=== design 1 ===
design_1/met2.png
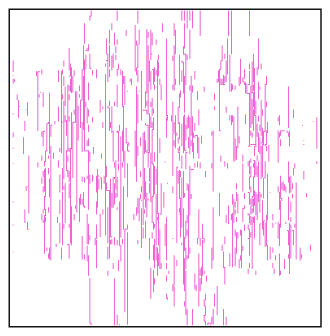

--- src/rtl/dbg_cmd_assembler.sv ---
// dbg_cmd_assembler: packs a byte-wide host AXI Stream into 32-bit command
// words for the dbg_guv command chain. A partial word left idle too long is
// discarded and counted, so a lost byte cannot misalign framing forever.
module dbg_cmd_assembler #(
  parameter int unsigned BIG_ENDIAN     = 1,
  parameter int unsigned TIMEOUT        = 1000,
  parameter int unsigned TO_WIDTH       = 16,
  parameter int unsigned DROP_CNT_WIDTH = 8
) (
  input  logic                      clk,
  input  logic                      rst,
  input  logic [7:0]                byte_in_TDATA,
  input  logic                      byte_in_TVALID,
  output logic                      byte_in_TREADY,
  output logic [31:0]               cmd_out_TDATA,
  output logic                      cmd_out_TVALID,
  output logic                      busy,
  output logic [DROP_CNT_WIDTH-1:0] drop_cnt
);

  // Idle-count value at which a further idle cycle discards the partial word.
  localparam logic [TO_WIDTH-1:0] TO_LAST = TO_WIDTH'(TIMEOUT - 1);

  logic                      ready_q,  ready_d;
  logic [1:0]                bcnt_q,   bcnt_d;
  logic [TO_WIDTH-1:0]       to_q,     to_d;
  logic [31:0]               shreg_q,  shreg_d;
  logic [31:0]               tdata_q,  tdata_d;
  logic                      tvalid_q, tvalid_d;
  logic                      busy_q,   busy_d;
  logic [DROP_CNT_WIDTH-1:0] drop_q,   drop_d;

  logic        accept;
  logic [1:0]  lane;
  logic [4:0]  lane_lsb;
  logic [31:0] word;

  // Handshake, lane placement, word completion and idle timeout.
  always_comb begin
    ready_d  = 1'b1;
    bcnt_d   = bcnt_q;
    to_d     = to_q;
    shreg_d  = shreg_q;
    tdata_d  = tdata_q;
    tvalid_d = 1'b0;
    drop_d   = drop_q;

    accept   = byte_in_TVALID && ready_q;
    lane     = (BIG_ENDIAN != 0) ? (2'd3 - bcnt_q) : bcnt_q;
    lane_lsb = {lane, 3'b000};
    word     = shreg_q;
    word[lane_lsb +: 8] = byte_in_TDATA;

    if (accept) begin
      shreg_d = word;
      to_d    = '0;
      if (bcnt_q == 2'd3) begin
        tdata_d  = word;
        tvalid_d = 1'b1;
        bcnt_d   = 2'd0;
      end else begin
        bcnt_d = bcnt_q + 2'd1;
      end
    end else if (TIMEOUT != 0 && bcnt_q != 2'd0) begin
      if (to_q == TO_LAST) begin
        bcnt_d = 2'd0;
        to_d   = '0;
        if (drop_q != '1) begin
          drop_d = drop_q + 1'b1;
        end
      end else begin
        to_d = to_q + 1'b1;
      end
    end else begin
      to_d = '0;
    end

    busy_d = (bcnt_d != 2'd0);
  end

  // State registers with synchronous active-low reset.
  always_ff @(posedge clk) begin
    if (!rst) begin
      ready_q  <= 1'b0;
      bcnt_q   <= 2'd0;
      to_q     <= '0;
      shreg_q  <= '0;
      tdata_q  <= '0;
      tvalid_q <= 1'b0;
      busy_q   <= 1'b0;
      drop_q   <= '0;
    end else begin
      ready_q  <= ready_d;
      bcnt_q   <= bcnt_d;
      to_q     <= to_d;
      shreg_q  <= shreg_d;
      tdata_q  <= tdata_d;
      tvalid_q <= tvalid_d;
      busy_q   <= busy_d;
      drop_q   <= drop_d;
    end
  end

  assign byte_in_TREADY = ready_q;
  assign cmd_out_TDATA  = tdata_q;
  assign cmd_out_TVALID = tvalid_q;
  assign busy           = busy_q;
  assign drop_cnt       = drop_q;

endmodule

--- config.mk ---
export PLATFORM = sky130hd
export DESIGN_NAME = dbg_cmd_assembler
export DESIGN_NICKNAME = d
export VERILOG_FILES = /design/src/rtl/dbg_cmd_assembler.sv
export SDC_FILE = /design/constraint.sdc
export NUM_CORES = 1
export LEC_CHECK = 0
export ABC_CLOCK_PERIOD_IN_PS = 2350
export CORE_AREA = 2 2 108 110
export CTS_BUF_LIST = sky130_fd_sc_hd__clkbuf_8
export DETAILED_ROUTE_END_ITERATION = 10
export DIE_AREA = 0 0 110 112
export PLACE_DENSITY_LB_ADDON = 0.2
export SYNTH_ARGS = -nofsm -noshare
export SYNTH_HDL_FRONTEND = slang
export SYNTH_SLANG_ARGS = --single-unit
--- constraint.sdc ---
create_clock -name clk -period 2.35 [get_ports clk]
set_input_delay 0.3525 -clock clk [delete_from_list [all_inputs] [get_ports clk]]
set_output_delay 0.3525 -clock clk [all_outputs]
set_load 0.01 [all_outputs]
=== design 2 ===
==> config.mk <==
export PLATFORM = sky130hd
export DESIGN_NAME = convolution_index_gen
export DESIGN_NICKNAME = d
export VERILOG_FILES = /design/src/rtl/convolution_index_gen.sv
export SDC_FILE = /design/constraint.sdc
export NUM_CORES = 1
export LEC_CHECK = 0
export CAP_MARGIN = 20
export CELL_PAD_IN_SITES_DETAIL_PLACEMENT = 1
export CELL_PAD_IN_SITES_GLOBAL_PLACEMENT = 1
export CORE_UTILIZATION = 39
export DETAILED_ROUTE_END_ITERATION = 10
export GPL_TIMING_DRIVEN = 0
export PLACE_DENSITY_LB_ADDON = 0.1
export SLEW_MARGIN = 40
export SYNTH_ARGS = -nofsm -noshare
export SYNTH_HDL_FRONTEND = slang
export SYNTH_SLANG_ARGS = --single-unit
==> constraint.sdc <==
create_clock -name clk -period 4.31 [get_ports clk]
set_clock_uncertainty 0.15 [all_clocks]
set_input_delay 0.431 -clock clk [delete_from_list [all_inputs] [get_ports clk]]
set_output_delay 0.431 -clock clk [all_outputs]
set_load 0.05 [all_outputs]
==> src/rtl/convolution_index_gen.sv <==
// Walks the (j, k) index space of z[k] = sum_j x[j]*y[k-j], one in-range pair per cycle,
// flagging the first and last term of each k for the downstream accumulator.
module convolution_index_gen #(
   parameter int DATA_WIDTH = 5
) (
   input  logic                  clk,
   input  logic                  rst_n,
   input  logic                  start_i,
   input  logic [DATA_WIDTH-1:0] sizeX_i,
   input  logic [DATA_WIDTH-1:0] sizeY_i,
   input  logic                  stall_i,
   output logic [DATA_WIDTH-1:0] j_o,
   output logic [DATA_WIDTH:0]   k_o,
   output logic                  valid_o,
   output logic                  first_o,
   output logic                  last_o,
   output logic                  busy_o,
   output logic                  done_o,
   output logic [1:0]            dbg_state_o
);

   localparam int KW = DATA_WIDTH + 1;
   localparam logic [KW-1:0] ONE = KW'(1);

   typedef enum logic [1:0] {S_IDLE = 2'd0, S_RUN = 2'd1, S_DONE = 2'd2} state_t;

   // Handshake: a pair is consumed on the rising edge where valid_o=1 and stall_i=0;
   // while stall_i=1 every output holds, so the same pair is re-presented.

   state_t                r_state, w_nxt_state;
   logic [DATA_WIDTH-1:0] r_size_x, w_nxt_size_x;
   logic [DATA_WIDTH-1:0] r_size_y, w_nxt_size_y;
   logic [DATA_WIDTH-1:0] r_j, w_nxt_j;
   logic [KW-1:0]         r_k, w_nxt_k;
   logic                  r_valid, w_nxt_valid;
   logic                  r_first, w_nxt_first;
   logic                  r_last, w_nxt_last;
   logic                  r_busy, w_nxt_busy;
   logic                  r_done, w_nxt_done;

   logic [KW-1:0] w_sx, w_sy, w_kmax, w_k_inc;
   logic [KW-1:0] w_jmax_k, w_jmin_kinc, w_jmax_kinc;
   logic [KW-1:0] w_j_ext, w_j_inc;

   // Lowest j for a given k; k+1 >= sy avoids a signed k-sy+1.
   function automatic logic [KW-1:0] f_jmin(input logic [KW-1:0] k, input logic [KW-1:0] sy);
      f_jmin = ((k + ONE) >= sy) ? (k + ONE - sy) : '0;
   endfunction

   function automatic logic [KW-1:0] f_jmax(input logic [KW-1:0] k, input logic [KW-1:0] sx);
      f_jmax = (k < (sx - ONE)) ? k : (sx - ONE);
   endfunction

   assign w_sx        = {1'b0, r_size_x};
   assign w_sy        = {1'b0, r_size_y};
   assign w_kmax      = w_sx + w_sy - KW'(2);
   assign w_k_inc     = r_k + ONE;
   assign w_j_ext     = {1'b0, r_j};
   assign w_j_inc     = w_j_ext + ONE;
   assign w_jmax_k    = f_jmax(r_k, w_sx);
   assign w_jmin_kinc = f_jmin(w_k_inc, w_sy);
   assign w_jmax_kinc = f_jmax(w_k_inc, w_sx);

   always_comb begin
      w_nxt_state  = r_state;
      w_nxt_size_x = r_size_x;
      w_nxt_size_y = r_size_y;
      w_nxt_j      = r_j;
      w_nxt_k      = r_k;
      w_nxt_valid  = r_valid;
      w_nxt_first  = r_first;
      w_nxt_last   = r_last;
      w_nxt_busy   = r_busy;
      w_nxt_done   = 1'b0;
      case (r_state)
         S_IDLE: begin
            if (start_i) begin
               w_nxt_size_x = sizeX_i;
               w_nxt_size_y = sizeY_i;
               w_nxt_busy   = 1'b1;
               if (sizeX_i == '0 || sizeY_i == '0) begin
                  w_nxt_state = S_DONE;
                  w_nxt_done  = 1'b1;
               end else begin
                  // k=0 always has exactly one term, j=0.
                  w_nxt_state = S_RUN;
                  w_nxt_j     = '0;
                  w_nxt_k     = '0;
                  w_nxt_valid = 1'b1;
                  w_nxt_first = 1'b1;
                  w_nxt_last  = 1'b1;
               end
            end
         end
         S_RUN: begin
            if (!stall_i) begin
               if (w_j_ext < w_jmax_k) begin
                  w_nxt_j     = w_j_inc[DATA_WIDTH-1:0];
                  w_nxt_first = 1'b0;
                  w_nxt_last  = (w_j_inc == w_jmax_k);
               end else if (r_k < w_kmax) begin
                  w_nxt_k     = w_k_inc;
                  w_nxt_j     = w_jmin_kinc[DATA_WIDTH-1:0];
                  w_nxt_first = 1'b1;
                  w_nxt_last  = (w_jmin_kinc == w_jmax_kinc);
               end else begin
                  w_nxt_state = S_DONE;
                  w_nxt_valid = 1'b0;
                  w_nxt_first = 1'b0;
                  w_nxt_last  = 1'b0;
                  w_nxt_done  = 1'b1;
               end
            end
         end
         S_DONE: begin
            w_nxt_state = S_IDLE;
            w_nxt_busy  = 1'b0;
         end
         default: begin
            w_nxt_state = S_IDLE;
            w_nxt_valid = 1'b0;
            w_nxt_busy  = 1'b0;
         end
      endcase
   end

   always_ff @(posedge clk or negedge rst_n) begin
      if (!rst_n) begin
         r_state  <= S_IDLE;
         r_size_x <= '0;
         r_size_y <= '0;
         r_j      <= '0;
         r_k      <= '0;
         r_valid  <= 1'b0;
         r_first  <= 1'b0;
         r_last   <= 1'b0;
         r_busy   <= 1'b0;
         r_done   <= 1'b0;
      end else begin
         r_state  <= w_nxt_state;
         r_size_x <= w_nxt_size_x;
         r_size_y <= w_nxt_size_y;
         r_j      <= w_nxt_j;
         r_k      <= w_nxt_k;
         r_valid  <= w_nxt_valid;
         r_first  <= w_nxt_first;
         r_last   <= w_nxt_last;
         r_busy   <= w_nxt_busy;
         r_done   <= w_nxt_done;
      end
   end

   assign j_o         = r_j;
   assign k_o         = r_k;
   assign valid_o     = r_valid;
   assign first_o     = r_first;
   assign last_o      = r_last;
   assign busy_o      = r_busy;
   assign done_o      = r_done;
   assign dbg_state_o = r_state;

endmodule

=== design 3 ===
[config.mk]
export PLATFORM = sky130hd
export DESIGN_NAME = text_cursor_writer
export DESIGN_NICKNAME = d
export VERILOG_FILES = /design/src/rtl/text_cursor_writer.sv
export SDC_FILE = /design/constraint.sdc
export NUM_CORES = 1
export LEC_CHECK = 0
export CORE_ASPECT_RATIO = 0.9
export CORE_MARGIN = 5
export CORE_UTILIZATION = 46
export CTS_BUF_LIST = sky130_fd_sc_hd__clkbuf_8
export DETAILED_ROUTE_END_ITERATION = 7
export GPL_TIMING_DRIVEN = 1
export PLACE_DENSITY = 0.78
export SKIP_LAST_GASP = 1
export SYNTH_ARGS = -nofsm -noshare
export SYNTH_HDL_FRONTEND = slang
export SYNTH_SLANG_ARGS = --single-unit
[constraint.sdc]
create_clock -name clk -period 1.85 [get_ports clk]
set_clock_uncertainty 0.1 [all_clocks]
set_input_delay 0.555 -clock clk [delete_from_list [all_inputs] [get_ports clk]]
set_output_delay 0.555 -clock clk [all_outputs]
set_load 0.01 [all_outputs]
[src/rtl/text_cursor_writer.sv]
// text_cursor_writer
//
// Purpose:
//   Upstream feeder for the dual-port character RAM. Accepts bytes from the
//   UART receiver over a valid/ready handshake, keeps a text cursor over a
//   ROWS x COLS grid and issues single-cycle write commands to the RAM write
//   port. Printable characters (0x20..0x7E) are written at the cursor and
//   advance it. CR, LF and BS move the cursor. FF clears the whole screen
//   with a row-major sweep of spaces. Any other byte is consumed and ignored.
//
// Configuration:
//   TEXTWR_BS_EN  defined   -> BS (0x08) steps back and blanks a cell
//                 undefined -> BS is consumed and ignored like any other byte
//
// Ports:
//   clk       system clock, all logic on the rising edge
//   reset     synchronous, active-high reset
//   rx_valid  rx_data holds a byte
//   rx_data   received character
//   rx_ready  byte is accepted when rx_valid && rx_ready
//   we        RAM write enable, one-cycle pulse per write (registered)
//   w_row     RAM write row (registered)
//   w_col     RAM write column (registered)
//   din       RAM write data (registered)
//   cur_row   current cursor row
//   cur_col   current cursor column
//   busy      clear sweep in progress

module text_cursor_writer #(
  parameter int DATA_WIDTH = 8,
  parameter int ROWS       = 4,
  parameter int COLS       = 32
) (
  input  logic                      clk,
  input  logic                      reset,
  input  logic                      rx_valid,
  input  logic [DATA_WIDTH-1:0]     rx_data,
  output logic                      rx_ready,
  output logic                      we,
  output logic [$clog2(ROWS)-1:0]   w_row,
  output logic [$clog2(COLS)-1:0]   w_col,
  output logic [DATA_WIDTH-1:0]     din,
  output logic [$clog2(ROWS)-1:0]   cur_row,
  output logic [$clog2(COLS)-1:0]   cur_col,
  output logic                      busy
);

  localparam int RW = $clog2(ROWS);
  localparam int CW = $clog2(COLS);

  localparam logic [RW-1:0] LAST_ROW = RW'(ROWS - 1);
  localparam logic [CW-1:0] LAST_COL = CW'(COLS - 1);

  // Control codes are compared against the full data word, so any set bit
  // above bit 7 makes the byte fall into the "ignored" class.
  localparam logic [DATA_WIDTH-1:0] CH_SPACE = DATA_WIDTH'(8'h20);
  localparam logic [DATA_WIDTH-1:0] CH_TILDE = DATA_WIDTH'(8'h7E);
  localparam logic [DATA_WIDTH-1:0] CH_CR    = DATA_WIDTH'(8'h0D);
  localparam logic [DATA_WIDTH-1:0] CH_LF    = DATA_WIDTH'(8'h0A);
  localparam logic [DATA_WIDTH-1:0] CH_FF    = DATA_WIDTH'(8'h0C);
`ifdef TEXTWR_BS_EN
  localparam logic [DATA_WIDTH-1:0] CH_BS    = DATA_WIDTH'(8'h08);
`endif

  typedef enum logic {
    IDLE,
    CLEAR
  } state_t;

  state_t state;

  logic [RW-1:0] adv_row;
  logic [CW-1:0] adv_col;
  logic [RW-1:0] next_line_row;
  logic [RW-1:0] sweep_row;
  logic [CW-1:0] sweep_col;
  logic          sweep_done;
  logic          is_printable;

  // The upstream may only hand over a byte while we sit in IDLE and are not
  // being reset; during the clear sweep it has to hold its byte.
  assign rx_ready = (state == IDLE) && !reset;

  // Next-position arithmetic. The cursor advance and the clear sweep use the
  // same row-major stepping with wrap from the last row back to row 0. The
  // sweep steps from the cell currently on the write port, so the write
  // address registers double as the sweep counter.
  always_comb begin
    next_line_row = (cur_row == LAST_ROW) ? '0 : cur_row + RW'(1);
    adv_row       = cur_row;
    adv_col       = cur_col + CW'(1);
    if (cur_col == LAST_COL) begin
      adv_row = next_line_row;
      adv_col = '0;
    end
    sweep_row = w_row;
    sweep_col = w_col + CW'(1);
    if (w_col == LAST_COL) begin
      sweep_row = w_row + RW'(1);
      sweep_col = '0;
    end
    sweep_done   = (w_row == LAST_ROW) && (w_col == LAST_COL);
    is_printable = (rx_data >= CH_SPACE) && (rx_data <= CH_TILDE);
  end

  // Main state machine. Every write is scheduled one cycle ahead, so an
  // accepted byte shows up on the RAM port in the following cycle. FF
  // schedules the first sweep write (cell 0,0) directly, which lets the sweep
  // cover all ROWS*COLS cells in the ROWS*COLS cycles right after acceptance.
  always_ff @(posedge clk) begin
    if (reset) begin
      state   <= IDLE;
      we      <= 1'b0;
      w_row   <= '0;
      w_col   <= '0;
      din     <= '0;
      cur_row <= '0;
      cur_col <= '0;
      busy    <= 1'b0;
    end else begin
      case (state)
        IDLE: begin
          we <= 1'b0;
          if (rx_valid) begin
            if (is_printable) begin
              we      <= 1'b1;
              w_row   <= cur_row;
              w_col   <= cur_col;
              din     <= rx_data;
              cur_row <= adv_row;
              cur_col <= adv_col;
            end else if (rx_data == CH_CR) begin
              cur_col <= '0;
            end else if (rx_data == CH_LF) begin
              cur_row <= next_line_row;
              cur_col <= '0;
`ifdef TEXTWR_BS_EN
            end else if (rx_data == CH_BS) begin
              if (cur_col != '0) begin
                cur_col <= cur_col - CW'(1);
                we      <= 1'b1;
                w_row   <= cur_row;
                w_col   <= cur_col - CW'(1);
                din     <= CH_SPACE;
              end else if (cur_row != '0) begin
                cur_row <= cur_row - RW'(1);
                cur_col <= LAST_COL;
                we      <= 1'b1;
                w_row   <= cur_row - RW'(1);
                w_col   <= LAST_COL;
                din     <= CH_SPACE;
              end
`endif
            end else if (rx_data == CH_FF) begin
              state   <= CLEAR;
              busy    <= 1'b1;
              cur_row <= '0;
              cur_col <= '0;
              we      <= 1'b1;
              w_row   <= '0;
              w_col   <= '0;
              din     <= CH_SPACE;
            end
          end
        end

        CLEAR: begin
          if (sweep_done) begin
            state <= IDLE;
            busy  <= 1'b0;
            we    <= 1'b0;
          end else begin
            we    <= 1'b1;
            w_row <= sweep_row;
            w_col <= sweep_col;
            din   <= CH_SPACE;
          end
        end

        default: begin
          state <= IDLE;
          we    <= 1'b0;
          busy  <= 1'b0;
        end
      endcase
    end
  end

endmodule

design_3/met4.png
Bar = 20 microns. Cells faint in the background.
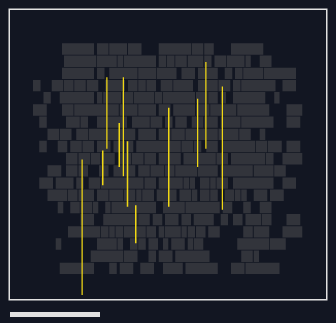
wire length on this layer	190 microns
main direction	vertical
share of all routed wire	3.5%
nets with wire on the layer	11
longest straight run	29.9 microns

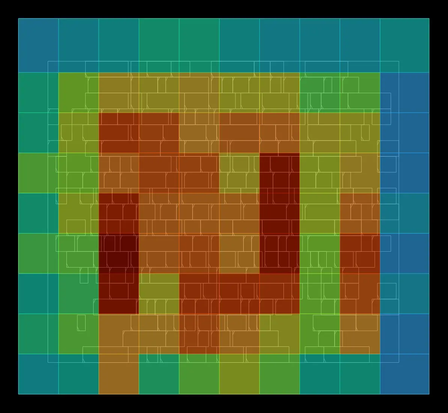
design_3/final_congestion.png
global-route track usage on met2: 40.8%
met1 GRT Util: 27.1%
busiest metal layer after global routing: met2
average wire per standard cell: 19.6 microns
final standard cell utilization of the core: 75.1%

==> notes.md, design 3 <==
Physical implementation status

The clock buffer count from CTS stands at 3. Per the synth stats, the proportion of register bits with asynchronous set or reset is 0%. The highest clock frequency the design can meet stands at 0.548 GHz.

The die is 70.5 microns wide. In this run, the number of DRC markers left after iteration 0 of detailed routing was approximately 170. The library cell used most frequently in the layout, excluding fill and tap cells, is sky130_fd_sc_hd__buf_4. The synthesis report names the predominant flop master as sky130_fd_sc_hd__dfxtp_1.

The type recorded for the worst min-delay path is reg -> reg. Excluding fillers, the count of instances in the completed layout stands at 281. The initial antenna violation count stands at 0. The number of global-route vias before repair stands at 1743. Max-slew check failures listed in the final report amount to 0. The most critical setup path has its startpoint at reset. During placement, the flow inserted port buffers numbering 35. The floorplan core density stands at 48.7%. For the pin with the worst max-slew slack, the measured transition is roughly 330 ps.

Setup slack closes at roughly 24 ps. The synthesized design contains 0 enable-type register cells. The number of antenna cells inserted stands at 0.

The number of maximum-capacitance violations recorded for the run is 0. The finished design was reported to have a net count of around 260. The insertion delay at the late pin of the worst-skew pair stands at around 270 ps.

The run finished with clean final reports. Once detailed placement completed, the half-perimeter wirelength came to 3.52 mm. The instance count of the mapped netlist stands at between 150 and 200.

The number of distinct library cell variants in the gate-level netlist after synthesis stands at roughly 51. The number of fill cells stands at ~220.
[design 3: timing repair]
| action | 4_1_cts | 5_1_grt |
|---|---|---|
| buffers inserted | 4 | 6 |
| hold buffers | 0 | 0 |
| setup endpoints to repair | 38 | 29 |
| gates cloned | 1 | 0 |
| gates resized | 60 | 38 |
| pin swaps | 9 | 12 |
[design 3: area by class of cell]
type                    instances  share of cell area (%)
well taps                      42                    2.25
repair buffers                 73                    26.7
inverters                       4                   0.642
clock inverters                 1                   0.321
clock buffers                   3                    1.77
multi-input cells             133                    46.5
flip-flops and latches         25                    21.8
[design 3: metrics by stage]
step / hold slack [ps] / TNS [ps]
after floorplan: 381 / 0
after global placement: 345 / -12990
after detailed placement: 353 / -14340
after CTS: 366 / 0
after global routing: 391 / -117
final: 367 / 0
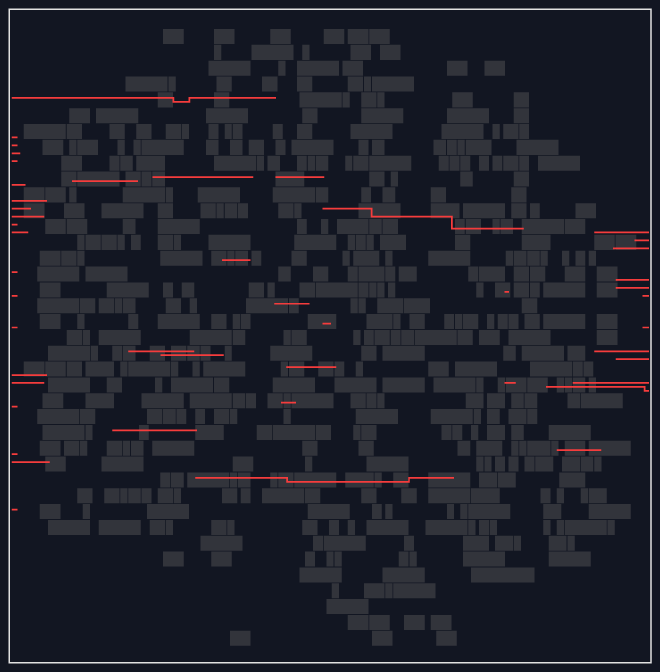
design_1/met3.png
Cells faint in the background.
main direction	horizontal
wire length on this layer	352 microns
via count: 3256
met3 track demand over resource in global routing: 4.68%

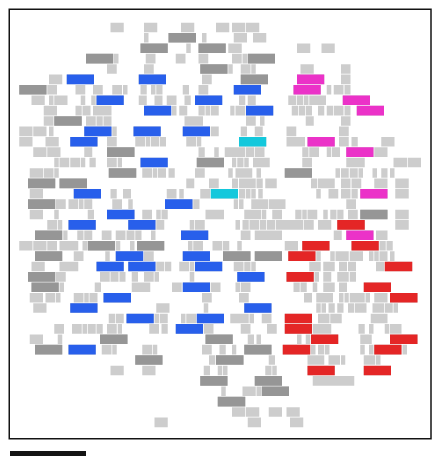
design_1/registers.png
Bar = 20 microns. Other sequential cells in the stronger gray, the rest of the logic in the fainter gray.
color	name in the netlist	sequential cells
red	to_q	16
blue	shreg_q	32
cyan	bcnt_q	2
magenta	drop_cnt	8
not colored	35

## Picture notes: design_1/met2.png
nets with wire on the layer	405
main direction	vertical
wire length on this layer	4260 microns
share of all routed wire	47%

==> notes.md, design 1 <==
Physical implementation status

The flow ran to the end, and the final reports show no timing, DRC or antenna violations. Post-route period utilization is reported as between 90% and 100%. Logic depth along the worst register-to-register path is recorded as 7. The CTS log lists the clock sinks for this run as slightly above 90. In this run the worst setup path terminates at drop_cnt[3]. The post-cts hold-fix buffer tally stands at 0. After filler insertion, the fill cell instance count of the layout stands at 1127. The logic area stands at 0.00184 sq mm. The register-to-register path setup slack stands at 210 ps. Sequential cells placed in the final layout were counted as just over 90. The top cell type by area accounts for between 40% and 50% of the synthesized area. Sorting the Yosys area breakdown by cell type puts at the top sky130_fd_sc_hd__dfxtp_1. The worst-path maximum fanout stands at 9. Counting endpoints that fail hold in the final report gives 0. The number of placed instances, taps included, is between 600 and 700. Clock tree synthesis inserted a total of 9 buffers. Data on the critical path arrives at its endpoint at 2430 ps.

The number of global-route vias before repair stands at roughly 3100. The final antenna diode tally reported by the flow is 0.

For reference, the critical path is launched at bcnt_q[0]. For this run, the final setup violation count is recorded as 0. In the synthesized netlist the async set-or-reset flop fraction comes to 0%. Across the run, the number of max-cap violations was 0. The total length of routed wires stands at around 9 mm.
[design 1: flip-flops by register name (all words and copies together), names as in the netlist]
register,count
bcnt_q,2
busy,1
byte_in_TREADY,1
cmd_out_TDATA,32
cmd_out_TVALID,1
drop_cnt,8
shreg_q,32
to_q,16
[design 1: how the worst min path moves through the flow]
stage	cells after the start	from	slack, ps	end
floorplan	0	rst	380	byte_in_TREADY
global placement	2	cmd_out_TDATA[16]	440	cmd_out_TDATA[16]
detailed placement	1	to_q[0]	450	to_q[0]
CTS	2	cmd_out_TDATA[23]	470	cmd_out_TDATA[23]
global route	2	cmd_out_TDATA[23]	480	cmd_out_TDATA[23]
finish	2	cmd_out_TDATA[23]	460	cmd_out_TDATA[23]
[design 1: layer usage]
layer  GRT usage [%]  routed length [microns]  vias up
met5               0                        0        -
met4            4.47                      103        0
met3            4.68                      351        8
met2            24.5                     4260       60
met1            21.3                     4360     1531
li1                -                        -     1657
[design 1: worst max-delay path: cells and delay by family, from the launching register on]
family | cells | cell delay, ps
AND-OR/OR-AND | 3 | 530
flip-flops | 1 | 490
AND/OR/NAND/NOR | 1 | 460
buffers and inverters | 2 | 350
adder cells (fa/ha/maj) | 1 | 220
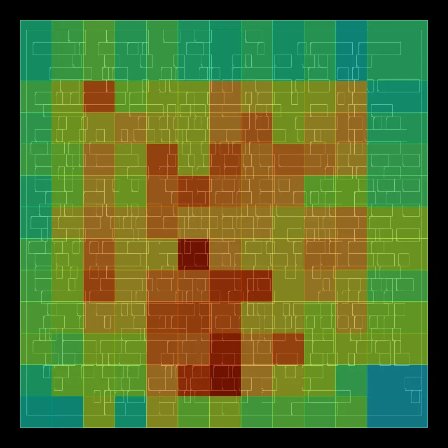
design_2/final_congestion.png
average wire per standard cell: 18.6 microns
busiest metal layer after global routing: met2

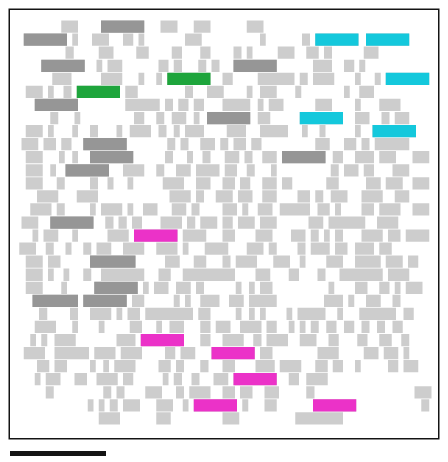
design_2/registers.png
Bar = 20 microns. Other sequential cells in the stronger gray, the rest of the logic in the fainter gray.
color	name in the netlist	sequential cells
green	dbg_state_o	2
cyan	j_o	5
magenta	k_o	6
not colored	15
final standard cell utilization of the core: 51.4%
flop share of the area: 18.8%

==> notes.md, design 2 <==
Physical implementation status

The flow ran to the end, and the final reports show no timing, DRC or antenna violations. The total length of routed wires stands at 9.20 mm. The synthesis report gives the async set-or-reset register share as 100%.

CTS added clock buffers totalling 3. The yosys synthesis warning count stands at 0. The worst setup path is of the reg -> reg kind. TritonCTS built the clock tree. The tree is rooted in a sky130_fd_sc_hd__clkbuf_8. Per the final report, the share of cell area in clock cells is approximately 1.9%. The fraction of final cell area spent on non-clock buffers in this run is between 10% and 20%. The pin count of the biggest net entering global routing stands at 19. STA classifies the critical path startpoint as a flop. Total global-route track usage over all layers is between 20% and 30%. The number of enable flip-flop cells stands at 0. The number of cells reported by Yosys stat comes to between 300 and 400.

The final cell count without fillers stands at 495. The worst slew slack as a fraction of its limit stands at between 50% and 60%.

Grouping stages by cell kind, the critical path spends the most delay in AND-OR/OR-AND gates. The setup slack after placement stands at -758 ps. The highest clock frequency the design can meet stands at ~0.24 GHz. The commonest cells after synthesis are sky130_fd_sc_hd__ha_1, sky130_fd_sc_hd__inv_1, sky130_fd_sc_hd__o21ai_0, sky130_fd_sc_hd__nand2_1, sky130_fd_sc_hd__dfrtp_1. In the final layout, excluding clock buffers the buffer count is between 50 and 60.

The STA report counts the stages on the worst setup path as 18. The proportion of netlist area held by the largest area contributor stands at a little under a quarter. Summed over all nets, wire length on met2 after detailed routing comes to roughly 4.7 mm.
==> design 2: worst min-delay path: stages (launching register included) <==
cell and delay [ps]:
sky130_fd_sc_hd__dfrtp_1 390, sky130_fd_sc_hd__inv_1 50, sky130_fd_sc_hd__o21ai_0 70
==> design 2: flip-flops by register name, indices dropped and copies added, names as in the netlist, 2 cells and up <==
| register | flops |
|---|---|
| dbg_state_o | 2 |
| j_o | 5 |
| k_o | 6 |
| r_size_x | 5 |
| r_size_y | 5 |
==> design 2: metal layers <==
metal  GRT usage, %  up-vias
met2           43.7       53
met3           1.66       11
li1               -     1352
met5              0        -
met4           5.63        0
met1           33.2     1385
==> design 2: path summary, 6_finish.rpt <==
path,end,start
worst min register to register,busy_o,busy_o
worst min-delay path,busy_o,busy_o
max in group asynchronous,r_size_x[0],rst_n
worst max register to register,j_o[3],r_size_x[3]
worst max-delay path,j_o[3],r_size_x[3]
min in group asynchronous,k_o[1],rst_n
==> design 2: timing repair <==
item | 4_1_cts | 5_1_grt
pin swaps | 3 | 12
setup buffers | 7 | 6
endpoints found under the setup margin | 17 | 17
resized | 15 | 23
hold buffers | 1 | 0
endpoints found under the hold margin | 10 | 0

=== design 4 ===
<file path="config.mk">
export PLATFORM = sky130hd
export DESIGN_NAME = exe_muldiv
export DESIGN_NICKNAME = d
export VERILOG_FILES = /design/src/rtl/exe_muldiv_pkg.sv /design/src/rtl/exe_muldiv_core.sv /design/src/rtl/exe_muldiv.sv
export SDC_FILE = /design/constraint.sdc
export NUM_CORES = 1
export LEC_CHECK = 0
export CORE_MARGIN = 5
export CORE_UTILIZATION = 58
export CTS_CLUSTER_DIAMETER = 120
export DETAILED_ROUTE_END_ITERATION = 16
export DONT_BUFFER_PORTS = 1
export PLACE_DENSITY = 0.83
export SLEW_MARGIN = 20
export SYNTH_ARGS = -nofsm -noshare
export SYNTH_HDL_FRONTEND = slang
export SYNTH_HIERARCHICAL = 1
export SYNTH_SLANG_ARGS = --single-unit
</file>
<file path="constraint.sdc">
create_clock -name clk -period 5.8 [get_ports clk]
set_clock_uncertainty 0.1 [all_clocks]
set_input_delay 0.58 -clock clk [delete_from_list [all_inputs] [get_ports clk]]
set_output_delay 0.58 -clock clk [all_outputs]
set_load 0.03 [all_outputs]
</file>
<file path="src/rtl/exe_muldiv_pkg.sv">
// Shared definitions for the EXE-stage multiply/divide unit.
//   md_op_e    : op-select encoding presented by the ID/EXE register
//                (the instruction decoder reuses the same encoding)
//   md_state_e : iteration FSM states
package exe_muldiv_pkg;

    typedef enum logic [1:0] {
        MD_MULT  = 2'b00,
        MD_MULTU = 2'b01,
        MD_DIV   = 2'b10,
        MD_DIVU  = 2'b11
    } md_op_e;

    typedef enum logic [1:0] {
        ST_IDLE   = 2'b00,
        ST_RUN    = 2'b01,
        ST_FINISH = 2'b10
    } md_state_e;

    // op[1] selects divide, op[0] selects unsigned
    function automatic logic op_is_div(input logic [1:0] op);
        return op[1];
    endfunction

    function automatic logic op_is_signed(input logic [1:0] op);
        return ~op[0];
    endfunction

endpackage

</file>
<file path="src/rtl/exe_muldiv_core.sv">
// Single-iteration datapath of the multiply/divide unit; purely combinational.
//   is_div  : 1 = restoring-divide step, 0 = shift-add multiply step
//   opnd    : multiplicand magnitude (multiply) or divisor magnitude (divide)
//   rem_in  : upper accumulator half (multiply) or partial remainder (divide)
//   q_in    : multiplier / low product bits (multiply) or dividend / quotient
//   rem_out, q_out : accumulator after this iteration
module exe_muldiv_core #(
    parameter int WIDTH = 32
) (
    input  logic             is_div,
    input  logic [WIDTH-1:0] opnd,
    input  logic [WIDTH-1:0] rem_in,
    input  logic [WIDTH-1:0] q_in,
    output logic [WIDTH-1:0] rem_out,
    output logic [WIDTH-1:0] q_out
);

    logic [WIDTH:0]   add_s;
    logic [WIDTH:0]   shl_s;
    logic [WIDTH-1:0] diff_s;
    logic             ge_s;

    // One shift-add or one restoring-subtract step
    always_comb begin
        // Multiply: add multiplicand into the upper half when the current
        // multiplier bit is set; the carry is kept in the extra bit and
        // shifted back in.
        if (q_in[0]) begin
            add_s = {1'b0, rem_in} + {1'b0, opnd};
        end else begin
            add_s = {1'b0, rem_in};
        end

        // Divide: shift the next dividend bit into the remainder. The shifted
        // value needs WIDTH+1 bits; when it is >= divisor the true difference
        // is below the divisor, so the low WIDTH bits of a modulo subtract
        // are exact.
        shl_s  = {rem_in, q_in[WIDTH-1]};
        ge_s   = (shl_s >= {1'b0, opnd});
        diff_s = shl_s[WIDTH-1:0] - opnd;

        if (is_div) begin
            if (ge_s) begin
                rem_out = diff_s;
                q_out   = {q_in[WIDTH-2:0], 1'b1};
            end else begin
                rem_out = shl_s[WIDTH-1:0];
                q_out   = {q_in[WIDTH-2:0], 1'b0};
            end
        end else begin
            rem_out = add_s[WIDTH:1];
            q_out   = {add_s[0], q_in[WIDTH-1:1]};
        end
    end

endmodule

</file>
<file path="src/rtl/exe_muldiv.sv">
// Iterative multiply/divide unit of the EXE stage, owner of HI/LO.
//   clk, rst_n    : clock, asynchronous active-low reset
//   start, op     : mul/div instruction in EXE (level) and its op-select
//   rega, regb    : operand A (multiplicand/dividend), B (multiplier/divisor)
//   flush         : abort any running operation, block a new one
//   hi_we, lo_we, wdata : MTHI/MTLO writes, honoured only while idle
//   stall         : hold ID/EXE and upstream while the operation runs
//   busy, done    : unit in RUN/FINISH; one-cycle completion pulse
//   hi, lo        : architectural HI/LO registers
module exe_muldiv
    import exe_muldiv_pkg::*;
#(
    parameter int WIDTH = 32,
    parameter int CNT_W = 6
) (
    input  logic             clk,
    input  logic             rst_n,
    input  logic             start,
    input  logic [1:0]       op,
    input  logic [WIDTH-1:0] rega,
    input  logic [WIDTH-1:0] regb,
    input  logic             flush,
    input  logic             hi_we,
    input  logic             lo_we,
    input  logic [WIDTH-1:0] wdata,
    output logic             stall,
    output logic             busy,
    output logic             done,
    output logic [WIDTH-1:0] hi,
    output logic [WIDTH-1:0] lo
);

    localparam logic [CNT_W-1:0] LAST_CNT = CNT_W'(WIDTH - 1);

    md_state_e        state_r;
    logic [CNT_W-1:0] cnt_r;
    md_op_e           op_r;
    logic [WIDTH-1:0] opnd_r;
    logic [WIDTH-1:0] rem_r;
    logic [WIDTH-1:0] q_r;
    logic             res_neg_r;
    logic             rem_neg_r;
    logic [WIDTH-1:0] hi_r;
    logic [WIDTH-1:0] lo_r;

    md_op_e           op_s;
    logic             go_s;
    logic             a_neg_s;
    logic             b_neg_s;
    logic             b_zero_s;
    logic [WIDTH-1:0] a_mag_s;
    logic [WIDTH-1:0] b_mag_s;
    logic [WIDTH-1:0] core_rem_s;
    logic [WIDTH-1:0] core_q_s;
    logic [2*WIDTH-1:0] prod_s;
    logic [WIDTH-1:0] res_hi_s;
    logic [WIDTH-1:0] res_lo_s;

    function automatic logic [WIDTH-1:0] neg_w(input logic [WIDTH-1:0] v);
        return ~v + {{(WIDTH-1){1'b0}}, 1'b1};
    endfunction

    function automatic logic [2*WIDTH-1:0] neg_2w(input logic [2*WIDTH-1:0] v);
        return ~v + {{(2*WIDTH-1){1'b0}}, 1'b1};
    endfunction

    // Operand magnitudes and signs; the magnitude of the most negative value
    // is 2^(WIDTH-1), which still fits unsigned in WIDTH bits.
    always_comb begin
        op_s     = md_op_e'(op);
        go_s     = start & ~flush;
        a_neg_s  = op_is_signed(op) & rega[WIDTH-1];
        b_neg_s  = op_is_signed(op) & regb[WIDTH-1];
        b_zero_s = (regb == {WIDTH{1'b0}});
        if (a_neg_s) begin
            a_mag_s = neg_w(rega);
        end else begin
            a_mag_s = rega;
        end
        if (b_neg_s) begin
            b_mag_s = neg_w(regb);
        end else begin
            b_mag_s = regb;
        end
    end

    exe_muldiv_core #(
        .WIDTH (WIDTH)
    ) u_core (
        .is_div  (op_is_div(op_r)),
        .opnd    (opnd_r),
        .rem_in  (rem_r),
        .q_in    (q_r),
        .rem_out (core_rem_s),
        .q_out   (core_q_s)
    );

    // Iteration FSM and working registers
    always_ff @(posedge clk or negedge rst_n) begin
        if (!rst_n) begin
            state_r   <= ST_IDLE;
            cnt_r     <= {CNT_W{1'b0}};
            op_r      <= MD_MULT;
            opnd_r    <= {WIDTH{1'b0}};
            rem_r     <= {WIDTH{1'b0}};
            q_r       <= {WIDTH{1'b0}};
            res_neg_r <= 1'b0;
            rem_neg_r <= 1'b0;
        end else begin
            case (state_r)
                ST_IDLE: begin
                    if (go_s) begin
                        state_r <= ST_RUN;
                        cnt_r   <= {CNT_W{1'b0}};
                        op_r    <= op_s;
                        rem_r   <= {WIDTH{1'b0}};
                        if (op_is_div(op)) begin
                            opnd_r    <= b_mag_s;
                            q_r       <= a_mag_s;
                            // divide by zero returns all-ones unnegated
                            res_neg_r <= (a_neg_s ^ b_neg_s) & ~b_zero_s;
                            rem_neg_r <= a_neg_s;
                        end else begin
                            opnd_r    <= a_mag_s;
                            q_r       <= b_mag_s;
                            res_neg_r <= a_neg_s ^ b_neg_s;
                            rem_neg_r <= 1'b0;
                        end
                    end else begin
                        state_r <= ST_IDLE;
                    end
                end
                ST_RUN: begin
                    if (flush) begin
                        state_r <= ST_IDLE;
                    end else begin
                        rem_r <= core_rem_s;
                        q_r   <= core_q_s;
                        cnt_r <= cnt_r + {{(CNT_W-1){1'b0}}, 1'b1};
                        if (cnt_r == LAST_CNT) begin
                            state_r <= ST_FINISH;
                        end else begin
                            state_r <= ST_RUN;
                        end
                    end
                end
                // start is still the retiring instruction here, never a new one
                ST_FINISH: begin
                    state_r <= ST_IDLE;
                end
                default: begin
                    state_r <= ST_IDLE;
                end
            endcase
        end
    end

    // Sign-corrected results from the final accumulator
    always_comb begin
        if (res_neg_r) begin
            prod_s = neg_2w({rem_r, q_r});
        end else begin
            prod_s = {rem_r, q_r};
        end
        case (op_r)
            MD_MULT, MD_MULTU: begin
                res_hi_s = prod_s[2*WIDTH-1:WIDTH];
                res_lo_s = prod_s[WIDTH-1:0];
            end
            MD_DIV, MD_DIVU: begin
                res_lo_s = res_neg_r ? neg_w(q_r) : q_r;
                res_hi_s = rem_neg_r ? neg_w(rem_r) : rem_r;
            end
            default: begin
                res_hi_s = {WIDTH{1'b0}};
                res_lo_s = {WIDTH{1'b0}};
            end
        endcase
    end

    // HI/LO: MTHI/MTLO while idle, results at the end of FINISH
    always_ff @(posedge clk or negedge rst_n) begin
        if (!rst_n) begin
            hi_r <= {WIDTH{1'b0}};
            lo_r <= {WIDTH{1'b0}};
        end else if (state_r == ST_IDLE) begin
            if (hi_we) begin
                hi_r <= wdata;
            end
            if (lo_we) begin
                lo_r <= wdata;
            end
        end else if ((state_r == ST_FINISH) && !flush) begin
            hi_r <= res_hi_s;
            lo_r <= res_lo_s;
        end
    end

    // stall must drop in FINISH so the held instruction leaves EXE; it is
    // forced low during reset even if start is asserted.
    assign stall = rst_n & (((state_r == ST_IDLE) & go_s) | (state_r == ST_RUN));
    assign busy  = (state_r == ST_RUN) | (state_r == ST_FINISH);
    assign done  = (state_r == ST_FINISH) & ~flush;
    assign hi    = hi_r;
    assign lo    = lo_r;

endmodule

</file>
=== design 5 ===
[config.mk]
export PLATFORM = sky130hd
export DESIGN_NAME = alu_exec_ctrl
export DESIGN_NICKNAME = d
export VERILOG_FILES = /design/src/rtl/alu_exec_ctrl.sv
export SDC_FILE = /design/constraint.sdc
export NUM_CORES = 1
export LEC_CHECK = 0
export CORE_MARGIN = 1
export CORE_UTILIZATION = 47
export DETAILED_ROUTE_END_ITERATION = 10
export PLACE_DENSITY = 0.86
export SYNTH_ARGS = -nofsm -noshare
export SYNTH_HDL_FRONTEND = slang
export SYNTH_SLANG_ARGS = --single-unit
[constraint.sdc]
create_clock -name clk -period 12.2 [get_ports clk]
set_clock_uncertainty 0.1 [all_clocks]
set_input_delay 2.44 -clock clk [delete_from_list [all_inputs] [get_ports clk]]
set_output_delay 2.44 -clock clk [all_outputs]
set_load 0.01 [all_outputs]
[src/rtl/alu_exec_ctrl.sv]
// Multi-cycle execute sequencer: read operands, drive the ALU, write the result back to rs.
// Optional ITER_SHIFT_EN: reg-shamt instructions run as repeated shift-by-1 through a SHIFT state.
module alu_exec_ctrl #(
  parameter int DATA_W = 32,
  parameter int IMM_W  = 22
) (
  input  logic              clk,
  input  logic              rst,
  input  logic              instr_valid,
  output logic              instr_ready,
  input  logic [31:0]       instr,
  output logic [4:0]        rf_ra1,
  output logic [4:0]        rf_ra2,
  input  logic [DATA_W-1:0] rf_rd1,
  input  logic [DATA_W-1:0] rf_rd2,
  output logic [3:0]        alu_fcode,
  output logic [DATA_W-1:0] alu_a,
  output logic [DATA_W-1:0] alu_b,
  input  logic [DATA_W-1:0] alu_y,
  output logic              rf_we,
  output logic [4:0]        rf_wa,
  output logic [DATA_W-1:0] rf_wd,
  output logic              busy,
  output logic              done,
  output logic              illegal
);

  typedef enum logic [2:0] {IDLE, READ, EXEC, SHIFT, WB, FAULT} state_e;

  state_e            state_q, state_d;
  logic [31:0]       instr_q, instr_d;
  logic [DATA_W-1:0] op_a_q, op_a_d;
  logic [DATA_W-1:0] op_b_q, op_b_d;
  logic [DATA_W-1:0] res_q, res_d;

  logic [2:0]        opcode;
  logic [4:0]        rs, rt, shamt;
  logic [3:0]        fcode;
  logic              is_rr, is_ri, is_rs;
  logic [DATA_W-1:0] imm_ext, class_b;

  assign opcode  = instr_q[31:29];
  assign rs      = instr_q[28:24];
  assign rt      = instr_q[23:19];
  assign shamt   = instr_q[18:14];
  assign fcode   = instr_q[3:0];
  assign is_ri   = (opcode == 3'd1);
  assign is_rr   = (opcode == 3'd0) && (fcode inside {4'd0, 4'd1, 4'd2, 4'd3, 4'd6, 4'd7, 4'd9});
  assign is_rs   = (opcode == 3'd0) && !is_rr;
  assign imm_ext = {{(DATA_W-IMM_W){instr_q[IMM_W-1]}}, instr_q[IMM_W-1:0]};
  assign class_b = is_ri ? imm_ext : (is_rs ? DATA_W'(shamt) : op_b_q);

`ifdef ITER_SHIFT_EN
  logic [DATA_W-1:0] acc_q, acc_d;
  logic [4:0]        cnt_q, cnt_d;
`endif

  always_ff @(posedge clk or posedge rst) begin
    if (rst) begin
      state_q <= IDLE;
      instr_q <= '0;
      op_a_q  <= '0;
      op_b_q  <= '0;
      res_q   <= '0;
`ifdef ITER_SHIFT_EN
      acc_q   <= '0;
      cnt_q   <= '0;
`endif
    end else begin
      state_q <= state_d;
      instr_q <= instr_d;
      op_a_q  <= op_a_d;
      op_b_q  <= op_b_d;
      res_q   <= res_d;
`ifdef ITER_SHIFT_EN
      acc_q   <= acc_d;
      cnt_q   <= cnt_d;
`endif
    end
  end

  // Illegal opcodes are caught straight off the incoming word so FAULT lands in cycle 1.
  always_comb begin
    state_d = state_q;
    instr_d = instr_q;
    op_a_d  = op_a_q;
    op_b_d  = op_b_q;
    res_d   = res_q;
`ifdef ITER_SHIFT_EN
    acc_d   = acc_q;
    cnt_d   = cnt_q;
`endif
    case (state_q)
      IDLE: begin
        if (instr_valid) begin
          instr_d = instr;
          state_d = (instr[31:29] > 3'd1) ? FAULT : READ;
        end
      end
      READ: begin
        op_a_d  = rf_rd1;
        op_b_d  = rf_rd2;
        state_d = EXEC;
`ifdef ITER_SHIFT_EN
        acc_d   = rf_rd1;
        cnt_d   = shamt;
        if (is_rs && (shamt != 5'd0)) state_d = SHIFT;
`endif
      end
      EXEC: begin
        res_d   = alu_y;
        state_d = WB;
      end
      SHIFT: begin
`ifdef ITER_SHIFT_EN
        // After the last shift-by-1, one EXEC with alu_b=0 moves acc into res.
        acc_d = alu_y;
        cnt_d = cnt_q - 5'd1;
        if (cnt_q == 5'd1) state_d = EXEC;
`else
        state_d = IDLE;
`endif
      end
      WB:      state_d = IDLE;
      FAULT:   state_d = IDLE;
      default: state_d = IDLE;
    endcase
  end

  always_comb begin
    instr_ready = (state_q == IDLE);
    busy        = (state_q != IDLE);
    rf_ra1      = '0;
    rf_ra2      = '0;
    alu_fcode   = '0;
    alu_a       = '0;
    alu_b       = '0;
    rf_we       = 1'b0;
    rf_wa       = '0;
    rf_wd       = '0;
    done        = 1'b0;
    illegal     = 1'b0;
    case (state_q)
      READ: begin
        rf_ra1 = rs;
        rf_ra2 = rt;
      end
      EXEC: begin
        alu_fcode = fcode;
        alu_a     = op_a_q;
        alu_b     = class_b;
`ifdef ITER_SHIFT_EN
        if (is_rs) begin
          alu_a = acc_q;
          alu_b = DATA_W'(cnt_q);
        end
`endif
      end
      SHIFT: begin
`ifdef ITER_SHIFT_EN
        alu_fcode = fcode;
        alu_a     = acc_q;
        alu_b     = DATA_W'(1);
`endif
      end
      WB: begin
        rf_we = 1'b1;
        rf_wa = rs;
        rf_wd = res_q;
        done  = 1'b1;
      end
      FAULT: begin
        done    = 1'b1;
        illegal = 1'b1;
      end
      default: ;
    endcase
  end

endmodule

=== design 6 ===
[src/rtl/motor_scheduler_if.sv]
// Host command port of motor_scheduler: request/grant handshake plus the
// requested H-bridge vector and the illegal-pattern error pulse.
interface motor_scheduler_if;
  logic       cmd_req;
  logic [3:0] cmd_motor;
  logic       cmd_gnt;
  logic       cmd_err;

  modport master (
    output cmd_req,
    output cmd_motor,
    input  cmd_gnt,
    input  cmd_err
  );

  modport slave (
    input  cmd_req,
    input  cmd_motor,
    output cmd_gnt,
    output cmd_err
  );
endinterface

[src/rtl/motor_scheduler.sv]
// Drive-path controller: arbitrates the H-bridge vector {IN4,IN3,IN2,IN1}
// between obstacle stop, host command port and built-in line follower, with
// input debounce, per-motor reversal dead time and PWM gating.
module motor_scheduler #(
  parameter int unsigned DEB_CYCLES = 4,
  parameter int unsigned DEADTIME   = 8
) (
  input  logic                clk,
  input  logic                rst,
  input  logic                enable,
  input  logic                D1,
  input  logic                D4,
  input  logic                obs,
  input  logic [7:0]          speed,
  motor_scheduler_if.slave    cmd,
  output logic [1:0]          state,
  output logic [3:0]          motor
);

  typedef enum logic [1:0] {IDLE = 2'd0, FOLLOW = 2'd1, HOST = 2'd2, BRAKE = 2'd3} state_t;
  typedef enum logic [1:0] {OFF = 2'd0, FWD = 2'd1, REV = 2'd2} dir_t;

  // index 0 = D1, 1 = D4, 2 = obs
  logic [2:0] raw;
  logic [2:0] deb_q;
  logic [3:0] deb_cnt [3];

  state_t     state_q;
  state_t     nxt;
  logic [7:0] pwm_cnt;
  logic       pwm_on;

  // index 0 = left motor (IN1 fwd / IN2 rev), 1 = right motor (IN4 fwd / IN3 rev)
  dir_t       dir_q   [2];
  dir_t       dir_n   [2];
  dir_t       tgt_dir [2];
  logic [7:0] dt_cnt  [2];
  logic [7:0] dt_n    [2];

  logic [3:0] host_tgt;
  logic       illegal;
  logic [3:0] line_tgt;
  logic [3:0] target;
  logic [3:0] image;

  assign raw   = {obs, D4, D1};
  assign state = state_q;

  // Pin pair given as {fwd_pin, rev_pin}.
  function automatic dir_t decode(input logic [1:0] fr);
    case (fr)
      2'b10:   decode = FWD;
      2'b01:   decode = REV;
      default: decode = OFF;
    endcase
  endfunction

  // Debounce: accept a new value after DEB_CYCLES consecutive differing samples.
  always_ff @(posedge clk) begin
    for (int unsigned i = 0; i < 3; i++) begin
      if (rst) begin
        deb_q[i]   <= 1'b0;
        deb_cnt[i] <= '0;
      end else if (raw[i] == deb_q[i]) begin
        deb_cnt[i] <= '0;
      end else if (deb_cnt[i] == 4'(DEB_CYCLES - 1)) begin
        deb_q[i]   <= raw[i];
        deb_cnt[i] <= '0;
      end else begin
        deb_cnt[i] <= deb_cnt[i] + 4'd1;
      end
    end
  end

  // Next owner, targets and committed-direction update for the coming edge.
  // Motor is registered from the next state so it switches owner together with state.
  always_comb begin
    nxt = FOLLOW;
    if (!enable)                 nxt = IDLE;
    else if (deb_q[2])           nxt = BRAKE;
    else if (cmd.cmd_req)        nxt = HOST;

    host_tgt = cmd.cmd_motor;
    illegal  = 1'b0;
    if (&cmd.cmd_motor[3:2]) begin host_tgt[3:2] = '0; illegal = 1'b1; end
    if (&cmd.cmd_motor[1:0]) begin host_tgt[1:0] = '0; illegal = 1'b1; end

    case ({deb_q[0], deb_q[1]})
      2'b00:   line_tgt = 4'b1001;
      2'b01:   line_tgt = 4'b0001;
      2'b10:   line_tgt = 4'b1000;
      default: line_tgt = 4'b0000;
    endcase

    target = '0;
    if (nxt == HOST)        target = host_tgt;
    else if (nxt == FOLLOW) target = line_tgt;

    tgt_dir[0] = decode({target[0], target[1]});
    tgt_dir[1] = decode({target[3], target[2]});

    for (int unsigned m = 0; m < 2; m++) begin
      dir_n[m] = dir_q[m];
      dt_n[m]  = dt_cnt[m];
      if (nxt == IDLE || nxt == BRAKE) begin
        dir_n[m] = OFF;
        dt_n[m]  = '0;
      end else if (dt_cnt[m] != '0) begin
        // Dead time runs to expiry regardless of target changes.
        if (dt_cnt[m] == 8'd1) begin
          dir_n[m] = tgt_dir[m];
          dt_n[m]  = '0;
        end else begin
          dt_n[m]  = dt_cnt[m] - 8'd1;
        end
      end else if ((dir_q[m] == FWD && tgt_dir[m] == REV) ||
                   (dir_q[m] == REV && tgt_dir[m] == FWD)) begin
        dir_n[m] = OFF;
        dt_n[m]  = 8'(DEADTIME);
      end else begin
        dir_n[m] = tgt_dir[m];
      end
    end

    image  = {dir_n[1] == FWD, dir_n[1] == REV, dir_n[0] == REV, dir_n[0] == FWD};
    pwm_on = (speed == 8'hFF) || (pwm_cnt < speed);
  end

  // FSM, committed directions, PWM counter and registered outputs.
  always_ff @(posedge clk) begin
    if (rst) begin
      state_q     <= IDLE;
      pwm_cnt     <= '0;
      motor       <= '0;
      cmd.cmd_gnt <= 1'b0;
      cmd.cmd_err <= 1'b0;
      for (int unsigned m = 0; m < 2; m++) begin
        dir_q[m]  <= OFF;
        dt_cnt[m] <= '0;
      end
    end else begin
      state_q     <= nxt;
      pwm_cnt     <= pwm_cnt + 8'd1;
      motor       <= pwm_on ? image : 4'b0000;
      cmd.cmd_gnt <= (nxt == HOST);
      cmd.cmd_err <= (nxt == HOST) && illegal;
      for (int unsigned m = 0; m < 2; m++) begin
        dir_q[m]  <= dir_n[m];
        dt_cnt[m] <= dt_n[m];
      end
    end
  end

endmodule
[src/flat_wrapper.sv]
// flat-port wrapper written by rule: the top's interface ports become plain ports
module motor_scheduler_flat 
#(
  parameter int unsigned DEB_CYCLES = 4,
  parameter int unsigned DEADTIME   = 8
)
  (clk, rst, enable, D1, D4, obs, speed, state, motor, cmd_cmd_req, cmd_cmd_motor, cmd_cmd_gnt, cmd_cmd_err);
  motor_scheduler_if cmd_i ();
  input  logic clk;
  input  logic rst;
  input  logic enable;
  input  logic D1;
  input  logic D4;
  input  logic obs;
  input  logic [7:0] speed;
  output logic [1:0] state;
  output logic [3:0] motor;
  input wire logic [$bits(cmd_i.cmd_req)-1:0] cmd_cmd_req;
  input wire logic [$bits(cmd_i.cmd_motor)-1:0] cmd_cmd_motor;
  output wire logic [$bits(cmd_i.cmd_gnt)-1:0] cmd_cmd_gnt;
  output wire logic [$bits(cmd_i.cmd_err)-1:0] cmd_cmd_err;
  assign cmd_i.cmd_req = cmd_cmd_req;
  assign cmd_i.cmd_motor = cmd_cmd_motor;
  assign cmd_cmd_gnt = cmd_i.cmd_gnt;
  assign cmd_cmd_err = cmd_i.cmd_err;
  motor_scheduler #(.DEB_CYCLES(DEB_CYCLES), .DEADTIME(DEADTIME)) u_core (.clk(clk), .rst(rst), .enable(enable), .D1(D1), .D4(D4), .obs(obs), .speed(speed), .cmd(cmd_i), .state(state), .motor(motor));
endmodule
[config.mk]
export PLATFORM = sky130hd
export DESIGN_NAME = motor_scheduler_flat
export DESIGN_NICKNAME = d
export VERILOG_FILES = /design/src/rtl/motor_scheduler_if.sv /design/src/rtl/motor_scheduler.sv /design/src/flat_wrapper.sv
export SDC_FILE = /design/constraint.sdc
export NUM_CORES = 1
export LEC_CHECK = 0
export CORE_MARGIN = 4
export CORE_UTILIZATION = 25
export CTS_CLUSTER_DIAMETER = 30
export DETAILED_ROUTE_END_ITERATION = 6
export GPL_TIMING_DRIVEN = 0
export PLACE_DENSITY = 0.4
export SLEW_MARGIN = 20
export SYNTH_ARGS = -nofsm -noshare
export SYNTH_HDL_FRONTEND = slang
export SYNTH_SLANG_ARGS = --single-unit
[constraint.sdc]
create_clock -name clk -period 2.05 [get_ports clk]
set_input_delay 0.5125 -clock clk [delete_from_list [all_inputs] [get_ports clk]]
set_output_delay 0.5125 -clock clk [all_outputs]
set_load 0.01 [all_outputs]
design_4/met4.png
Bar = 50 microns. Cells faint in the background.
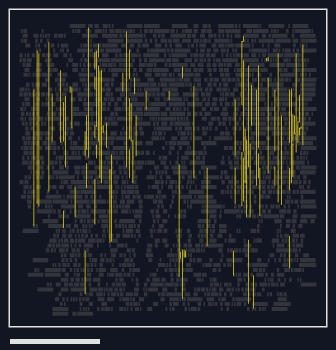
main direction	vertical
nets with wire on the layer	76
wire length on this layer	2580 microns
share of all routed wire	4.3%
via count: 16700
routed wire length: 60.3 mm

==> notes.md, design 4 <==
Physical implementation status

After synthesis the cells add up to roughly 0.016 sq mm. STA classifies the critical path endpoint as a flop. The most common logic cell in the final layout is sky130_fd_sc_hd__nand2_1. The buffer and inverter count on the worst path stands at 2.

The worst register-to-register path begins at q_r[31]. The register cell area after layout stands at ~0.0043 sq mm. The arrival time of data at the worst endpoint is listed as around 4000 ps. Traced cell by cell, the critical path runs through inv_1, ha_1, inv_1, fa_1, a21oi_1, o2111ai_1, a31o_2, a2111oi_2, o211ai_1, a311oi_1, a41oi_1, nor3_1, a211oi_2, nand3_1, nand2_1. For reference, the critical path is captured by rem_r[28].

The number of cells upsized or downsized after cts stands at 0. Routing resource usage on met3 recorded by global route was under 10%. The count of nets left with antenna violations after detail routing stands at 0.

The period utilization stands at 64.9%. Sorting the synthesized cells by how often they occur yields sky130_fd_sc_hd__nand2_1, sky130_fd_sc_hd__a21oi_1, sky130_fd_sc_hd__nor2_1, sky130_fd_sc_hd__dfrtp_1, sky130_fd_sc_hd__o21ai_0. The instance count of the mapped netlist stands at slightly above 2000. The run finished with clean final reports.

Setup slack on the worst reg-to-reg path comes out at 2040 ps. The synthesized design contains 0 enable-type register cells.
## design 4: cells by family after synthesis
kind of cell | after synthesis | synth area share (%)
fa+ha+maj | 74 | 5.87
mux | 78 | 5.21
flops | 171 | 26.7
compound gates | 637 | 26.2
buf+inv | 200 | 5.07
xor+xnor | 157 | 8.58
simple gates | 750 | 22.4
## design 4: stage by stage
stage,cells,hold WS [ps],power (mW),setup WS [ps],instance area [sq um]
finish,2370,45.9,6.87,2040,16800
CTS,2369,93.0,6.74,2100,16800
floorplan,2067,184,4.51,2600,16000
global placement,2336,189,5.42,2110,16200
detailed placement,2336,189,5.46,2110,16200
global route,2369,100,7.22,1740,16800
## design 4: final cells by class
| type | count | share of cell area (%) |
|---|---|---|
| Clock buffer | 17 | 2.53 |
| Tap cell | 372 | 2.77 |
| Multi-Input combinational cell | 1696 | 65.2 |
| Sequential cell | 171 | 25.4 |
| Clock inverter | 15 | 1.20 |
| Antenna cell | 1 | 0.0149 |
| Timing Repair Buffer | 24 | 1.19 |
| Inverter | 74 | 1.65 |
## design 4: report_power, final
group	switching, mW	internal [mW]	total [mW]
Clock	0.653	0.603	1.26
Sequential	0.710	1.45	2.16
Combinational	2.14	1.32	3.46
Total	3.50	3.37	6.87
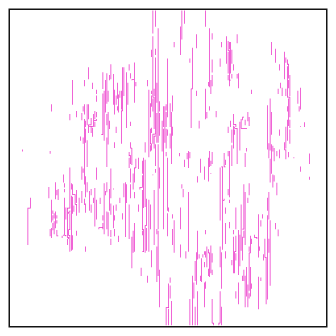
design_6/met2.png
share of all routed wire	46%
main direction	vertical
wire length on this layer	2680 microns
longest straight run	39.8 microns
global-route track usage on met2: 16.1%
via count: 2064

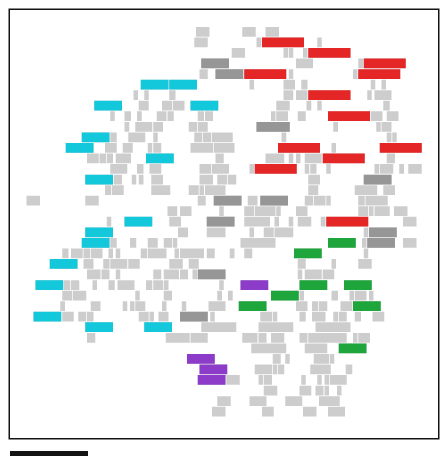
design_6/registers.png
Bar = 20 microns. Other sequential cells in the stronger gray, the rest of the logic in the fainter gray.
color	name in the netlist	sequential cells
red	u_core.deb_cnt	12
cyan	u_core.dt_cnt	16
purple	u_core.motor	4
green	u_core.pwm_cnt	8
not colored	11
final standard cell utilization of the core: 33.2%
Seq. cell area: 0.00114 sq mm
power in sequential cells: 1.41 mW

==> notes.md, design 6 <==
Physical implementation status

The min-delay analysis places its worst path in the category reg -> reg. The area reported by Yosys stat stands at between 0.002 and 0.003 sq mm. Looking at the max-slew report, the worst-margin pin has a slew of 598 ps.

The post-route cell area stands at approximately 0.0034 sq mm. Summed over all cells, the static leakage comes to around 1.3 nW. The power per cell area stands at roughly 1400 mW/mm^2. The flow ran to the end, and the final reports show no timing, DRC or antenna violations.

Of all cell types, the one taking the most synthesized area is sky130_fd_sc_hd__dfxtp_1. The routed design shows a wire length per standard cell of roughly 12 microns. Per the timing report, the most critical flop-to-flop path finishes at u_core.motor[0]. The synthesis run shows the most used standard cells to be sky130_fd_sc_hd__nor2_1, sky130_fd_sc_hd__dfxtp_1, sky130_fd_sc_hd__inv_1, sky130_fd_sc_hd__ha_1. The fraction of area in registers stands at between 30% and 40%.

The highest clock frequency the design can meet stands at between 0.4 and 0.5 GHz. In the finished layout, the clock tree contains a buffer count of 5. The final count of pins violating max slew stands at 0.

The critical path goes through clkdlybuf4s50_1, inv_1, ha_2, a2111oi_4, nor3_4, o32a_1, nor4bb_4. The region available for standard cell placement spans 0.0103 sq mm. The floorplan step defined a die boundary enclosing between 0.01 and 0.015 sq mm. The final number of setup-violating endpoints stands at 0.

The multi-input gate share of total cell area stands at 47.6%. The standard cell area after detailed placement stands at 0.00308 sq mm. The critical path is of the in -> reg type. The clock sink count stands at between 50 and 60. Synthesis handed over a netlist of 278 instances.
[design 6: metal layers]
layer	up-vias	wire length, microns	GRT usage (%)
li1	1067	-	-
met1	969	2800	13.2
met2	21	2680	16.1
met3	7	224	2.27
met4	0	65	3.17
met5	-	0	0
[design 6: worst min path at each step]
| stage | endpoint | slack, ps | cells past startpoint |
|---|---|---|---|
| after floorplan | u_core.pwm_cnt[0] | 420 | 1 |
| after global placement | u_core.pwm_cnt[0] | 460 | 1 |
| after detailed placement | u_core.pwm_cnt[0] | 460 | 1 |
| after CTS | u_core.pwm_cnt[0] | 480 | 1 |
| after global routing | u_core.state[1] | 520 | 3 |
| final | u_core.pwm_cnt[0] | 480 | 1 |
[design 6: flip-flops by register name, indices dropped and copies added, names as in the netlist]
register and flops:
u_core.cmd.cmd_gnt 1, u_core.deb_cnt 12, u_core.pwm_cnt 8, u_core.dir_q 4, u_core.dt_cnt 16, u_core.state 2, u_core.cmd.cmd_err 1, u_core.deb_q 3
u_core.motor 4
[design 6: stage by stage]
step           hold slack (ps)  setup TNS, ps
2_1_floorplan              421              0
6_report                   475              0
3_5_place_dp               457         -13490
3_3_place_gp               459         -13320
4_1_cts                    481              0
5_1_grt                    518          -52.3
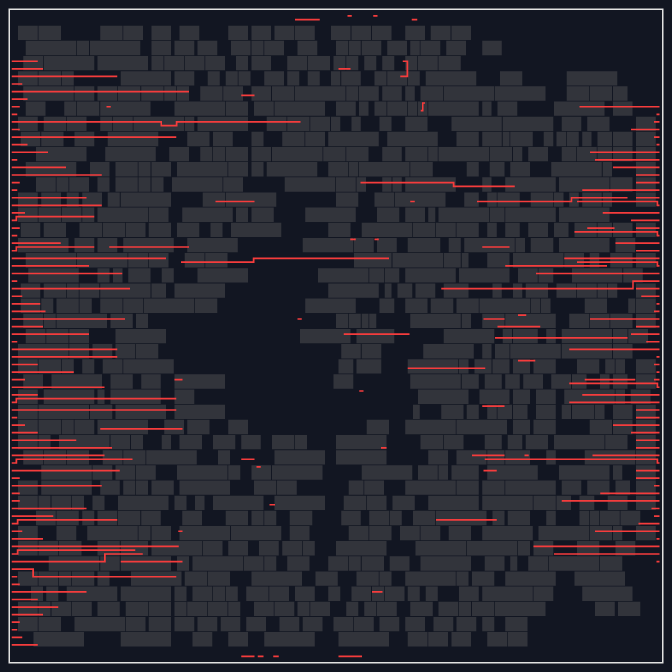
design_5/met3.png
Cells faint in the background.
wire length on this layer	1620 microns
longest straight run	34.3 microns
main direction	horizontal

==> notes.md, design 5 <==
Physical implementation status

The worst slew slack as a fraction of its limit stands at approximately a fifth. The run finished with clean final reports. STA classifies the critical path endpoint as an output port. The top-level port count stands at about 250.

The stage logs contain a warning count of 26. The setup slack after placement stands at between 6000 and 7000 ps. After clock tree synthesis, the repair step resized 0 gates.

The final timing report counts setup violations totalling 0. The final cell count without fillers stands at ~910. Among cell families on the critical path, the largest total delay comes from buffers and inverters. Yosys instantiated no cell more often than sky130_fd_sc_hd__dfrtp_1. The yosys synthesis warning count stands at 0. The initial antenna violation count was 0. The overflow left after global routing stands at 0. The area of the mapped netlist stands at about 0.0062 sq mm.
-- design 5: worst max path at each step --
stage / endpoint / cells after the start / slack, ps / from
floorplan: instr_q[0] / 1 / 6160 / rst
global placement: alu_b[2] / 5 / 6670 / state_q[1]
detailed placement: alu_b[4] / 5 / 6570 / state_q[1]
CTS: alu_b[4] / 5 / 6120 / state_q[1]
global route: alu_b[2] / 5 / 5890 / state_q[1]
finish: alu_b[4] / 5 / 6130 / state_q[1]
-- design 5: per-layer routing --
metal	up-vias	part of all wire, %
li1	2237	-
met1	2389	37
met2	211	50
met3	35	9.8
met4	0	3.0
met5	-	0
-- design 5: cells by family (layout without fill, tap and decap cells) --
logic type | count (synthesis) | in the layout
mux | 128 | 128
buf+inv | 41 | 289
flops | 131 | 131
simple gates | 105 | 105
compound gates | 89 | 89
-- design 5: final cells by class --
class,instances,share of cell area [%]
multi-input cells,322,29.4
clock inverters,7,0.378
repair buffers,256,27.5
well taps,172,2.32
inverters,2,0.108
flip-flops and latches,131,35.3
clock buffers,24,4.98
-- design 5: flip-flops by register name (all words and copies together), names as in the netlist --
register / count
res_q: 32
state_q: 3
op_b_q: 32
instr_q: 32
op_a_q: 32

==> screenshots <==
Congestion heat map.
panel A
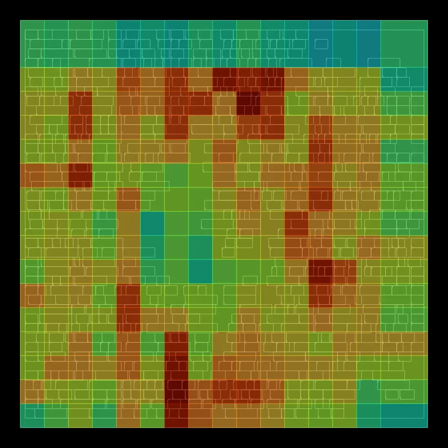
panel B
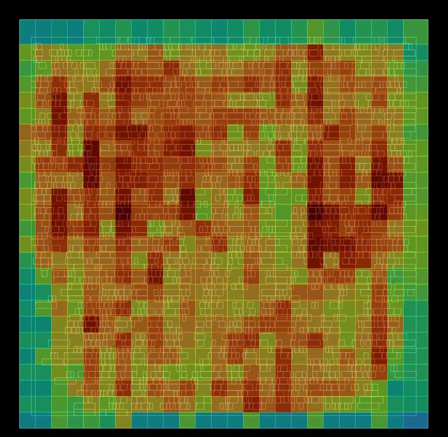
panel C
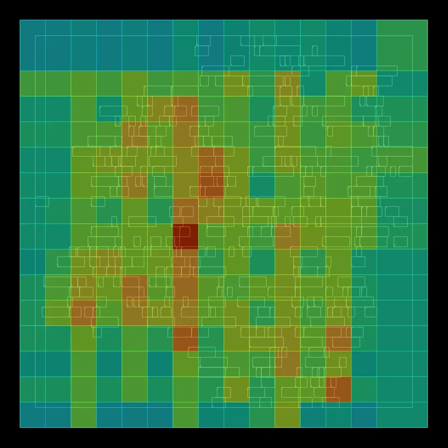
design 5 -> panel A
design 4 -> panel B
design 6 -> panel C
The one with the most wire per cell is panel B.
The one with the highest utilization is panel A.


=== design 7 ===
design_7/met2.png
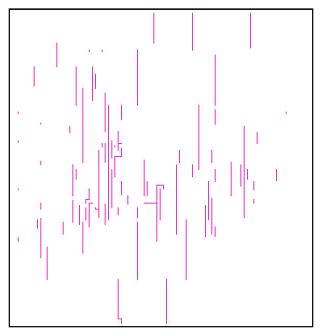

### config.mk
export PLATFORM = sky130hd
export DESIGN_NAME = pc_unit_flat
export DESIGN_NICKNAME = d
export VERILOG_FILES = /design/src/rtl/pc_unit_if.sv /design/src/rtl/pc_unit.sv /design/src/flat_wrapper.sv
export SDC_FILE = /design/constraint.sdc
export NUM_CORES = 1
export LEC_CHECK = 0
export ABC_AREA = 0
export CAP_MARGIN = 10
export CORE_AREA = 3 3 40 42
export CTS_CLUSTER_DIAMETER = 150
export DETAILED_ROUTE_END_ITERATION = 16
export DIE_AREA = 0 0 43 45
export PLACE_DENSITY = 0.64
export RECOVER_POWER = 50
export REMOVE_ABC_BUFFERS = 1
export SYNTH_ARGS = -nofsm -noshare
export SYNTH_HDL_FRONTEND = slang
export SYNTH_SLANG_ARGS = --single-unit
### constraint.sdc
create_clock -name clk -period 2.3 [get_ports clk]
set_clock_uncertainty 0.05 [all_clocks]
set_input_delay 0.46 -clock clk [delete_from_list [all_inputs] [get_ports clk]]
set_output_delay 0.46 -clock clk [all_outputs]
set_load 0.05 [all_outputs]
### src/rtl/pc_unit_if.sv
// Program-counter unit bus: flow-control requests from the sequencer and PC/stack status back.
// The master drives requests; the slave (pc_unit) returns the PC and stack flags.
interface pc_unit_if #(
  parameter int IMW = 4
);
  logic           stall;
  logic           br_en;
  logic [IMW-1:0] br_off;
  logic           jmp_en;
  logic           call_en;
  logic           ret_en;
  logic [IMW-1:0] jmp_addr;
  logic [IMW-1:0] pc_r;
  logic           pc_valid_r;
  logic           ras_full;
  logic           ras_empty;
  logic           ras_err_r;

  modport master (
    output stall, br_en, br_off, jmp_en, call_en, ret_en, jmp_addr,
    input  pc_r, pc_valid_r, ras_full, ras_empty, ras_err_r
  );

  modport slave (
    input  stall, br_en, br_off, jmp_en, call_en, ret_en, jmp_addr,
    output pc_r, pc_valid_r, ras_full, ras_empty, ras_err_r
  );
endinterface

### src/rtl/pc_unit.sv
// Program counter with branch/jump and an optional return-address stack.
// Define PC_RAS_EN to build the stack; otherwise calls act as jumps and returns are ignored.
module pc_unit #(
  parameter int             IMW        = 4,
  parameter int             RAS_DEPTH  = 4,
  parameter logic [IMW-1:0] RESET_ADDR = '0
) (
  input  logic      clk,
  input  logic      start,
  pc_unit_if.slave  bus
);

  logic [IMW-1:0]        pc_p0;
  logic                  vld_p0;
  logic [IMW-1:0]        pc_nxt;
  logic signed [IMW-1:0] br_off_s;
  logic                  ret_take;
  logic [IMW-1:0]        ret_pc;

  function automatic logic [IMW-1:0] pc_inc(input logic [IMW-1:0] base);
    return base + IMW'(1);
  endfunction

  // Modular add: the two's-complement bit pattern wraps naturally at 2^IMW.
  function automatic logic [IMW-1:0] pc_add(input logic [IMW-1:0] base,
                                            input logic signed [IMW-1:0] off);
    return base + $unsigned(off);
  endfunction

  assign br_off_s = $signed(bus.br_off);

`ifdef PC_RAS_EN
  localparam int             CW       = $clog2(RAS_DEPTH + 1);
  localparam logic [CW-1:0]  FULL_CNT = CW'(RAS_DEPTH);

  logic [IMW-1:0] stk [RAS_DEPTH];
  logic [CW-1:0]  cnt_p0;
  logic           err_p0;
  logic           full_w;
  logic           empty_w;

  assign full_w   = (cnt_p0 == FULL_CNT);
  assign empty_w  = (cnt_p0 == '0);
  assign ret_take = bus.ret_en;
  assign ret_pc   = empty_w ? pc_inc(pc_p0) : stk[0];

  // Shift-register stack: index 0 is the top, the oldest entry falls off the far end.
  always_ff @(posedge clk) begin
    if (!start && !bus.stall) begin
      if (bus.ret_en) begin
        if (!empty_w) begin
          for (int i = 0; i < RAS_DEPTH - 1; i++) stk[i] <= stk[i+1];
        end
      end else if (bus.call_en) begin
        for (int i = RAS_DEPTH - 1; i > 0; i--) stk[i] <= stk[i-1];
        stk[0] <= pc_inc(pc_p0);
      end
    end
  end

  always_ff @(posedge clk) begin
    if (start) begin
      cnt_p0 <= '0;
      err_p0 <= 1'b0;
    end else if (!bus.stall) begin
      if (bus.ret_en) begin
        if (empty_w) err_p0 <= 1'b1;
        else         cnt_p0 <= cnt_p0 - 1'b1;
      end else if (bus.call_en) begin
        if (full_w) err_p0 <= 1'b1;
        else        cnt_p0 <= cnt_p0 + 1'b1;
      end
    end
  end

  assign bus.ras_full  = full_w;
  assign bus.ras_empty = empty_w;
  assign bus.ras_err_r = err_p0;
`else
  assign ret_take      = 1'b0;
  assign ret_pc        = '0;
  assign bus.ras_full  = 1'b0;
  assign bus.ras_empty = 1'b1;
  assign bus.ras_err_r = 1'b0;
`endif

  // Next-PC select, highest priority first; start and stall are handled at the register.
  always_comb begin
    pc_nxt = pc_inc(pc_p0);
    if (ret_take)                         pc_nxt = ret_pc;
    else if (bus.call_en || bus.jmp_en)   pc_nxt = bus.jmp_addr;
    else if (bus.br_en)                   pc_nxt = pc_add(pc_p0, br_off_s);
  end

  // Stage p0: registered PC and fetch-valid.
  always_ff @(posedge clk) begin
    if (start) begin
      pc_p0  <= RESET_ADDR;
      vld_p0 <= 1'b0;
    end else if (!bus.stall) begin
      pc_p0  <= pc_nxt;
      vld_p0 <= 1'b1;
    end
  end

  assign bus.pc_r       = pc_p0;
  assign bus.pc_valid_r = vld_p0;

endmodule

### src/flat_wrapper.sv
// flat-port wrapper written by rule: the top's interface ports become plain ports
module pc_unit_flat 
#(
  parameter int             IMW        = 4,
  parameter int             RAS_DEPTH  = 4,
  parameter logic [IMW-1:0] RESET_ADDR = '0
)
  (clk, start, bus_stall, bus_br_en, bus_br_off, bus_jmp_en, bus_call_en, bus_ret_en, bus_jmp_addr, bus_pc_r, bus_pc_valid_r, bus_ras_full, bus_ras_empty, bus_ras_err_r);
  pc_unit_if #(.IMW(IMW)) bus_i ();
  input  logic clk;
  input  logic start;
  input wire logic [$bits(bus_i.stall)-1:0] bus_stall;
  input wire logic [$bits(bus_i.br_en)-1:0] bus_br_en;
  input wire logic [$bits(bus_i.br_off)-1:0] bus_br_off;
  input wire logic [$bits(bus_i.jmp_en)-1:0] bus_jmp_en;
  input wire logic [$bits(bus_i.call_en)-1:0] bus_call_en;
  input wire logic [$bits(bus_i.ret_en)-1:0] bus_ret_en;
  input wire logic [$bits(bus_i.jmp_addr)-1:0] bus_jmp_addr;
  output wire logic [$bits(bus_i.pc_r)-1:0] bus_pc_r;
  output wire logic [$bits(bus_i.pc_valid_r)-1:0] bus_pc_valid_r;
  output wire logic [$bits(bus_i.ras_full)-1:0] bus_ras_full;
  output wire logic [$bits(bus_i.ras_empty)-1:0] bus_ras_empty;
  output wire logic [$bits(bus_i.ras_err_r)-1:0] bus_ras_err_r;
  assign bus_i.stall = bus_stall;
  assign bus_i.br_en = bus_br_en;
  assign bus_i.br_off = bus_br_off;
  assign bus_i.jmp_en = bus_jmp_en;
  assign bus_i.call_en = bus_call_en;
  assign bus_i.ret_en = bus_ret_en;
  assign bus_i.jmp_addr = bus_jmp_addr;
  assign bus_pc_r = bus_i.pc_r;
  assign bus_pc_valid_r = bus_i.pc_valid_r;
  assign bus_ras_full = bus_i.ras_full;
  assign bus_ras_empty = bus_i.ras_empty;
  assign bus_ras_err_r = bus_i.ras_err_r;
  pc_unit #(.IMW(IMW), .RAS_DEPTH(RAS_DEPTH), .RESET_ADDR(RESET_ADDR)) u_core (.clk(clk), .start(start), .bus(bus_i));
endmodule
=== design 8 ===
==> config.mk <==
export PLATFORM = sky130hd
export DESIGN_NAME = mem_port_arbiter
export DESIGN_NICKNAME = d
export VERILOG_FILES = /design/src/rtl/mem_port_arbiter.sv
export SDC_FILE = /design/constraint.sdc
export NUM_CORES = 1
export LEC_CHECK = 0
export CAP_MARGIN = 40
export CORE_MARGIN = 4
export CORE_UTILIZATION = 38
export CTS_CLUSTER_SIZE = 10
export DETAILED_ROUTE_END_ITERATION = 16
export GPL_ROUTABILITY_DRIVEN = 0
export PLACE_DENSITY = 0.75
export SLEW_MARGIN = 20
export SYNTH_ARGS = -nofsm -noshare
export SYNTH_HDL_FRONTEND = slang
export SYNTH_SLANG_ARGS = --single-unit
export TNS_END_PERCENT = 20
==> constraint.sdc <==
create_clock -name clk -period 2.1 [get_ports clk]
set_clock_uncertainty 0.2 [all_clocks]
set_input_delay 0.21 -clock clk [delete_from_list [all_inputs] [get_ports clk]]
set_output_delay 0.21 -clock clk [all_outputs]
set_load 0.03 [all_outputs]
==> src/rtl/mem_port_arbiter.sv <==
// mem_port_arbiter: shares one wait-state single-port memory between IF fetches and MEM loads/stores.
// Optional macro ARB_RR_EN selects round-robin tie-breaking instead of fixed MEM priority.
module mem_port_arbiter #(
  parameter int ADDR_W  = 9,
  parameter int DATA_W  = 32,
  parameter int LATENCY = 2,
  parameter int CNT_W   = 4
) (
  input  logic              clk,
  input  logic              reset,
  input  logic              if_req,
  input  logic [ADDR_W-1:0] if_addr,
  output logic              if_ready,
  output logic [DATA_W-1:0] if_data,
  output logic              if_stall,
  input  logic              mem_req,
  input  logic [ADDR_W-1:0] mem_addr,
  input  logic              mem_rw,
  input  logic [1:0]        mem_size,
  input  logic              mem_se,
  input  logic [DATA_W-1:0] mem_wdata,
  output logic              mem_ready,
  output logic [DATA_W-1:0] mem_rdata,
  output logic              mem_stall,
  output logic              ram_e,
  output logic              ram_rw,
  output logic              ram_se,
  output logic [1:0]        ram_size,
  output logic [ADDR_W-1:0] ram_a,
  output logic [DATA_W-1:0] ram_di,
  input  logic [DATA_W-1:0] ram_do,
  output logic              busy
);

  typedef enum logic [1:0] {
    IDLE     = 2'd0,
    BUSY_IF  = 2'd1,
    BUSY_MEM = 2'd2
  } state_t;

  localparam logic [CNT_W-1:0] CNT_LOAD = CNT_W'(LATENCY - 1);
  localparam logic [CNT_W-1:0] CNT_ZERO = {CNT_W{1'b0}};
  localparam logic [CNT_W-1:0] CNT_ONE  = {{(CNT_W-1){1'b0}}, 1'b1};

  state_t              state_r;
  state_t              state_nxt_s;
  logic [CNT_W-1:0]    cnt_r;
  logic                if_ready_r;
  logic                mem_ready_r;
  logic [DATA_W-1:0]   if_data_r;
  logic [DATA_W-1:0]   mem_rdata_r;
  logic                ram_e_r;
  logic                ram_rw_r;
  logic                ram_se_r;
  logic [1:0]          ram_size_r;
  logic [ADDR_W-1:0]   ram_a_r;
  logic [DATA_W-1:0]   ram_di_r;
  logic                if_elig_s;
  logic                mem_elig_s;
  logic                tie_mem_s;
  logic                grant_if_s;
  logic                grant_mem_s;
  logic                done_s;

  // A requester whose ready pulse is showing this cycle is not eligible for a new grant.
  assign if_elig_s  = if_req & ~if_ready_r;
  assign mem_elig_s = mem_req & ~mem_ready_r;

`ifdef ARB_RR_EN
  logic last_mem_r;

  // Round-robin history: remembers which requester was granted most recently.
  always_ff @(posedge clk or negedge reset) begin
    if (!reset) begin
      last_mem_r <= 1'b1;
    end else if (grant_mem_s) begin
      last_mem_r <= 1'b1;
    end else if (grant_if_s) begin
      last_mem_r <= 1'b0;
    end else begin
      last_mem_r <= last_mem_r;
    end
  end

  assign tie_mem_s = ~last_mem_r;
`else
  assign tie_mem_s = 1'b1;
`endif

  // FSM state register.
  always_ff @(posedge clk or negedge reset) begin
    if (!reset) begin
      state_r <= IDLE;
    end else begin
      state_r <= state_nxt_s;
    end
  end

  // FSM next-state decode.
  always_comb begin
    state_nxt_s = state_r;
    case (state_r)
      IDLE: begin
        if (grant_mem_s) begin
          state_nxt_s = BUSY_MEM;
        end else if (grant_if_s) begin
          state_nxt_s = BUSY_IF;
        end else begin
          state_nxt_s = IDLE;
        end
      end
      BUSY_IF, BUSY_MEM: begin
        if (done_s) begin
          state_nxt_s = IDLE;
        end else begin
          state_nxt_s = state_r;
        end
      end
      default: state_nxt_s = IDLE;
    endcase
  end

  // FSM outputs: grant selection in IDLE and access completion in BUSY states.
  always_comb begin
    grant_if_s  = 1'b0;
    grant_mem_s = 1'b0;
    done_s      = 1'b0;
    case (state_r)
      IDLE: begin
        if (if_elig_s && mem_elig_s) begin
          grant_mem_s = tie_mem_s;
          grant_if_s  = ~tie_mem_s;
        end else if (mem_elig_s) begin
          grant_mem_s = 1'b1;
        end else if (if_elig_s) begin
          grant_if_s = 1'b1;
        end else begin
          grant_if_s  = 1'b0;
          grant_mem_s = 1'b0;
        end
      end
      BUSY_IF, BUSY_MEM: begin
        done_s = (cnt_r == CNT_ZERO);
      end
      default: begin
        done_s = 1'b0;
      end
    endcase
  end

  // Wait-state counter: loaded at grant, counts down to zero during the access.
  always_ff @(posedge clk or negedge reset) begin
    if (!reset) begin
      cnt_r <= CNT_ZERO;
    end else if (grant_if_s || grant_mem_s) begin
      cnt_r <= CNT_LOAD;
    end else if (cnt_r != CNT_ZERO) begin
      cnt_r <= cnt_r - CNT_ONE;
    end else begin
      cnt_r <= cnt_r;
    end
  end

  // Memory command latched at grant; held stable for the whole access.
  always_ff @(posedge clk or negedge reset) begin
    if (!reset) begin
      ram_e_r    <= 1'b0;
      ram_rw_r   <= 1'b0;
      ram_se_r   <= 1'b0;
      ram_size_r <= 2'b00;
      ram_a_r    <= {ADDR_W{1'b0}};
      ram_di_r   <= {DATA_W{1'b0}};
    end else if (grant_mem_s) begin
      ram_e_r    <= 1'b1;
      ram_rw_r   <= mem_rw;
      ram_se_r   <= mem_se;
      ram_size_r <= mem_size;
      ram_a_r    <= mem_addr;
      ram_di_r   <= mem_wdata;
    end else if (grant_if_s) begin
      ram_e_r    <= 1'b1;
      ram_rw_r   <= 1'b0;
      ram_se_r   <= 1'b0;
      ram_size_r <= 2'b10;
      ram_a_r    <= if_addr;
      ram_di_r   <= ram_di_r;
    end else if (done_s) begin
      ram_e_r    <= 1'b0;
    end else begin
      ram_e_r    <= ram_e_r;
    end
  end

  // Completion: one-cycle ready pulses and read-data capture.
  always_ff @(posedge clk or negedge reset) begin
    if (!reset) begin
      if_ready_r  <= 1'b0;
      mem_ready_r <= 1'b0;
      if_data_r   <= {DATA_W{1'b0}};
      mem_rdata_r <= {DATA_W{1'b0}};
    end else begin
      if_ready_r  <= done_s && (state_r == BUSY_IF);
      mem_ready_r <= done_s && (state_r == BUSY_MEM);
      if (done_s && (state_r == BUSY_IF)) begin
        if_data_r <= ram_do;
      end else begin
        if_data_r <= if_data_r;
      end
      // Stores complete with a ready pulse but leave the load result untouched.
      if (done_s && (state_r == BUSY_MEM) && !ram_rw_r) begin
        mem_rdata_r <= ram_do;
      end else begin
        mem_rdata_r <= mem_rdata_r;
      end
    end
  end

  assign if_ready  = if_ready_r;
  assign if_data   = if_data_r;
  assign if_stall  = if_req & ~if_ready_r;
  assign mem_ready = mem_ready_r;
  assign mem_rdata = mem_rdata_r;
  assign mem_stall = mem_req & ~mem_ready_r;
  assign ram_e     = ram_e_r;
  assign ram_rw    = ram_rw_r;
  assign ram_se    = ram_se_r;
  assign ram_size  = ram_size_r;
  assign ram_a     = ram_a_r;
  assign ram_di    = ram_di_r;
  assign busy      = ram_e_r;

endmodule

=== design 9 ===
[config.mk]
export PLATFORM = sky130hd
export DESIGN_NAME = down_timer
export DESIGN_NICKNAME = d
export VERILOG_FILES = /design/src/rtl/down_timer_pkg.sv /design/src/rtl/down_timer_prescaler.sv /design/src/rtl/down_timer.sv
export SDC_FILE = /design/constraint.sdc
export NUM_CORES = 1
export LEC_CHECK = 0
export ABC_AREA = 1
export CAP_MARGIN = 15
export CORE_MARGIN = 3
export CORE_UTILIZATION = 30
export CTS_CLUSTER_SIZE = 25
export DETAILED_ROUTE_END_ITERATION = 8
export HOLD_SLACK_MARGIN = 0.12
export SKIP_CTS_REPAIR_TIMING = 1
export SYNTH_ARGS = -nofsm -noshare
export SYNTH_HDL_FRONTEND = slang
export SYNTH_SLANG_ARGS = --single-unit
[constraint.sdc]
create_clock -name clk_i -period 3.7 [get_ports clk_i]
set_clock_uncertainty 0.2 [all_clocks]
set_input_delay 1.11 -clock clk_i [delete_from_list [all_inputs] [get_ports clk_i]]
set_output_delay 1.11 -clock clk_i [all_outputs]
set_load 0.01 [all_outputs]
[src/rtl/down_timer_pkg.sv]
// Shared types and defaults for the down_timer block and its prescaler.
package down_timer_pkg;

    // Default widths for the count/load value and the prescaler compare value.
    localparam int unsigned DEF_BW          = 8;
    localparam int unsigned DEF_PRESCALE_BW = 4;

    // Timer control states; any unlisted encoding decodes back to ST_IDLE.
    typedef enum logic {
        ST_IDLE = 1'b0,
        ST_RUN  = 1'b1
    } timer_state_e;

endpackage : down_timer_pkg

[src/rtl/down_timer_prescaler.sv]
// Clear-on-start, wrap-on-compare tick generator.
// The tick fires on a cycle where the counter equals cmp_i. The counter then wraps to 0,
// so a tick occurs every cmp_i+1 enabled cycles.
module prescaler #(
    parameter int unsigned PRESCALE_BW = 4
) (
    input  logic                   clk_i,
    input  logic                   rst_i,
    input  logic                   clr_i,
    input  logic                   en_i,
    input  logic [PRESCALE_BW-1:0] cmp_i,
    output logic                   tick_o
);

    logic [PRESCALE_BW-1:0] r_cnt;

    // Compare is made against the live cmp_i, so a new compare value applies at the next compare.
    assign tick_o = en_i && !clr_i && (r_cnt == cmp_i);

    // Prescale counter: cleared while idle, wraps on tick.
    // It wraps naturally mod 2^PRESCALE_BW if cmp_i is lowered below the current count.
    always_ff @(posedge clk_i or posedge rst_i) begin
        if (rst_i) begin
            r_cnt <= '0;
        end else if (clr_i) begin
            r_cnt <= '0;
        end else if (en_i) begin
            if (tick_o) begin
                r_cnt <= '0;
            end else begin
                r_cnt <= r_cnt + PRESCALE_BW'(1);
            end
        end
    end

endmodule : prescaler

[src/rtl/down_timer.sv]
// Loadable down-counting timer with prescaler, one-cycle done pulse and optional auto-reload.
module down_timer
    import down_timer_pkg::*;
#(
    parameter int unsigned BW          = DEF_BW,
    parameter int unsigned PRESCALE_BW = DEF_PRESCALE_BW
) (
    input  logic                   clk_i,
    input  logic                   rst_i,
    input  logic [BW-1:0]          load_val_i,
    input  logic [PRESCALE_BW-1:0] prescale_i,
    input  logic                   start_i,
    input  logic                   stop_i,
    input  logic                   reload_i,
    output logic [BW-1:0]          count_o,
    output logic                   busy_o,
    output logic                   done_o
);

    timer_state_e  r_state;
    timer_state_e  w_state_nxt;
    logic [BW-1:0] r_count;
    logic [BW-1:0] w_count_nxt;
    logic          r_busy;
    logic          w_busy_nxt;
    logic          r_done;
    logic          w_done_nxt;
    logic          w_pre_clr;
    logic          w_pre_en;
    logic          w_tick;

    // The prescaler counts only in RUN and is held cleared in IDLE,
    // so every accepted start begins from a zero prescale phase.
    assign w_pre_en  = (r_state == ST_RUN);
    assign w_pre_clr = (r_state != ST_RUN);

    prescaler #(
        .PRESCALE_BW (PRESCALE_BW)
    ) u_prescaler (
        .clk_i  (clk_i),
        .rst_i  (rst_i),
        .clr_i  (w_pre_clr),
        .en_i   (w_pre_en),
        .cmp_i  (prescale_i),
        .tick_o (w_tick)
    );

    // State, count and registered outputs.
    always_ff @(posedge clk_i or posedge rst_i) begin
        if (rst_i) begin
            r_state <= ST_IDLE;
            r_count <= '0;
            r_busy  <= 1'b0;
            r_done  <= 1'b0;
        end else begin
            r_state <= w_state_nxt;
            r_count <= w_count_nxt;
            r_busy  <= w_busy_nxt;
            r_done  <= w_done_nxt;
        end
    end

    // Next-state and next-output decode.
    // Stop has priority over both start and expiry.
    always_comb begin
        w_state_nxt = r_state;
        w_count_nxt = r_count;
        w_busy_nxt  = r_busy;
        w_done_nxt  = 1'b0;
        case (r_state)
            ST_IDLE: begin
                w_busy_nxt = 1'b0;
                if (start_i && !stop_i) begin
                    if (load_val_i != '0) begin
                        w_count_nxt = load_val_i;
                        w_busy_nxt  = 1'b1;
                        w_state_nxt = ST_RUN;
                    end else begin
                        // A zero-length start expires immediately without entering RUN.
                        w_count_nxt = '0;
                        w_done_nxt  = 1'b1;
                    end
                end
            end
            ST_RUN: begin
                if (stop_i) begin
                    w_state_nxt = ST_IDLE;
                    w_busy_nxt  = 1'b0;
                end else if (w_tick) begin
                    if (r_count > BW'(1)) begin
                        w_count_nxt = r_count - BW'(1);
                    end else begin
                        // Expiry: a count of 0 is never held in RUN, so this branch means count==1.
                        w_done_nxt = 1'b1;
                        if (reload_i && (load_val_i != '0)) begin
                            w_count_nxt = load_val_i;
                        end else begin
                            w_count_nxt = '0;
                            w_busy_nxt  = 1'b0;
                            w_state_nxt = ST_IDLE;
                        end
                    end
                end
            end
            default: begin
                w_state_nxt = ST_IDLE;
                w_busy_nxt  = 1'b0;
            end
        endcase
    end

    assign count_o = r_count;
    assign busy_o  = r_busy;
    assign done_o  = r_done;

endmodule : down_timer

=== design 10 ===
$ cat src/rtl/pwm_decoder.sv
// rtl/pwm_decoder.sv - PWM duty-code decoder with period policing and lock status
//
// Purpose: measures the high time and rise-to-rise period of an asynchronous
// PWM line, publishes a rounded 4-bit duty code for each in-tolerance frame,
// flags malformed frames, and reports a 0 code when the line stays low.
//
// Ports:
//   clk_1MHz    in   sole clock, rising edge
//   rst_n       in   asynchronous active-low reset
//   pwm_in      in   asynchronous PWM line, high phase first
//   pulse_width out  [3:0] decoded duty code (registered)
//   valid       out  one-cycle strobe: pulse_width updated
//   frame_err   out  one-cycle strobe: malformed frame
//   locked      out  good frame decoded since the last error
module pwm_decoder #(
  parameter int UNIT  = 100,
  parameter int FRAME = 2000,
  parameter int TOL   = 50
) (
  input  logic       clk_1MHz,
  input  logic       rst_n,
  input  logic       pwm_in,
  output logic [3:0] pulse_width,
  output logic       valid,
  output logic       frame_err,
  output logic       locked
);

  // Cycle count that means "too long": stuck high or no rise at all.
  localparam int LIMIT = FRAME + TOL + 1;
  // At least 11 bits, widened when needed so LIMIT itself is representable.
  localparam int CNT_W = ($clog2(LIMIT + 1) > 11) ? $clog2(LIMIT + 1) : 11;

  localparam logic [CNT_W-1:0] PER_MIN = CNT_W'(FRAME - TOL);
  localparam logic [CNT_W-1:0] PER_MAX = CNT_W'(FRAME + TOL);
  localparam logic [CNT_W-1:0] CNT_LIM = CNT_W'(LIMIT);
  localparam logic [CNT_W-1:0] CNT_ONE = CNT_W'(1);

  localparam logic [1:0] S_IDLE  = 2'd0;
  localparam logic [1:0] S_ARMED = 2'd1;
  localparam logic [1:0] S_HIGH  = 2'd2;
  localparam logic [1:0] S_LOW   = 2'd3;

  logic             sync1_q, sync2_q, sync3_q;
  logic [1:0]       fill_q;
  logic [1:0]       state_q, state_d;
  logic [CNT_W-1:0] high_q, high_d;
  logic [CNT_W-1:0] per_q, per_d;
  logic [3:0]       pw_q, pw_d;
  logic             valid_q, valid_d;
  logic             err_q, err_d;
  logic             locked_q, locked_d;

  logic             rise, fall;
  logic [CNT_W-1:0] high_inc, per_inc;

  function automatic logic [CNT_W-1:0] sat_inc(input logic [CNT_W-1:0] v);
    return (&v) ? v : v + CNT_ONE;
  endfunction

  function automatic logic [3:0] round_code(input logic [CNT_W-1:0] h);
    logic [CNT_W:0] sum;
    logic [CNT_W:0] q;
    sum = {1'b0, h} + (CNT_W+1)'(UNIT / 2);
    q   = sum / (CNT_W+1)'(UNIT);
    return (q > (CNT_W+1)'(15)) ? 4'd15 : q[3:0];
  endfunction

  assign rise     = sync2_q & ~sync3_q;
  assign fall     = ~sync2_q & sync3_q;
  assign high_inc = sat_inc(high_q);
  assign per_inc  = sat_inc(per_q);

  always_comb begin
    state_d  = state_q;
    high_d   = high_q;
    per_d    = per_q;
    pw_d     = pw_q;
    valid_d  = 1'b0;
    err_d    = 1'b0;
    locked_d = locked_q;

    case (state_q)
      S_IDLE: begin
        // fill_q keeps stale post-reset zeros in the synchronizer from
        // looking like a real low phase.
        if (fill_q == 2'd3 && !sync2_q) begin
          state_d = S_ARMED;
          high_d  = '0;
          per_d   = CNT_ONE;
        end
      end

      S_ARMED: begin
        if (rise) begin
          state_d = S_HIGH;
          high_d  = CNT_ONE;
          per_d   = CNT_ONE;
        end else if (per_q == CNT_LIM) begin
          // Line idle for a whole over-long frame: duty is zero.
          valid_d = 1'b1;
          pw_d    = 4'd0;
          per_d   = CNT_ONE;
        end else begin
          per_d = per_inc;
        end
      end

      S_HIGH: begin
        per_d = per_inc;
        if (fall) begin
          // high_cnt is not bumped here so it equals the exact high time.
          state_d = S_LOW;
        end else if (high_inc == CNT_LIM) begin
          err_d    = 1'b1;
          locked_d = 1'b0;
          state_d  = S_IDLE;
          high_d   = '0;
          per_d    = '0;
        end else begin
          high_d = high_inc;
        end
      end

      S_LOW: begin
        if (rise) begin
          // per_q holds the exact rise-to-rise distance in this cycle.
          if (per_q >= PER_MIN && per_q <= PER_MAX) begin
            pw_d     = round_code(high_q);
            valid_d  = 1'b1;
            locked_d = 1'b1;
          end else begin
            err_d    = 1'b1;
            locked_d = 1'b0;
          end
          state_d = S_HIGH;
          high_d  = CNT_ONE;
          per_d   = CNT_ONE;
        end else if (per_q == CNT_LIM) begin
          valid_d = 1'b1;
          pw_d    = 4'd0;
          per_d   = CNT_ONE;
          state_d = S_ARMED;
        end else begin
          per_d = per_inc;
        end
      end

      default: state_d = S_IDLE;
    endcase
  end

  always_ff @(posedge clk_1MHz or negedge rst_n) begin
    if (!rst_n) begin
      sync1_q  <= 1'b0;
      sync2_q  <= 1'b0;
      sync3_q  <= 1'b0;
      fill_q   <= 2'd0;
      state_q  <= S_IDLE;
      high_q   <= '0;
      per_q    <= '0;
      pw_q     <= 4'd0;
      valid_q  <= 1'b0;
      err_q    <= 1'b0;
      locked_q <= 1'b0;
    end else begin
      sync1_q  <= pwm_in;
      sync2_q  <= sync1_q;
      sync3_q  <= sync2_q;
      if (fill_q != 2'd3) begin
        fill_q <= fill_q + 2'd1;
      end
      state_q  <= state_d;
      high_q   <= high_d;
      per_q    <= per_d;
      pw_q     <= pw_d;
      valid_q  <= valid_d;
      err_q    <= err_d;
      locked_q <= locked_d;
    end
  end

  assign pulse_width = pw_q;
  assign valid       = valid_q;
  assign frame_err   = err_q;
  assign locked      = locked_q;

endmodule

$ cat config.mk
export PLATFORM = sky130hd
export DESIGN_NAME = pwm_decoder
export DESIGN_NICKNAME = d
export VERILOG_FILES = /design/src/rtl/pwm_decoder.sv
export SDC_FILE = /design/constraint.sdc
export NUM_CORES = 1
export LEC_CHECK = 0
export ABC_CLOCK_PERIOD_IN_PS = 5600
export CAP_MARGIN = 20
export CORE_MARGIN = 5
export CORE_UTILIZATION = 55
export CTS_CLUSTER_DIAMETER = 50
export CTS_CLUSTER_SIZE = 8
export DETAILED_ROUTE_END_ITERATION = 12
export PLACE_DENSITY = 0.82
export REMOVE_ABC_BUFFERS = 1
export SETUP_SLACK_MARGIN = 0.15
export SKIP_LAST_GASP = 1
export SLEW_MARGIN = 20
export SYNTH_ARGS = -nofsm -noshare
export SYNTH_HDL_FRONTEND = slang
export SYNTH_SLANG_ARGS = --single-unit
$ cat constraint.sdc
create_clock -name clk_1MHz -period 5.6 [get_ports clk_1MHz]
set_clock_uncertainty 0.1 [all_clocks]
set_input_delay 0.56 -clock clk_1MHz [delete_from_list [all_inputs] [get_ports clk_1MHz]]
set_output_delay 0.56 -clock clk_1MHz [all_outputs]
set_load 0.005 [all_outputs]
design_10/met4.png
Bar = 20 microns. Cells faint in the background.
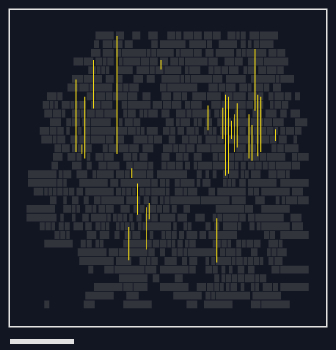
share of all routed wire	2.6%
main direction	vertical
nets with wire on the layer	24
routed wire length: 13.0 mm
via count: 4878

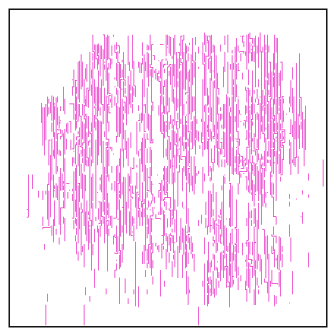
design_10/met2.png
nets with wire on the layer	532
wire length on this layer	6040 microns
longest straight run	31.6 microns
main direction	vertical
share of all routed wire	46%
global-route track usage on met2: 39.7%

==> notes.md, design 10 <==
Physical implementation status

Subtracting the final worst setup slack from the clock period gives about 5400 ps. In this run the critical path is formed by buf_4, a311oi_4, buf_4, nor3_2, a32o_1, o221a_1, a211oi_4, o22ai_1, a22o_1, and2_2, a211o_1, a211oi_2, o2111a_2, nor4_4, xor2_1, a211oi_1, or3_1, a22o_1. The share of total power in the clock network stands at about a third. In the synthesized netlist the dominant register cell turns out to be sky130_fd_sc_hd__dfrtp_1. The die covers around 0.01 sq mm. The average wire per cell in the routed design stands at approximately 18 microns.

The run finished with clean final reports. The worst-path maximum fanout stands at 11. The final report gives the standard cell area, fillers excluded, as around 0.0053 sq mm.

The worst hold margin stands at roughly 260 ps. Detailed placement ended at an HPWL of approximately 9.0 mm. Yosys reported that registers with async set or reset make up 100%. The horizontal die dimension stands at just under 100 microns. By startpoint and endpoint, the worst setup path is classified as reg -> reg.

In this run the count of I/O pins placed on the die edge is 10. The routed via count divided by cell count stands at 6.82. Clock-pin slew was measured on the worst setup and hold paths at ~90 ps.

The net count reported at finish stands at 624. The number of cells upsized or downsized after cts stands at 12. The worst slew slack as a fraction of its limit stands at 29.3%. The combinational group share of total power stands at 26.2%. The final count of pins violating max slew stands at 0. The register-to-register path setup slack stands at around 230 ps.

The final number of hold-violating endpoints stands at 0. The clock network power consumption stands at between 0.2 and 0.3 mW. The synthesis log from Yosys contains 0 warnings. The report lists the power per cell area as ~160 mW/mm^2.
==> design 10: final cells by class <==
type | instances | area, sq um
inverters | 17 | 63.8
flip-flops and latches | 38 | 956
multi-input cells | 486 | 3470
clock buffers | 5 | 68.8
clock inverters | 3 | 68.8
repair buffers | 64 | 498
fillers | 608 | 2470
well taps | 102 | 128
==> design 10: layout by cell type, fill, tap and decap left out, drive strengths merged, types with 11 or more instances in the layout <==
master	Yosys	routed
a21oi	39	39
dfrtp	38	38
nor2	53	53
inv	17	17
nand3	25	25
nor4	12	12
buf	16	56
xnor2	24	24
and3	11	11
nand2	53	53
o21ai	48	48
nor3	17	17
a31oi	14	14
==> design 10: worst paths after layout <==
check / startpoint / to
worst max-delay path: high_q[2] / pulse_width[1]
worst min register to register: sync1_q / sync2_q
worst min-delay path: sync1_q / sync2_q
min in group asynchronous: rst_n / high_q[7]
worst max register to register: high_q[2] / pulse_width[1]
max in group asynchronous: rst_n / high_q[4]
==> design 10: metal layers <==
layer	vias to the layer above	part of all wire, %	global-route usage [%]
met3	52	8.3	3.65
li1	2271	-	-
met4	0	2.5	7.46
met5	-	0	0
met2	272	46	39.7
met1	2283	43	35.6
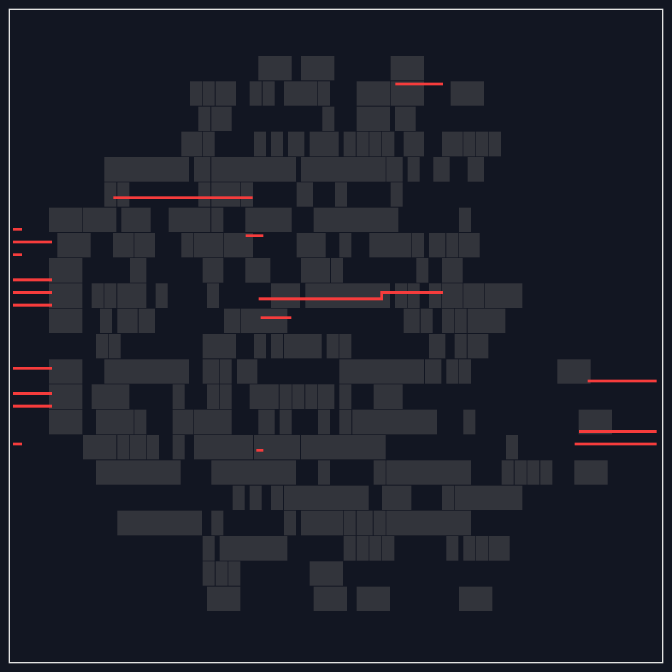
design_9/met3.png
Cells faint in the background.
nets with wire on the layer	16
longest straight run	14.7 microns

==> notes.md, design 9 <==
Physical implementation status

The stage delay of the slowest cell on the critical path stands at around 600 ps. The clock sink count stands at 15. In this run the top signal layer used is met4.

The pin closest to its max-slew limit shows a slew of between 500 and 600 ps. The critical path required time stands at roughly 2400 ps. Per the CTS log, the root buffer master is sky130_fd_sc_hd__clkbuf_8. The synthesis report names the predominant flop master as sky130_fd_sc_hd__dfrtp_1. After layout, the worst path uses between 70 and 80% of the clock period.

The highest clock frequency the design can meet stands at 0.374 GHz. The initial antenna violation count stands at 0. The clock buffer count stands at 3. The layout has 26 buffers outside the clock class. The routed design uses about 1.2 mm of met2 wire. Along the worst hold path, the cell count comes to 2. After synthesis, the mean cell area works out to 7.19 sq um.

The fraction of area in registers stands at 23.8%. Warnings reported by Yosys during synthesis add up to 0. For this block, wires on met1 add up to ~1.4 mm.

The final weighted congestion in routability-driven placement stands at between 0.8 and 0.9. The final timing report lists a hold violation count of 0. Looking at the critical path, the highest net fanout was 6. The insertion delay at the late pin of the worst-skew pair stands at around 250 ps. The buffer and inverter count on the worst path stands at 1.

The top-level port count stands at 27. For the finished layout, the period the worst path requires is roughly 2700 ps. The number of flip-flops in the largest register stands at 8. Cells fill slightly above 40% of the core in the end. The fraction of final layout cells with drive strength greater than 1 stands at 21.5%. The flow ran to the end, and the final reports show no timing, DRC or antenna violations. The share of the Yosys chip area taken by registers is approximately 30%. Leaving out buffers and inverters, the combinational logic in the layout accounts for around 730 sq um. The global-route track usage on met3 stands at between 2 and 2.5%.

The routed design uses 97 microns of met3 wire. The area of the mapped netlist stands at 0.00124 sq mm. Across all hold checks on the routed design, the worst slack comes to 311 ps.

The total length of routed wires stands at 2.72 mm.
[design 9: path summary, 6_finish.rpt]
kind	start	endpoint	slack [ps]
setup / recovery	count_o[2]	count_o[2]	1020
hold / removal	busy_o	busy_o	310
setup reg to reg	count_o[0]	count_o[5]	1690
hold reg to reg	busy_o	busy_o	310
max in group asynchronous	rst_i	count_o[4]	1890
min in group asynchronous	rst_i	count_o[7]	1030
[design 9: cell families after synthesis]
family                     synth area share (%)
AOI/OAI and AO/OA                          8.81
xor gates and xnor gates                   2.13
adders and majority gates                  3.04
buffers and inverters                      10.4
DFF                                        30.4
and+or+nand+nor                            45.2
[design 9: placed cells by master (no fill, tap or decap), drive strengths merged, types with 2 or more instances in the layout]
cell type,n
ha,3
xnor2,2
nand3,14
nand4,3
nor2,26
o21ai,13
clkbuf,3
dfrtp,15
clkdlybuf4s50,26
inv,26
nand2,62
[design 9: power groups by stage]
stage	clock (mW)	combinational, mW	sequential [mW]
6_report	0.135	0.366	0.251
5_1_grt	0.144	0.414	0.259
4_1_cts	0.139	0.369	0.251
3_5_place_dp	0	0.367	0.254
3_3_place_gp	0	0.365	0.254
2_1_floorplan	0	0.250	0.253
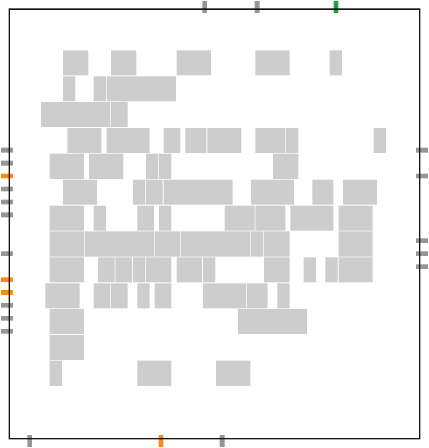
design_7/pins.png
Pins as bars across the die edge, other pins in gray.
color	port	pins	direction	edge
orange	bus_jmp_addr	4	input	3 left, 1 bottom
green	bus_ras_empty	1	output	top

## Picture notes: design_7/met2.png
nets with wire on the layer	64
main direction	vertical
wire length on this layer	285 microns
share of all routed wire	36%
via count: 370
routed wire length: 785 microns
global-route track usage on met2: 12.0%

==> notes.md, design 7 <==
Physical implementation status

The cell depth of the worst hold path stands at 2. After floorplanning, the die was sized to cover just under 0.002 sq mm. In the hold report, the worst path ends at u_core.bus.pc_valid_r. The worst hold path belongs to the class reg -> reg.

For reference, the top cells by count after synthesis are sky130_fd_sc_hd__a21oi_1, sky130_fd_sc_hd__nor2_1, sky130_fd_sc_hd__dfxtp_1, sky130_fd_sc_hd__inv_1, sky130_fd_sc_hd__nand2_1. The worst setup path is launched from an input port. From bottom edge to top edge, the die measures 45 microns. The slew check shows that the tightest pin keeps a relative margin of between 60% and 70%.

TritonCTS built the clock tree. Per the layout report, the design carries around 140 filler cells. The wire-length estimate of the detail-placed layout is 628 microns.

Tracing the worst setup path back leads to its startpoint at bus_br_en. Per report_power, the Clock row totals 0.100 mW. The number of buffers inserted by port buffering stands at 18.

The final cell count without fillers stands at 85. The buffers inserted during post-CTS setup optimization stands at 0. The wire length of the first global-routing pass stands at between 1 and 1.5 mm. The flow ran to the end, and the final reports show no timing, DRC or antenna violations. The initial antenna violation count was 0. In the final routed layout, each cell accounts on average for around 9.2 microns. The fraction of final layout cells with drive strength greater than 1 stands at roughly 10%. Across all hold checks on the routed design, the worst slack comes to ~400 ps. Adding up every negative setup slack in the final design gives 0 ps. The residual DRC count stands at 0. The worst setup margin stands at between 150 and 200 ps.
[design 7: area by class of cell]
type / count / area (sq um) / share of cell area [%]
multi-input cells: 37 / 241 / 40.5
well taps: 15 / 18.8 / 3.14
flip-flops and latches: 5 / 100 / 16.8
repair buffers: 20 / 195 / 32.7
inverters: 4 / 15.0 / 2.52
clock buffers: 4 / 26.3 / 4.40
[design 7: cells by family after synthesis]
family	count (synthesis)
multiplexers	1
AND-OR/OR-AND	14
XOR/XNOR	2
AND/OR/NAND/NOR	13
flip-flops	5
adder cells (fa/ha/maj)	4
other	2
buffers and inverters	8
[design 7: worst max-delay path: stages]
cell,delay [ps]
sky130_fd_sc_hd__clkdlybuf4s50_1,530
sky130_fd_sc_hd__nand2_1,90
sky130_fd_sc_hd__inv_1,60
sky130_fd_sc_hd__ha_1,210
sky130_fd_sc_hd__a21o_1,180
sky130_fd_sc_hd__a21oi_2,140
sky130_fd_sc_hd__xor2_1,180
sky130_fd_sc_hd__mux2i_1,240
sky130_fd_sc_hd__a211oi_2,90
[design 7: metal layers]
layer  GRT usage, %  part of all wire (%)  wire length (microns)
met1           12.6                    48                    375
met5              0                     0                      0
met4           9.04                   4.3                     34
met3           3.98                    11                     89
met2           12.0                    36                    284
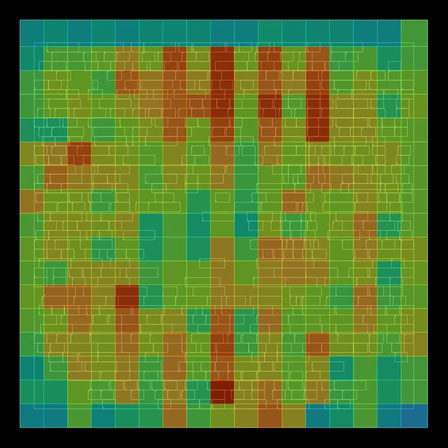
design_8/final_congestion.png
total track usage: 18.0%
average wire per standard cell: 18.4 microns
final standard cell utilization of the core: 65.8%
met1 GRT Util: 20.5%
met3 track demand over resource in global routing: 7.93%

==> notes.md, design 8 <==
Physical implementation status

The flow ran to the end, and the final reports show no timing, DRC or antenna violations. The detailed router's first-iteration violation count stands at roughly 160. The worst register-to-register path begins at cnt_r[0]. The number of sequential storage elements stands at 118. The initial antenna violation count is 0.

As reported, the later end of the worst-skew pair has a clock insertion delay of 400 ps. Across all hold checks on the routed design, the worst slack comes to 111 ps. The residual DRC count stands at 0. Endpoints failing hold in the final report were tallied at 0. The detailed router used layers up to and including met4. The register-to-register path setup slack stands at approximately 3.0 ps. STA classifies the critical path endpoint as a flop. Looking at the critical path, the single cell with the biggest stage delay is sky130_fd_sc_hd__or3b_4. The net count of the mapped netlist stands at between 300 and 400. The count of nets left with antenna violations after detail routing stands at 0.

Looking at the reg2reg group, the worst path ends at mem_rdata[6]. After clock tree synthesis, the clock-pin slew on the worst setup and hold paths is about 50 ps. The global-route met2 utilization stands at a little over 30%. Per STA, the highest per-stage delay on the worst path measures about 400 ps. The number of global-route vias before repair stands at 3674. In the final layout, non-clock buffers account for a little over 30% of the cell area.

The layout summary lists the proportion of cells stronger than drive strength 1 as between 30% and 40%. The root buffer cell chosen for the clock tree is sky130_fd_sc_hd__clkbuf_16. Per the synthesis report, the adder-cell share of the synthesized area is 1.09%.
[design 8: power breakdown]
part / internal [mW] / switching, mW
combinational: 3.24 / 3.47
clock: 1.78 / 0.935
sequential: 3.36 / 0.589
total: 8.38 / 5.00
[design 8: synthesized netlist by cell type (all sizes together), types with 2 or more instances]
cell      n  area (sq um)
a22o      3          26.3
buf      11          83.8
clkbuf    5          18.8
dfrtp   118          2950
ha        4          50.1
inv       5          18.8
mux2     96          1080
mux2i     2          20.0
nand2     5          18.8
nand4b    9          78.8
nor2      2          7.51
nor3      4          31.3
o221a     9           101
xnor2     3          26.3
[design 8: repair_timing]
action / 4_1_cts / 5_1_grt
setup endpoints to repair: 31 / 64
hold endpoints to repair: 58 / 0
gates cloned: 2 / 0
resized: 23 / 6
hold buffers: 1 / 0
setup buffers: 7 / 2
pin swaps: 2 / 1
[design 8: flip-flops by register name, summed over array words and instances (netlist names)]
name       count
ram_rw         1
busy           1
ram_size       2
cnt_r          4
ram_di        32
state_r        2
ram_a          9
if_ready       1
ram_se         1
mem_rdata     32
if_data       32
mem_ready      1

==> screenshots <==
Signal wires on met1.
Cells faint in the background.
Plate I
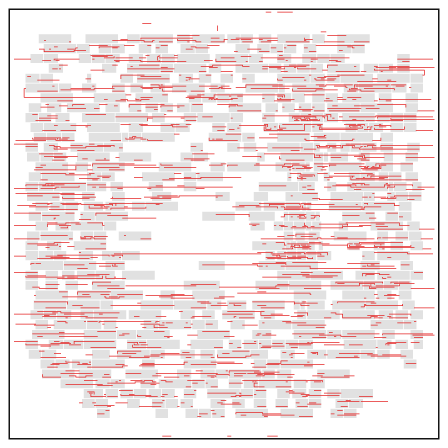
Plate II
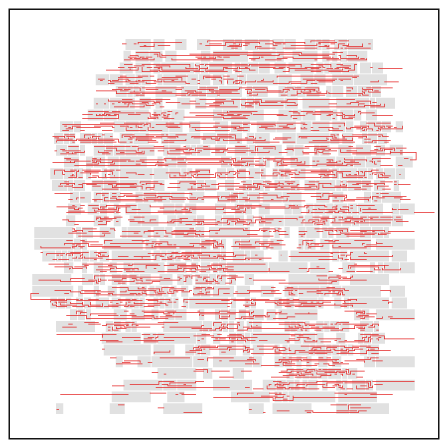
Plate III
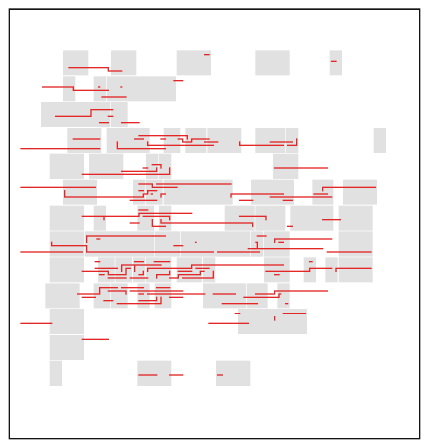
Plate IV
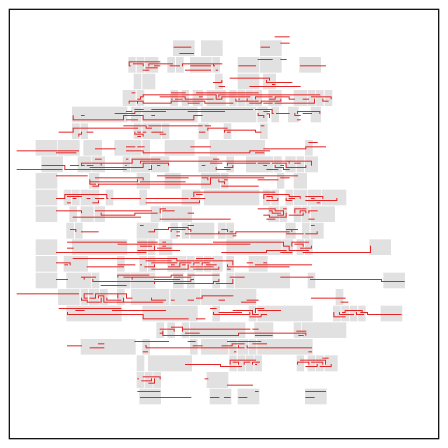
Plate I -> design 8
Plate II -> design 10
Plate IV -> design 9
Plate III -> design 7


=== design 11 ===
design_11/met1.png
Cells faint in the background.
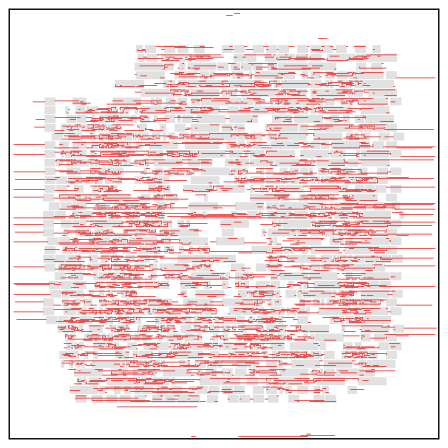
design_11/met2.png
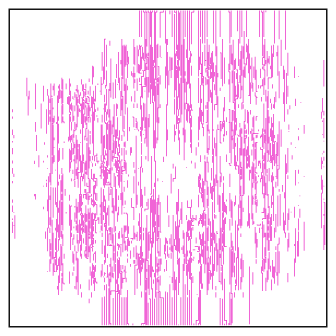
design_11/met3.png
Cells faint in the background.
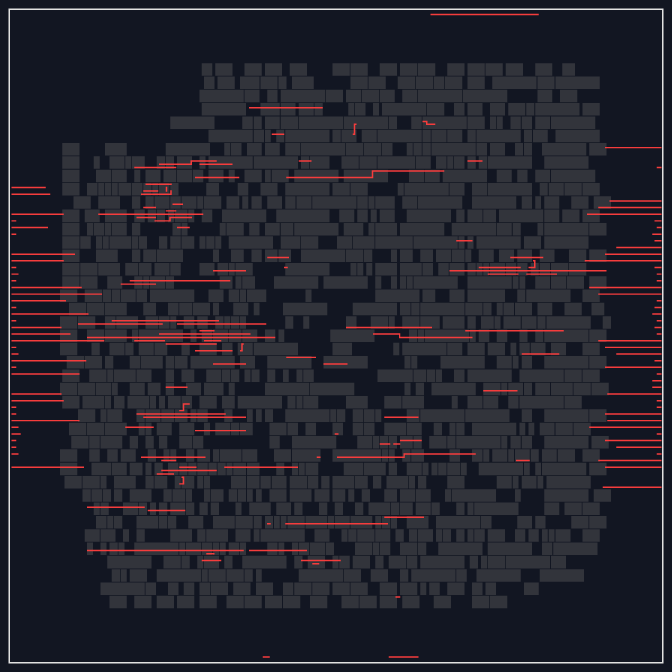
$ cat src/rtl/branch_resolve_unit_pkg.sv
// branch_resolve_unit_pkg: shared FSM encoding and datapath constants
package branch_resolve_unit_pkg;
  localparam int XLEN = 32;
  localparam int PC_STEP = 4;
  typedef enum logic [1:0] {IDLE = 2'd0, REDIRECT = 2'd1, FLUSH = 2'd2} state_t;
endpackage

$ cat src/rtl/branch_resolve_unit_sat_counter.sv
// sat_counter: up-counter that sticks at all-ones instead of wrapping
module sat_counter #(
  parameter int WIDTH = 32
) (
  input  logic             clk,
  input  logic             rst_n,
  input  logic             inc_i,
  output logic [WIDTH-1:0] cnt_o
);
  always_ff @(posedge clk or negedge rst_n)
    if (!rst_n) cnt_o <= '0;
    else if (inc_i && cnt_o != '1) cnt_o <= cnt_o + WIDTH'(1);
endmodule

$ cat src/rtl/branch_resolve_unit.sv
// branch_resolve_unit: resolves branch next-PC, raises redirect/flush on mispredict, counts branches
module branch_resolve_unit #(
  parameter int XLEN         = branch_resolve_unit_pkg::XLEN,
  parameter int CNT_W        = 32,
  parameter int FLUSH_CYCLES = 2
) (
  input  logic             clk,
  input  logic             rst_n,
  input  logic             br_valid_i,
  output logic             br_ready_o,
  input  logic [XLEN-1:0]  br_pc_i,
  input  logic [XLEN-1:0]  br_imm_i,
  input  logic             br_taken_i,
  input  logic             br_pred_i,
  output logic             redirect_valid_o,
  input  logic             redirect_ready_i,
  output logic [XLEN-1:0]  redirect_pc_o,
  output logic             flush_o,
  output logic             stall_o,
  output logic             misalign_o,
  output logic [CNT_W-1:0] branch_cnt_o,
  output logic [CNT_W-1:0] mispred_cnt_o
);
  import branch_resolve_unit_pkg::*;
  localparam int FW = FLUSH_CYCLES > 2 ? $clog2(FLUSH_CYCLES) : 1;
  localparam int FL = FLUSH_CYCLES > 0 ? FLUSH_CYCLES - 1 : 0;
  state_t state, state_d;
  logic [XLEN-1:0] pc_q, target, fall;
  logic [FW-1:0] fcnt;
  logic misalign_q, accept, bad_tgt, mispred;
  // ready is gated by rst_n so every output reads 0 while reset is held
  assign br_ready_o = rst_n & (state == IDLE);
  assign accept = br_valid_i & br_ready_o;
  assign target = br_pc_i + br_imm_i;
  assign fall = br_pc_i + XLEN'(PC_STEP);
  assign bad_tgt = br_taken_i & (target[1:0] != 2'b00);
  assign mispred = (br_taken_i ^ br_pred_i) & ~bad_tgt;
  always_comb begin
    state_d = state == IDLE     ? (accept && mispred ? REDIRECT : IDLE) :
              state == REDIRECT ? (redirect_ready_i ? (FLUSH_CYCLES > 0 ? FLUSH : IDLE) : REDIRECT) :
              state == FLUSH && fcnt != '0 ? FLUSH : IDLE;
  end
  always_ff @(posedge clk or negedge rst_n)
    if (!rst_n) begin
      state <= IDLE;
      pc_q <= '0;
      fcnt <= '0;
      misalign_q <= 1'b0;
    end else begin
      state <= state_d;
      misalign_q <= accept & bad_tgt;
      if (accept) pc_q <= br_taken_i ? target : fall;
      if (state == REDIRECT) fcnt <= FW'(FL);
      else if (fcnt != '0) fcnt <= fcnt - FW'(1);
    end
  assign redirect_valid_o = state == REDIRECT;
  assign flush_o = state == REDIRECT || state == FLUSH;
  assign stall_o = flush_o;
  assign redirect_pc_o = redirect_valid_o ? pc_q : '0;
  assign misalign_o = misalign_q;
  sat_counter #(.WIDTH(CNT_W)) u_branch_cnt (
    .clk(clk), .rst_n(rst_n), .inc_i(accept), .cnt_o(branch_cnt_o)
  );
  sat_counter #(.WIDTH(CNT_W)) u_mispred_cnt (
    .clk(clk), .rst_n(rst_n), .inc_i(accept & mispred), .cnt_o(mispred_cnt_o)
  );
endmodule
$ cat config.mk
export PLATFORM = sky130hd
export DESIGN_NAME = branch_resolve_unit
export DESIGN_NICKNAME = d
export VERILOG_FILES = /design/src/rtl/branch_resolve_unit_pkg.sv /design/src/rtl/branch_resolve_unit_sat_counter.sv /design/src/rtl/branch_resolve_unit.sv
export SDC_FILE = /design/constraint.sdc
export NUM_CORES = 1
export LEC_CHECK = 0
export CAP_MARGIN = 20
export CORE_MARGIN = 10
export CORE_UTILIZATION = 55
export DETAILED_ROUTE_END_ITERATION = 6
export HOLD_SLACK_MARGIN = 0.03
export PLACE_DENSITY = 0.87
export SLEW_MARGIN = 20
export SYNTH_ARGS = -nofsm -noshare
export SYNTH_HDL_FRONTEND = slang
export SYNTH_SLANG_ARGS = --single-unit
$ cat constraint.sdc
create_clock -name clk -period 5.7 [get_ports clk]
set_clock_uncertainty 0.1 [all_clocks]
set_input_delay 1.14 -clock clk [delete_from_list [all_inputs] [get_ports clk]]
set_output_delay 1.14 -clock clk [all_outputs]
set_load 0.05 [all_outputs]
==> notes.md <==
Physical implementation status

The final design utilization stands at 73.1%. The total tool warning count stands at 28. On the worst path, the slowest cell contributes a delay of approximately 520 ps. The sequential-to-total area share from yosys stat stands at 35.5%. The register-to-register path setup slack stands at between 3000 and 4000 ps. The worst-case max-slew headroom was logged as 48.5%. Across the VDD grid, the largest voltage drop is 136 uV. The pin count of the biggest net entering global routing stands at a little over 60. The clock network power consumption stands at roughly 0.65 mW. The final number of hold-violating endpoints stands at 0. The cell family contributing the most delay on the critical path is simple AND/OR/NAND/NOR gates. The worst register-to-register path begins at u_mispred_cnt.cnt_o[22].

The area fraction of the largest cell type after synthesis is 35.5%. The path class of the tightest hold or removal check is reg -> reg. The clock-pin slew of the registers on the worst-case setup and hold paths stands at approximately 70 ps. The run finished with clean final reports.
Notes on design_11/met1.png above:
share of all routed wire	42%
nets with wire on the layer	968
routed wire length: 19.8 mm
met1 GRT Util: 27.8%
via count: 6497

Notes on design_11/met2.png above:
nets with wire on the layer	923
wire length on this layer	9860 microns
share of all routed wire	50%
longest straight run	57.5 microns
main direction	vertical

Notes on design_11/met3.png above:
main direction	horizontal
wire length on this layer	1310 microns

cells by family (layout without fill, tap and decap cells):
group	after synthesis	after routing	share of synthesized area, %
buffers and inverters	47	212	2.81
AND/OR/NAND/NOR	329	329	24.5
AND-OR/OR-AND	165	165	15.5
multiplexers	10	10	1.49
flip-flops	100	100	35.5
adder cells (fa/ha/maj)	38	38	6.86
XOR/XNOR	107	107	13.3
synth_stat cells, drive strengths merged, types with 9 or more instances:
library cell / number
o21ai: 41
or3: 9
nand4: 21
buf: 9
and2: 41
xor2: 38
a211oi: 9
dfrtp: 100
nand2: 88
a21oi: 53
and4: 10
inv: 21
nand3: 44
xnor2: 69
and3: 24
clkbuf: 17
nor2: 60
ha: 37
a21o: 16
area by class of cell:
class                   instances  area [sq um]  share of cell area [%]
multi-input cells             649          4340                    47.3
flip-flops and latches        100          2500                    27.2
repair buffers                175          1730                    18.8
clock buffers                   9           225                    2.45
well taps                     172           215                    2.34
clock inverters                 7          92.6                    1.01
inverters                      21          78.8                   0.858
state kept, by name, indices dropped and copies added (netlist names):
signal,cells
fcnt,1
misalign_o,1
state,2
pc_q,32
u_branch_cnt.cnt_o,32
u_mispred_cnt.cnt_o,32


==> screenshots <==
The metal 4 layer.
shot_01.png
Bar = 50 microns. Cells faint in the background.
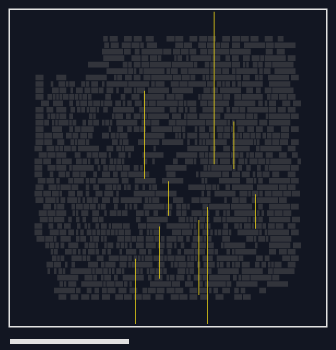
shot_02.png
Bar = 20 microns. Cells faint in the background.
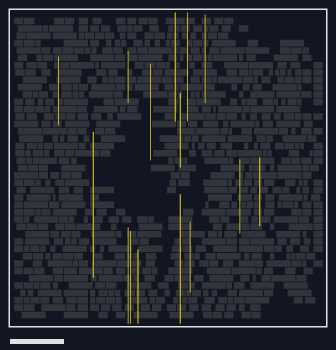
shot_03.png
Bar = 20 microns. Cells faint in the background.
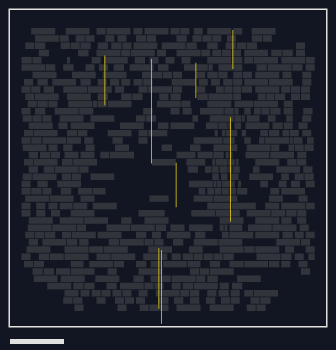
Of these, largest die: shot_01.png
shot_01.png is design 11.
shot_03.png is design 8.
shot_02.png is design 5.


==> gallery <==
Congestion heat map.
(a)
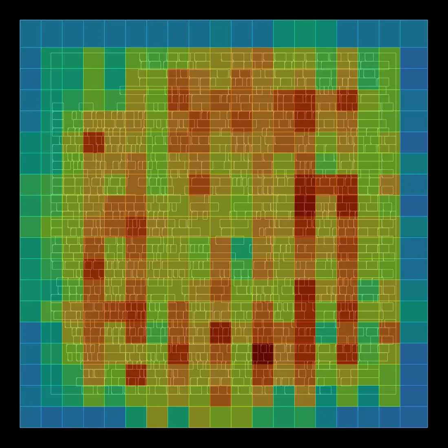
(b)
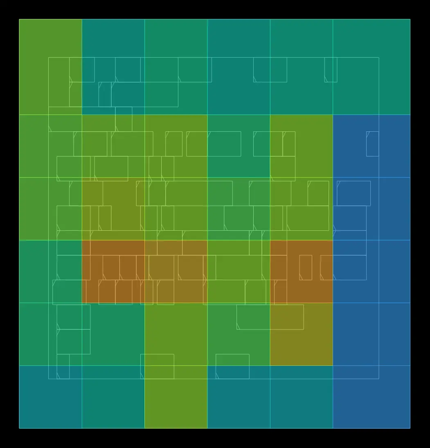
(c)
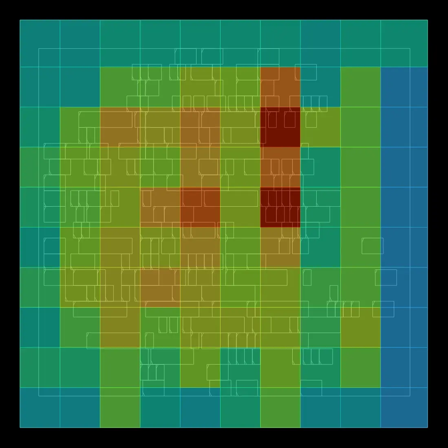
(d)
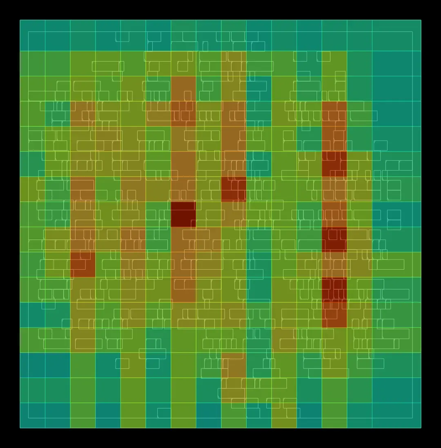
- most wire per cell: (a)
- highest utilization: (a)
| from | picture |
|---|---|
| design 11 | (a) |
| design 9 | (c) |
| design 7 | (b) |
| design 1 | (d) |

Power and IR drop assume default switching activity.
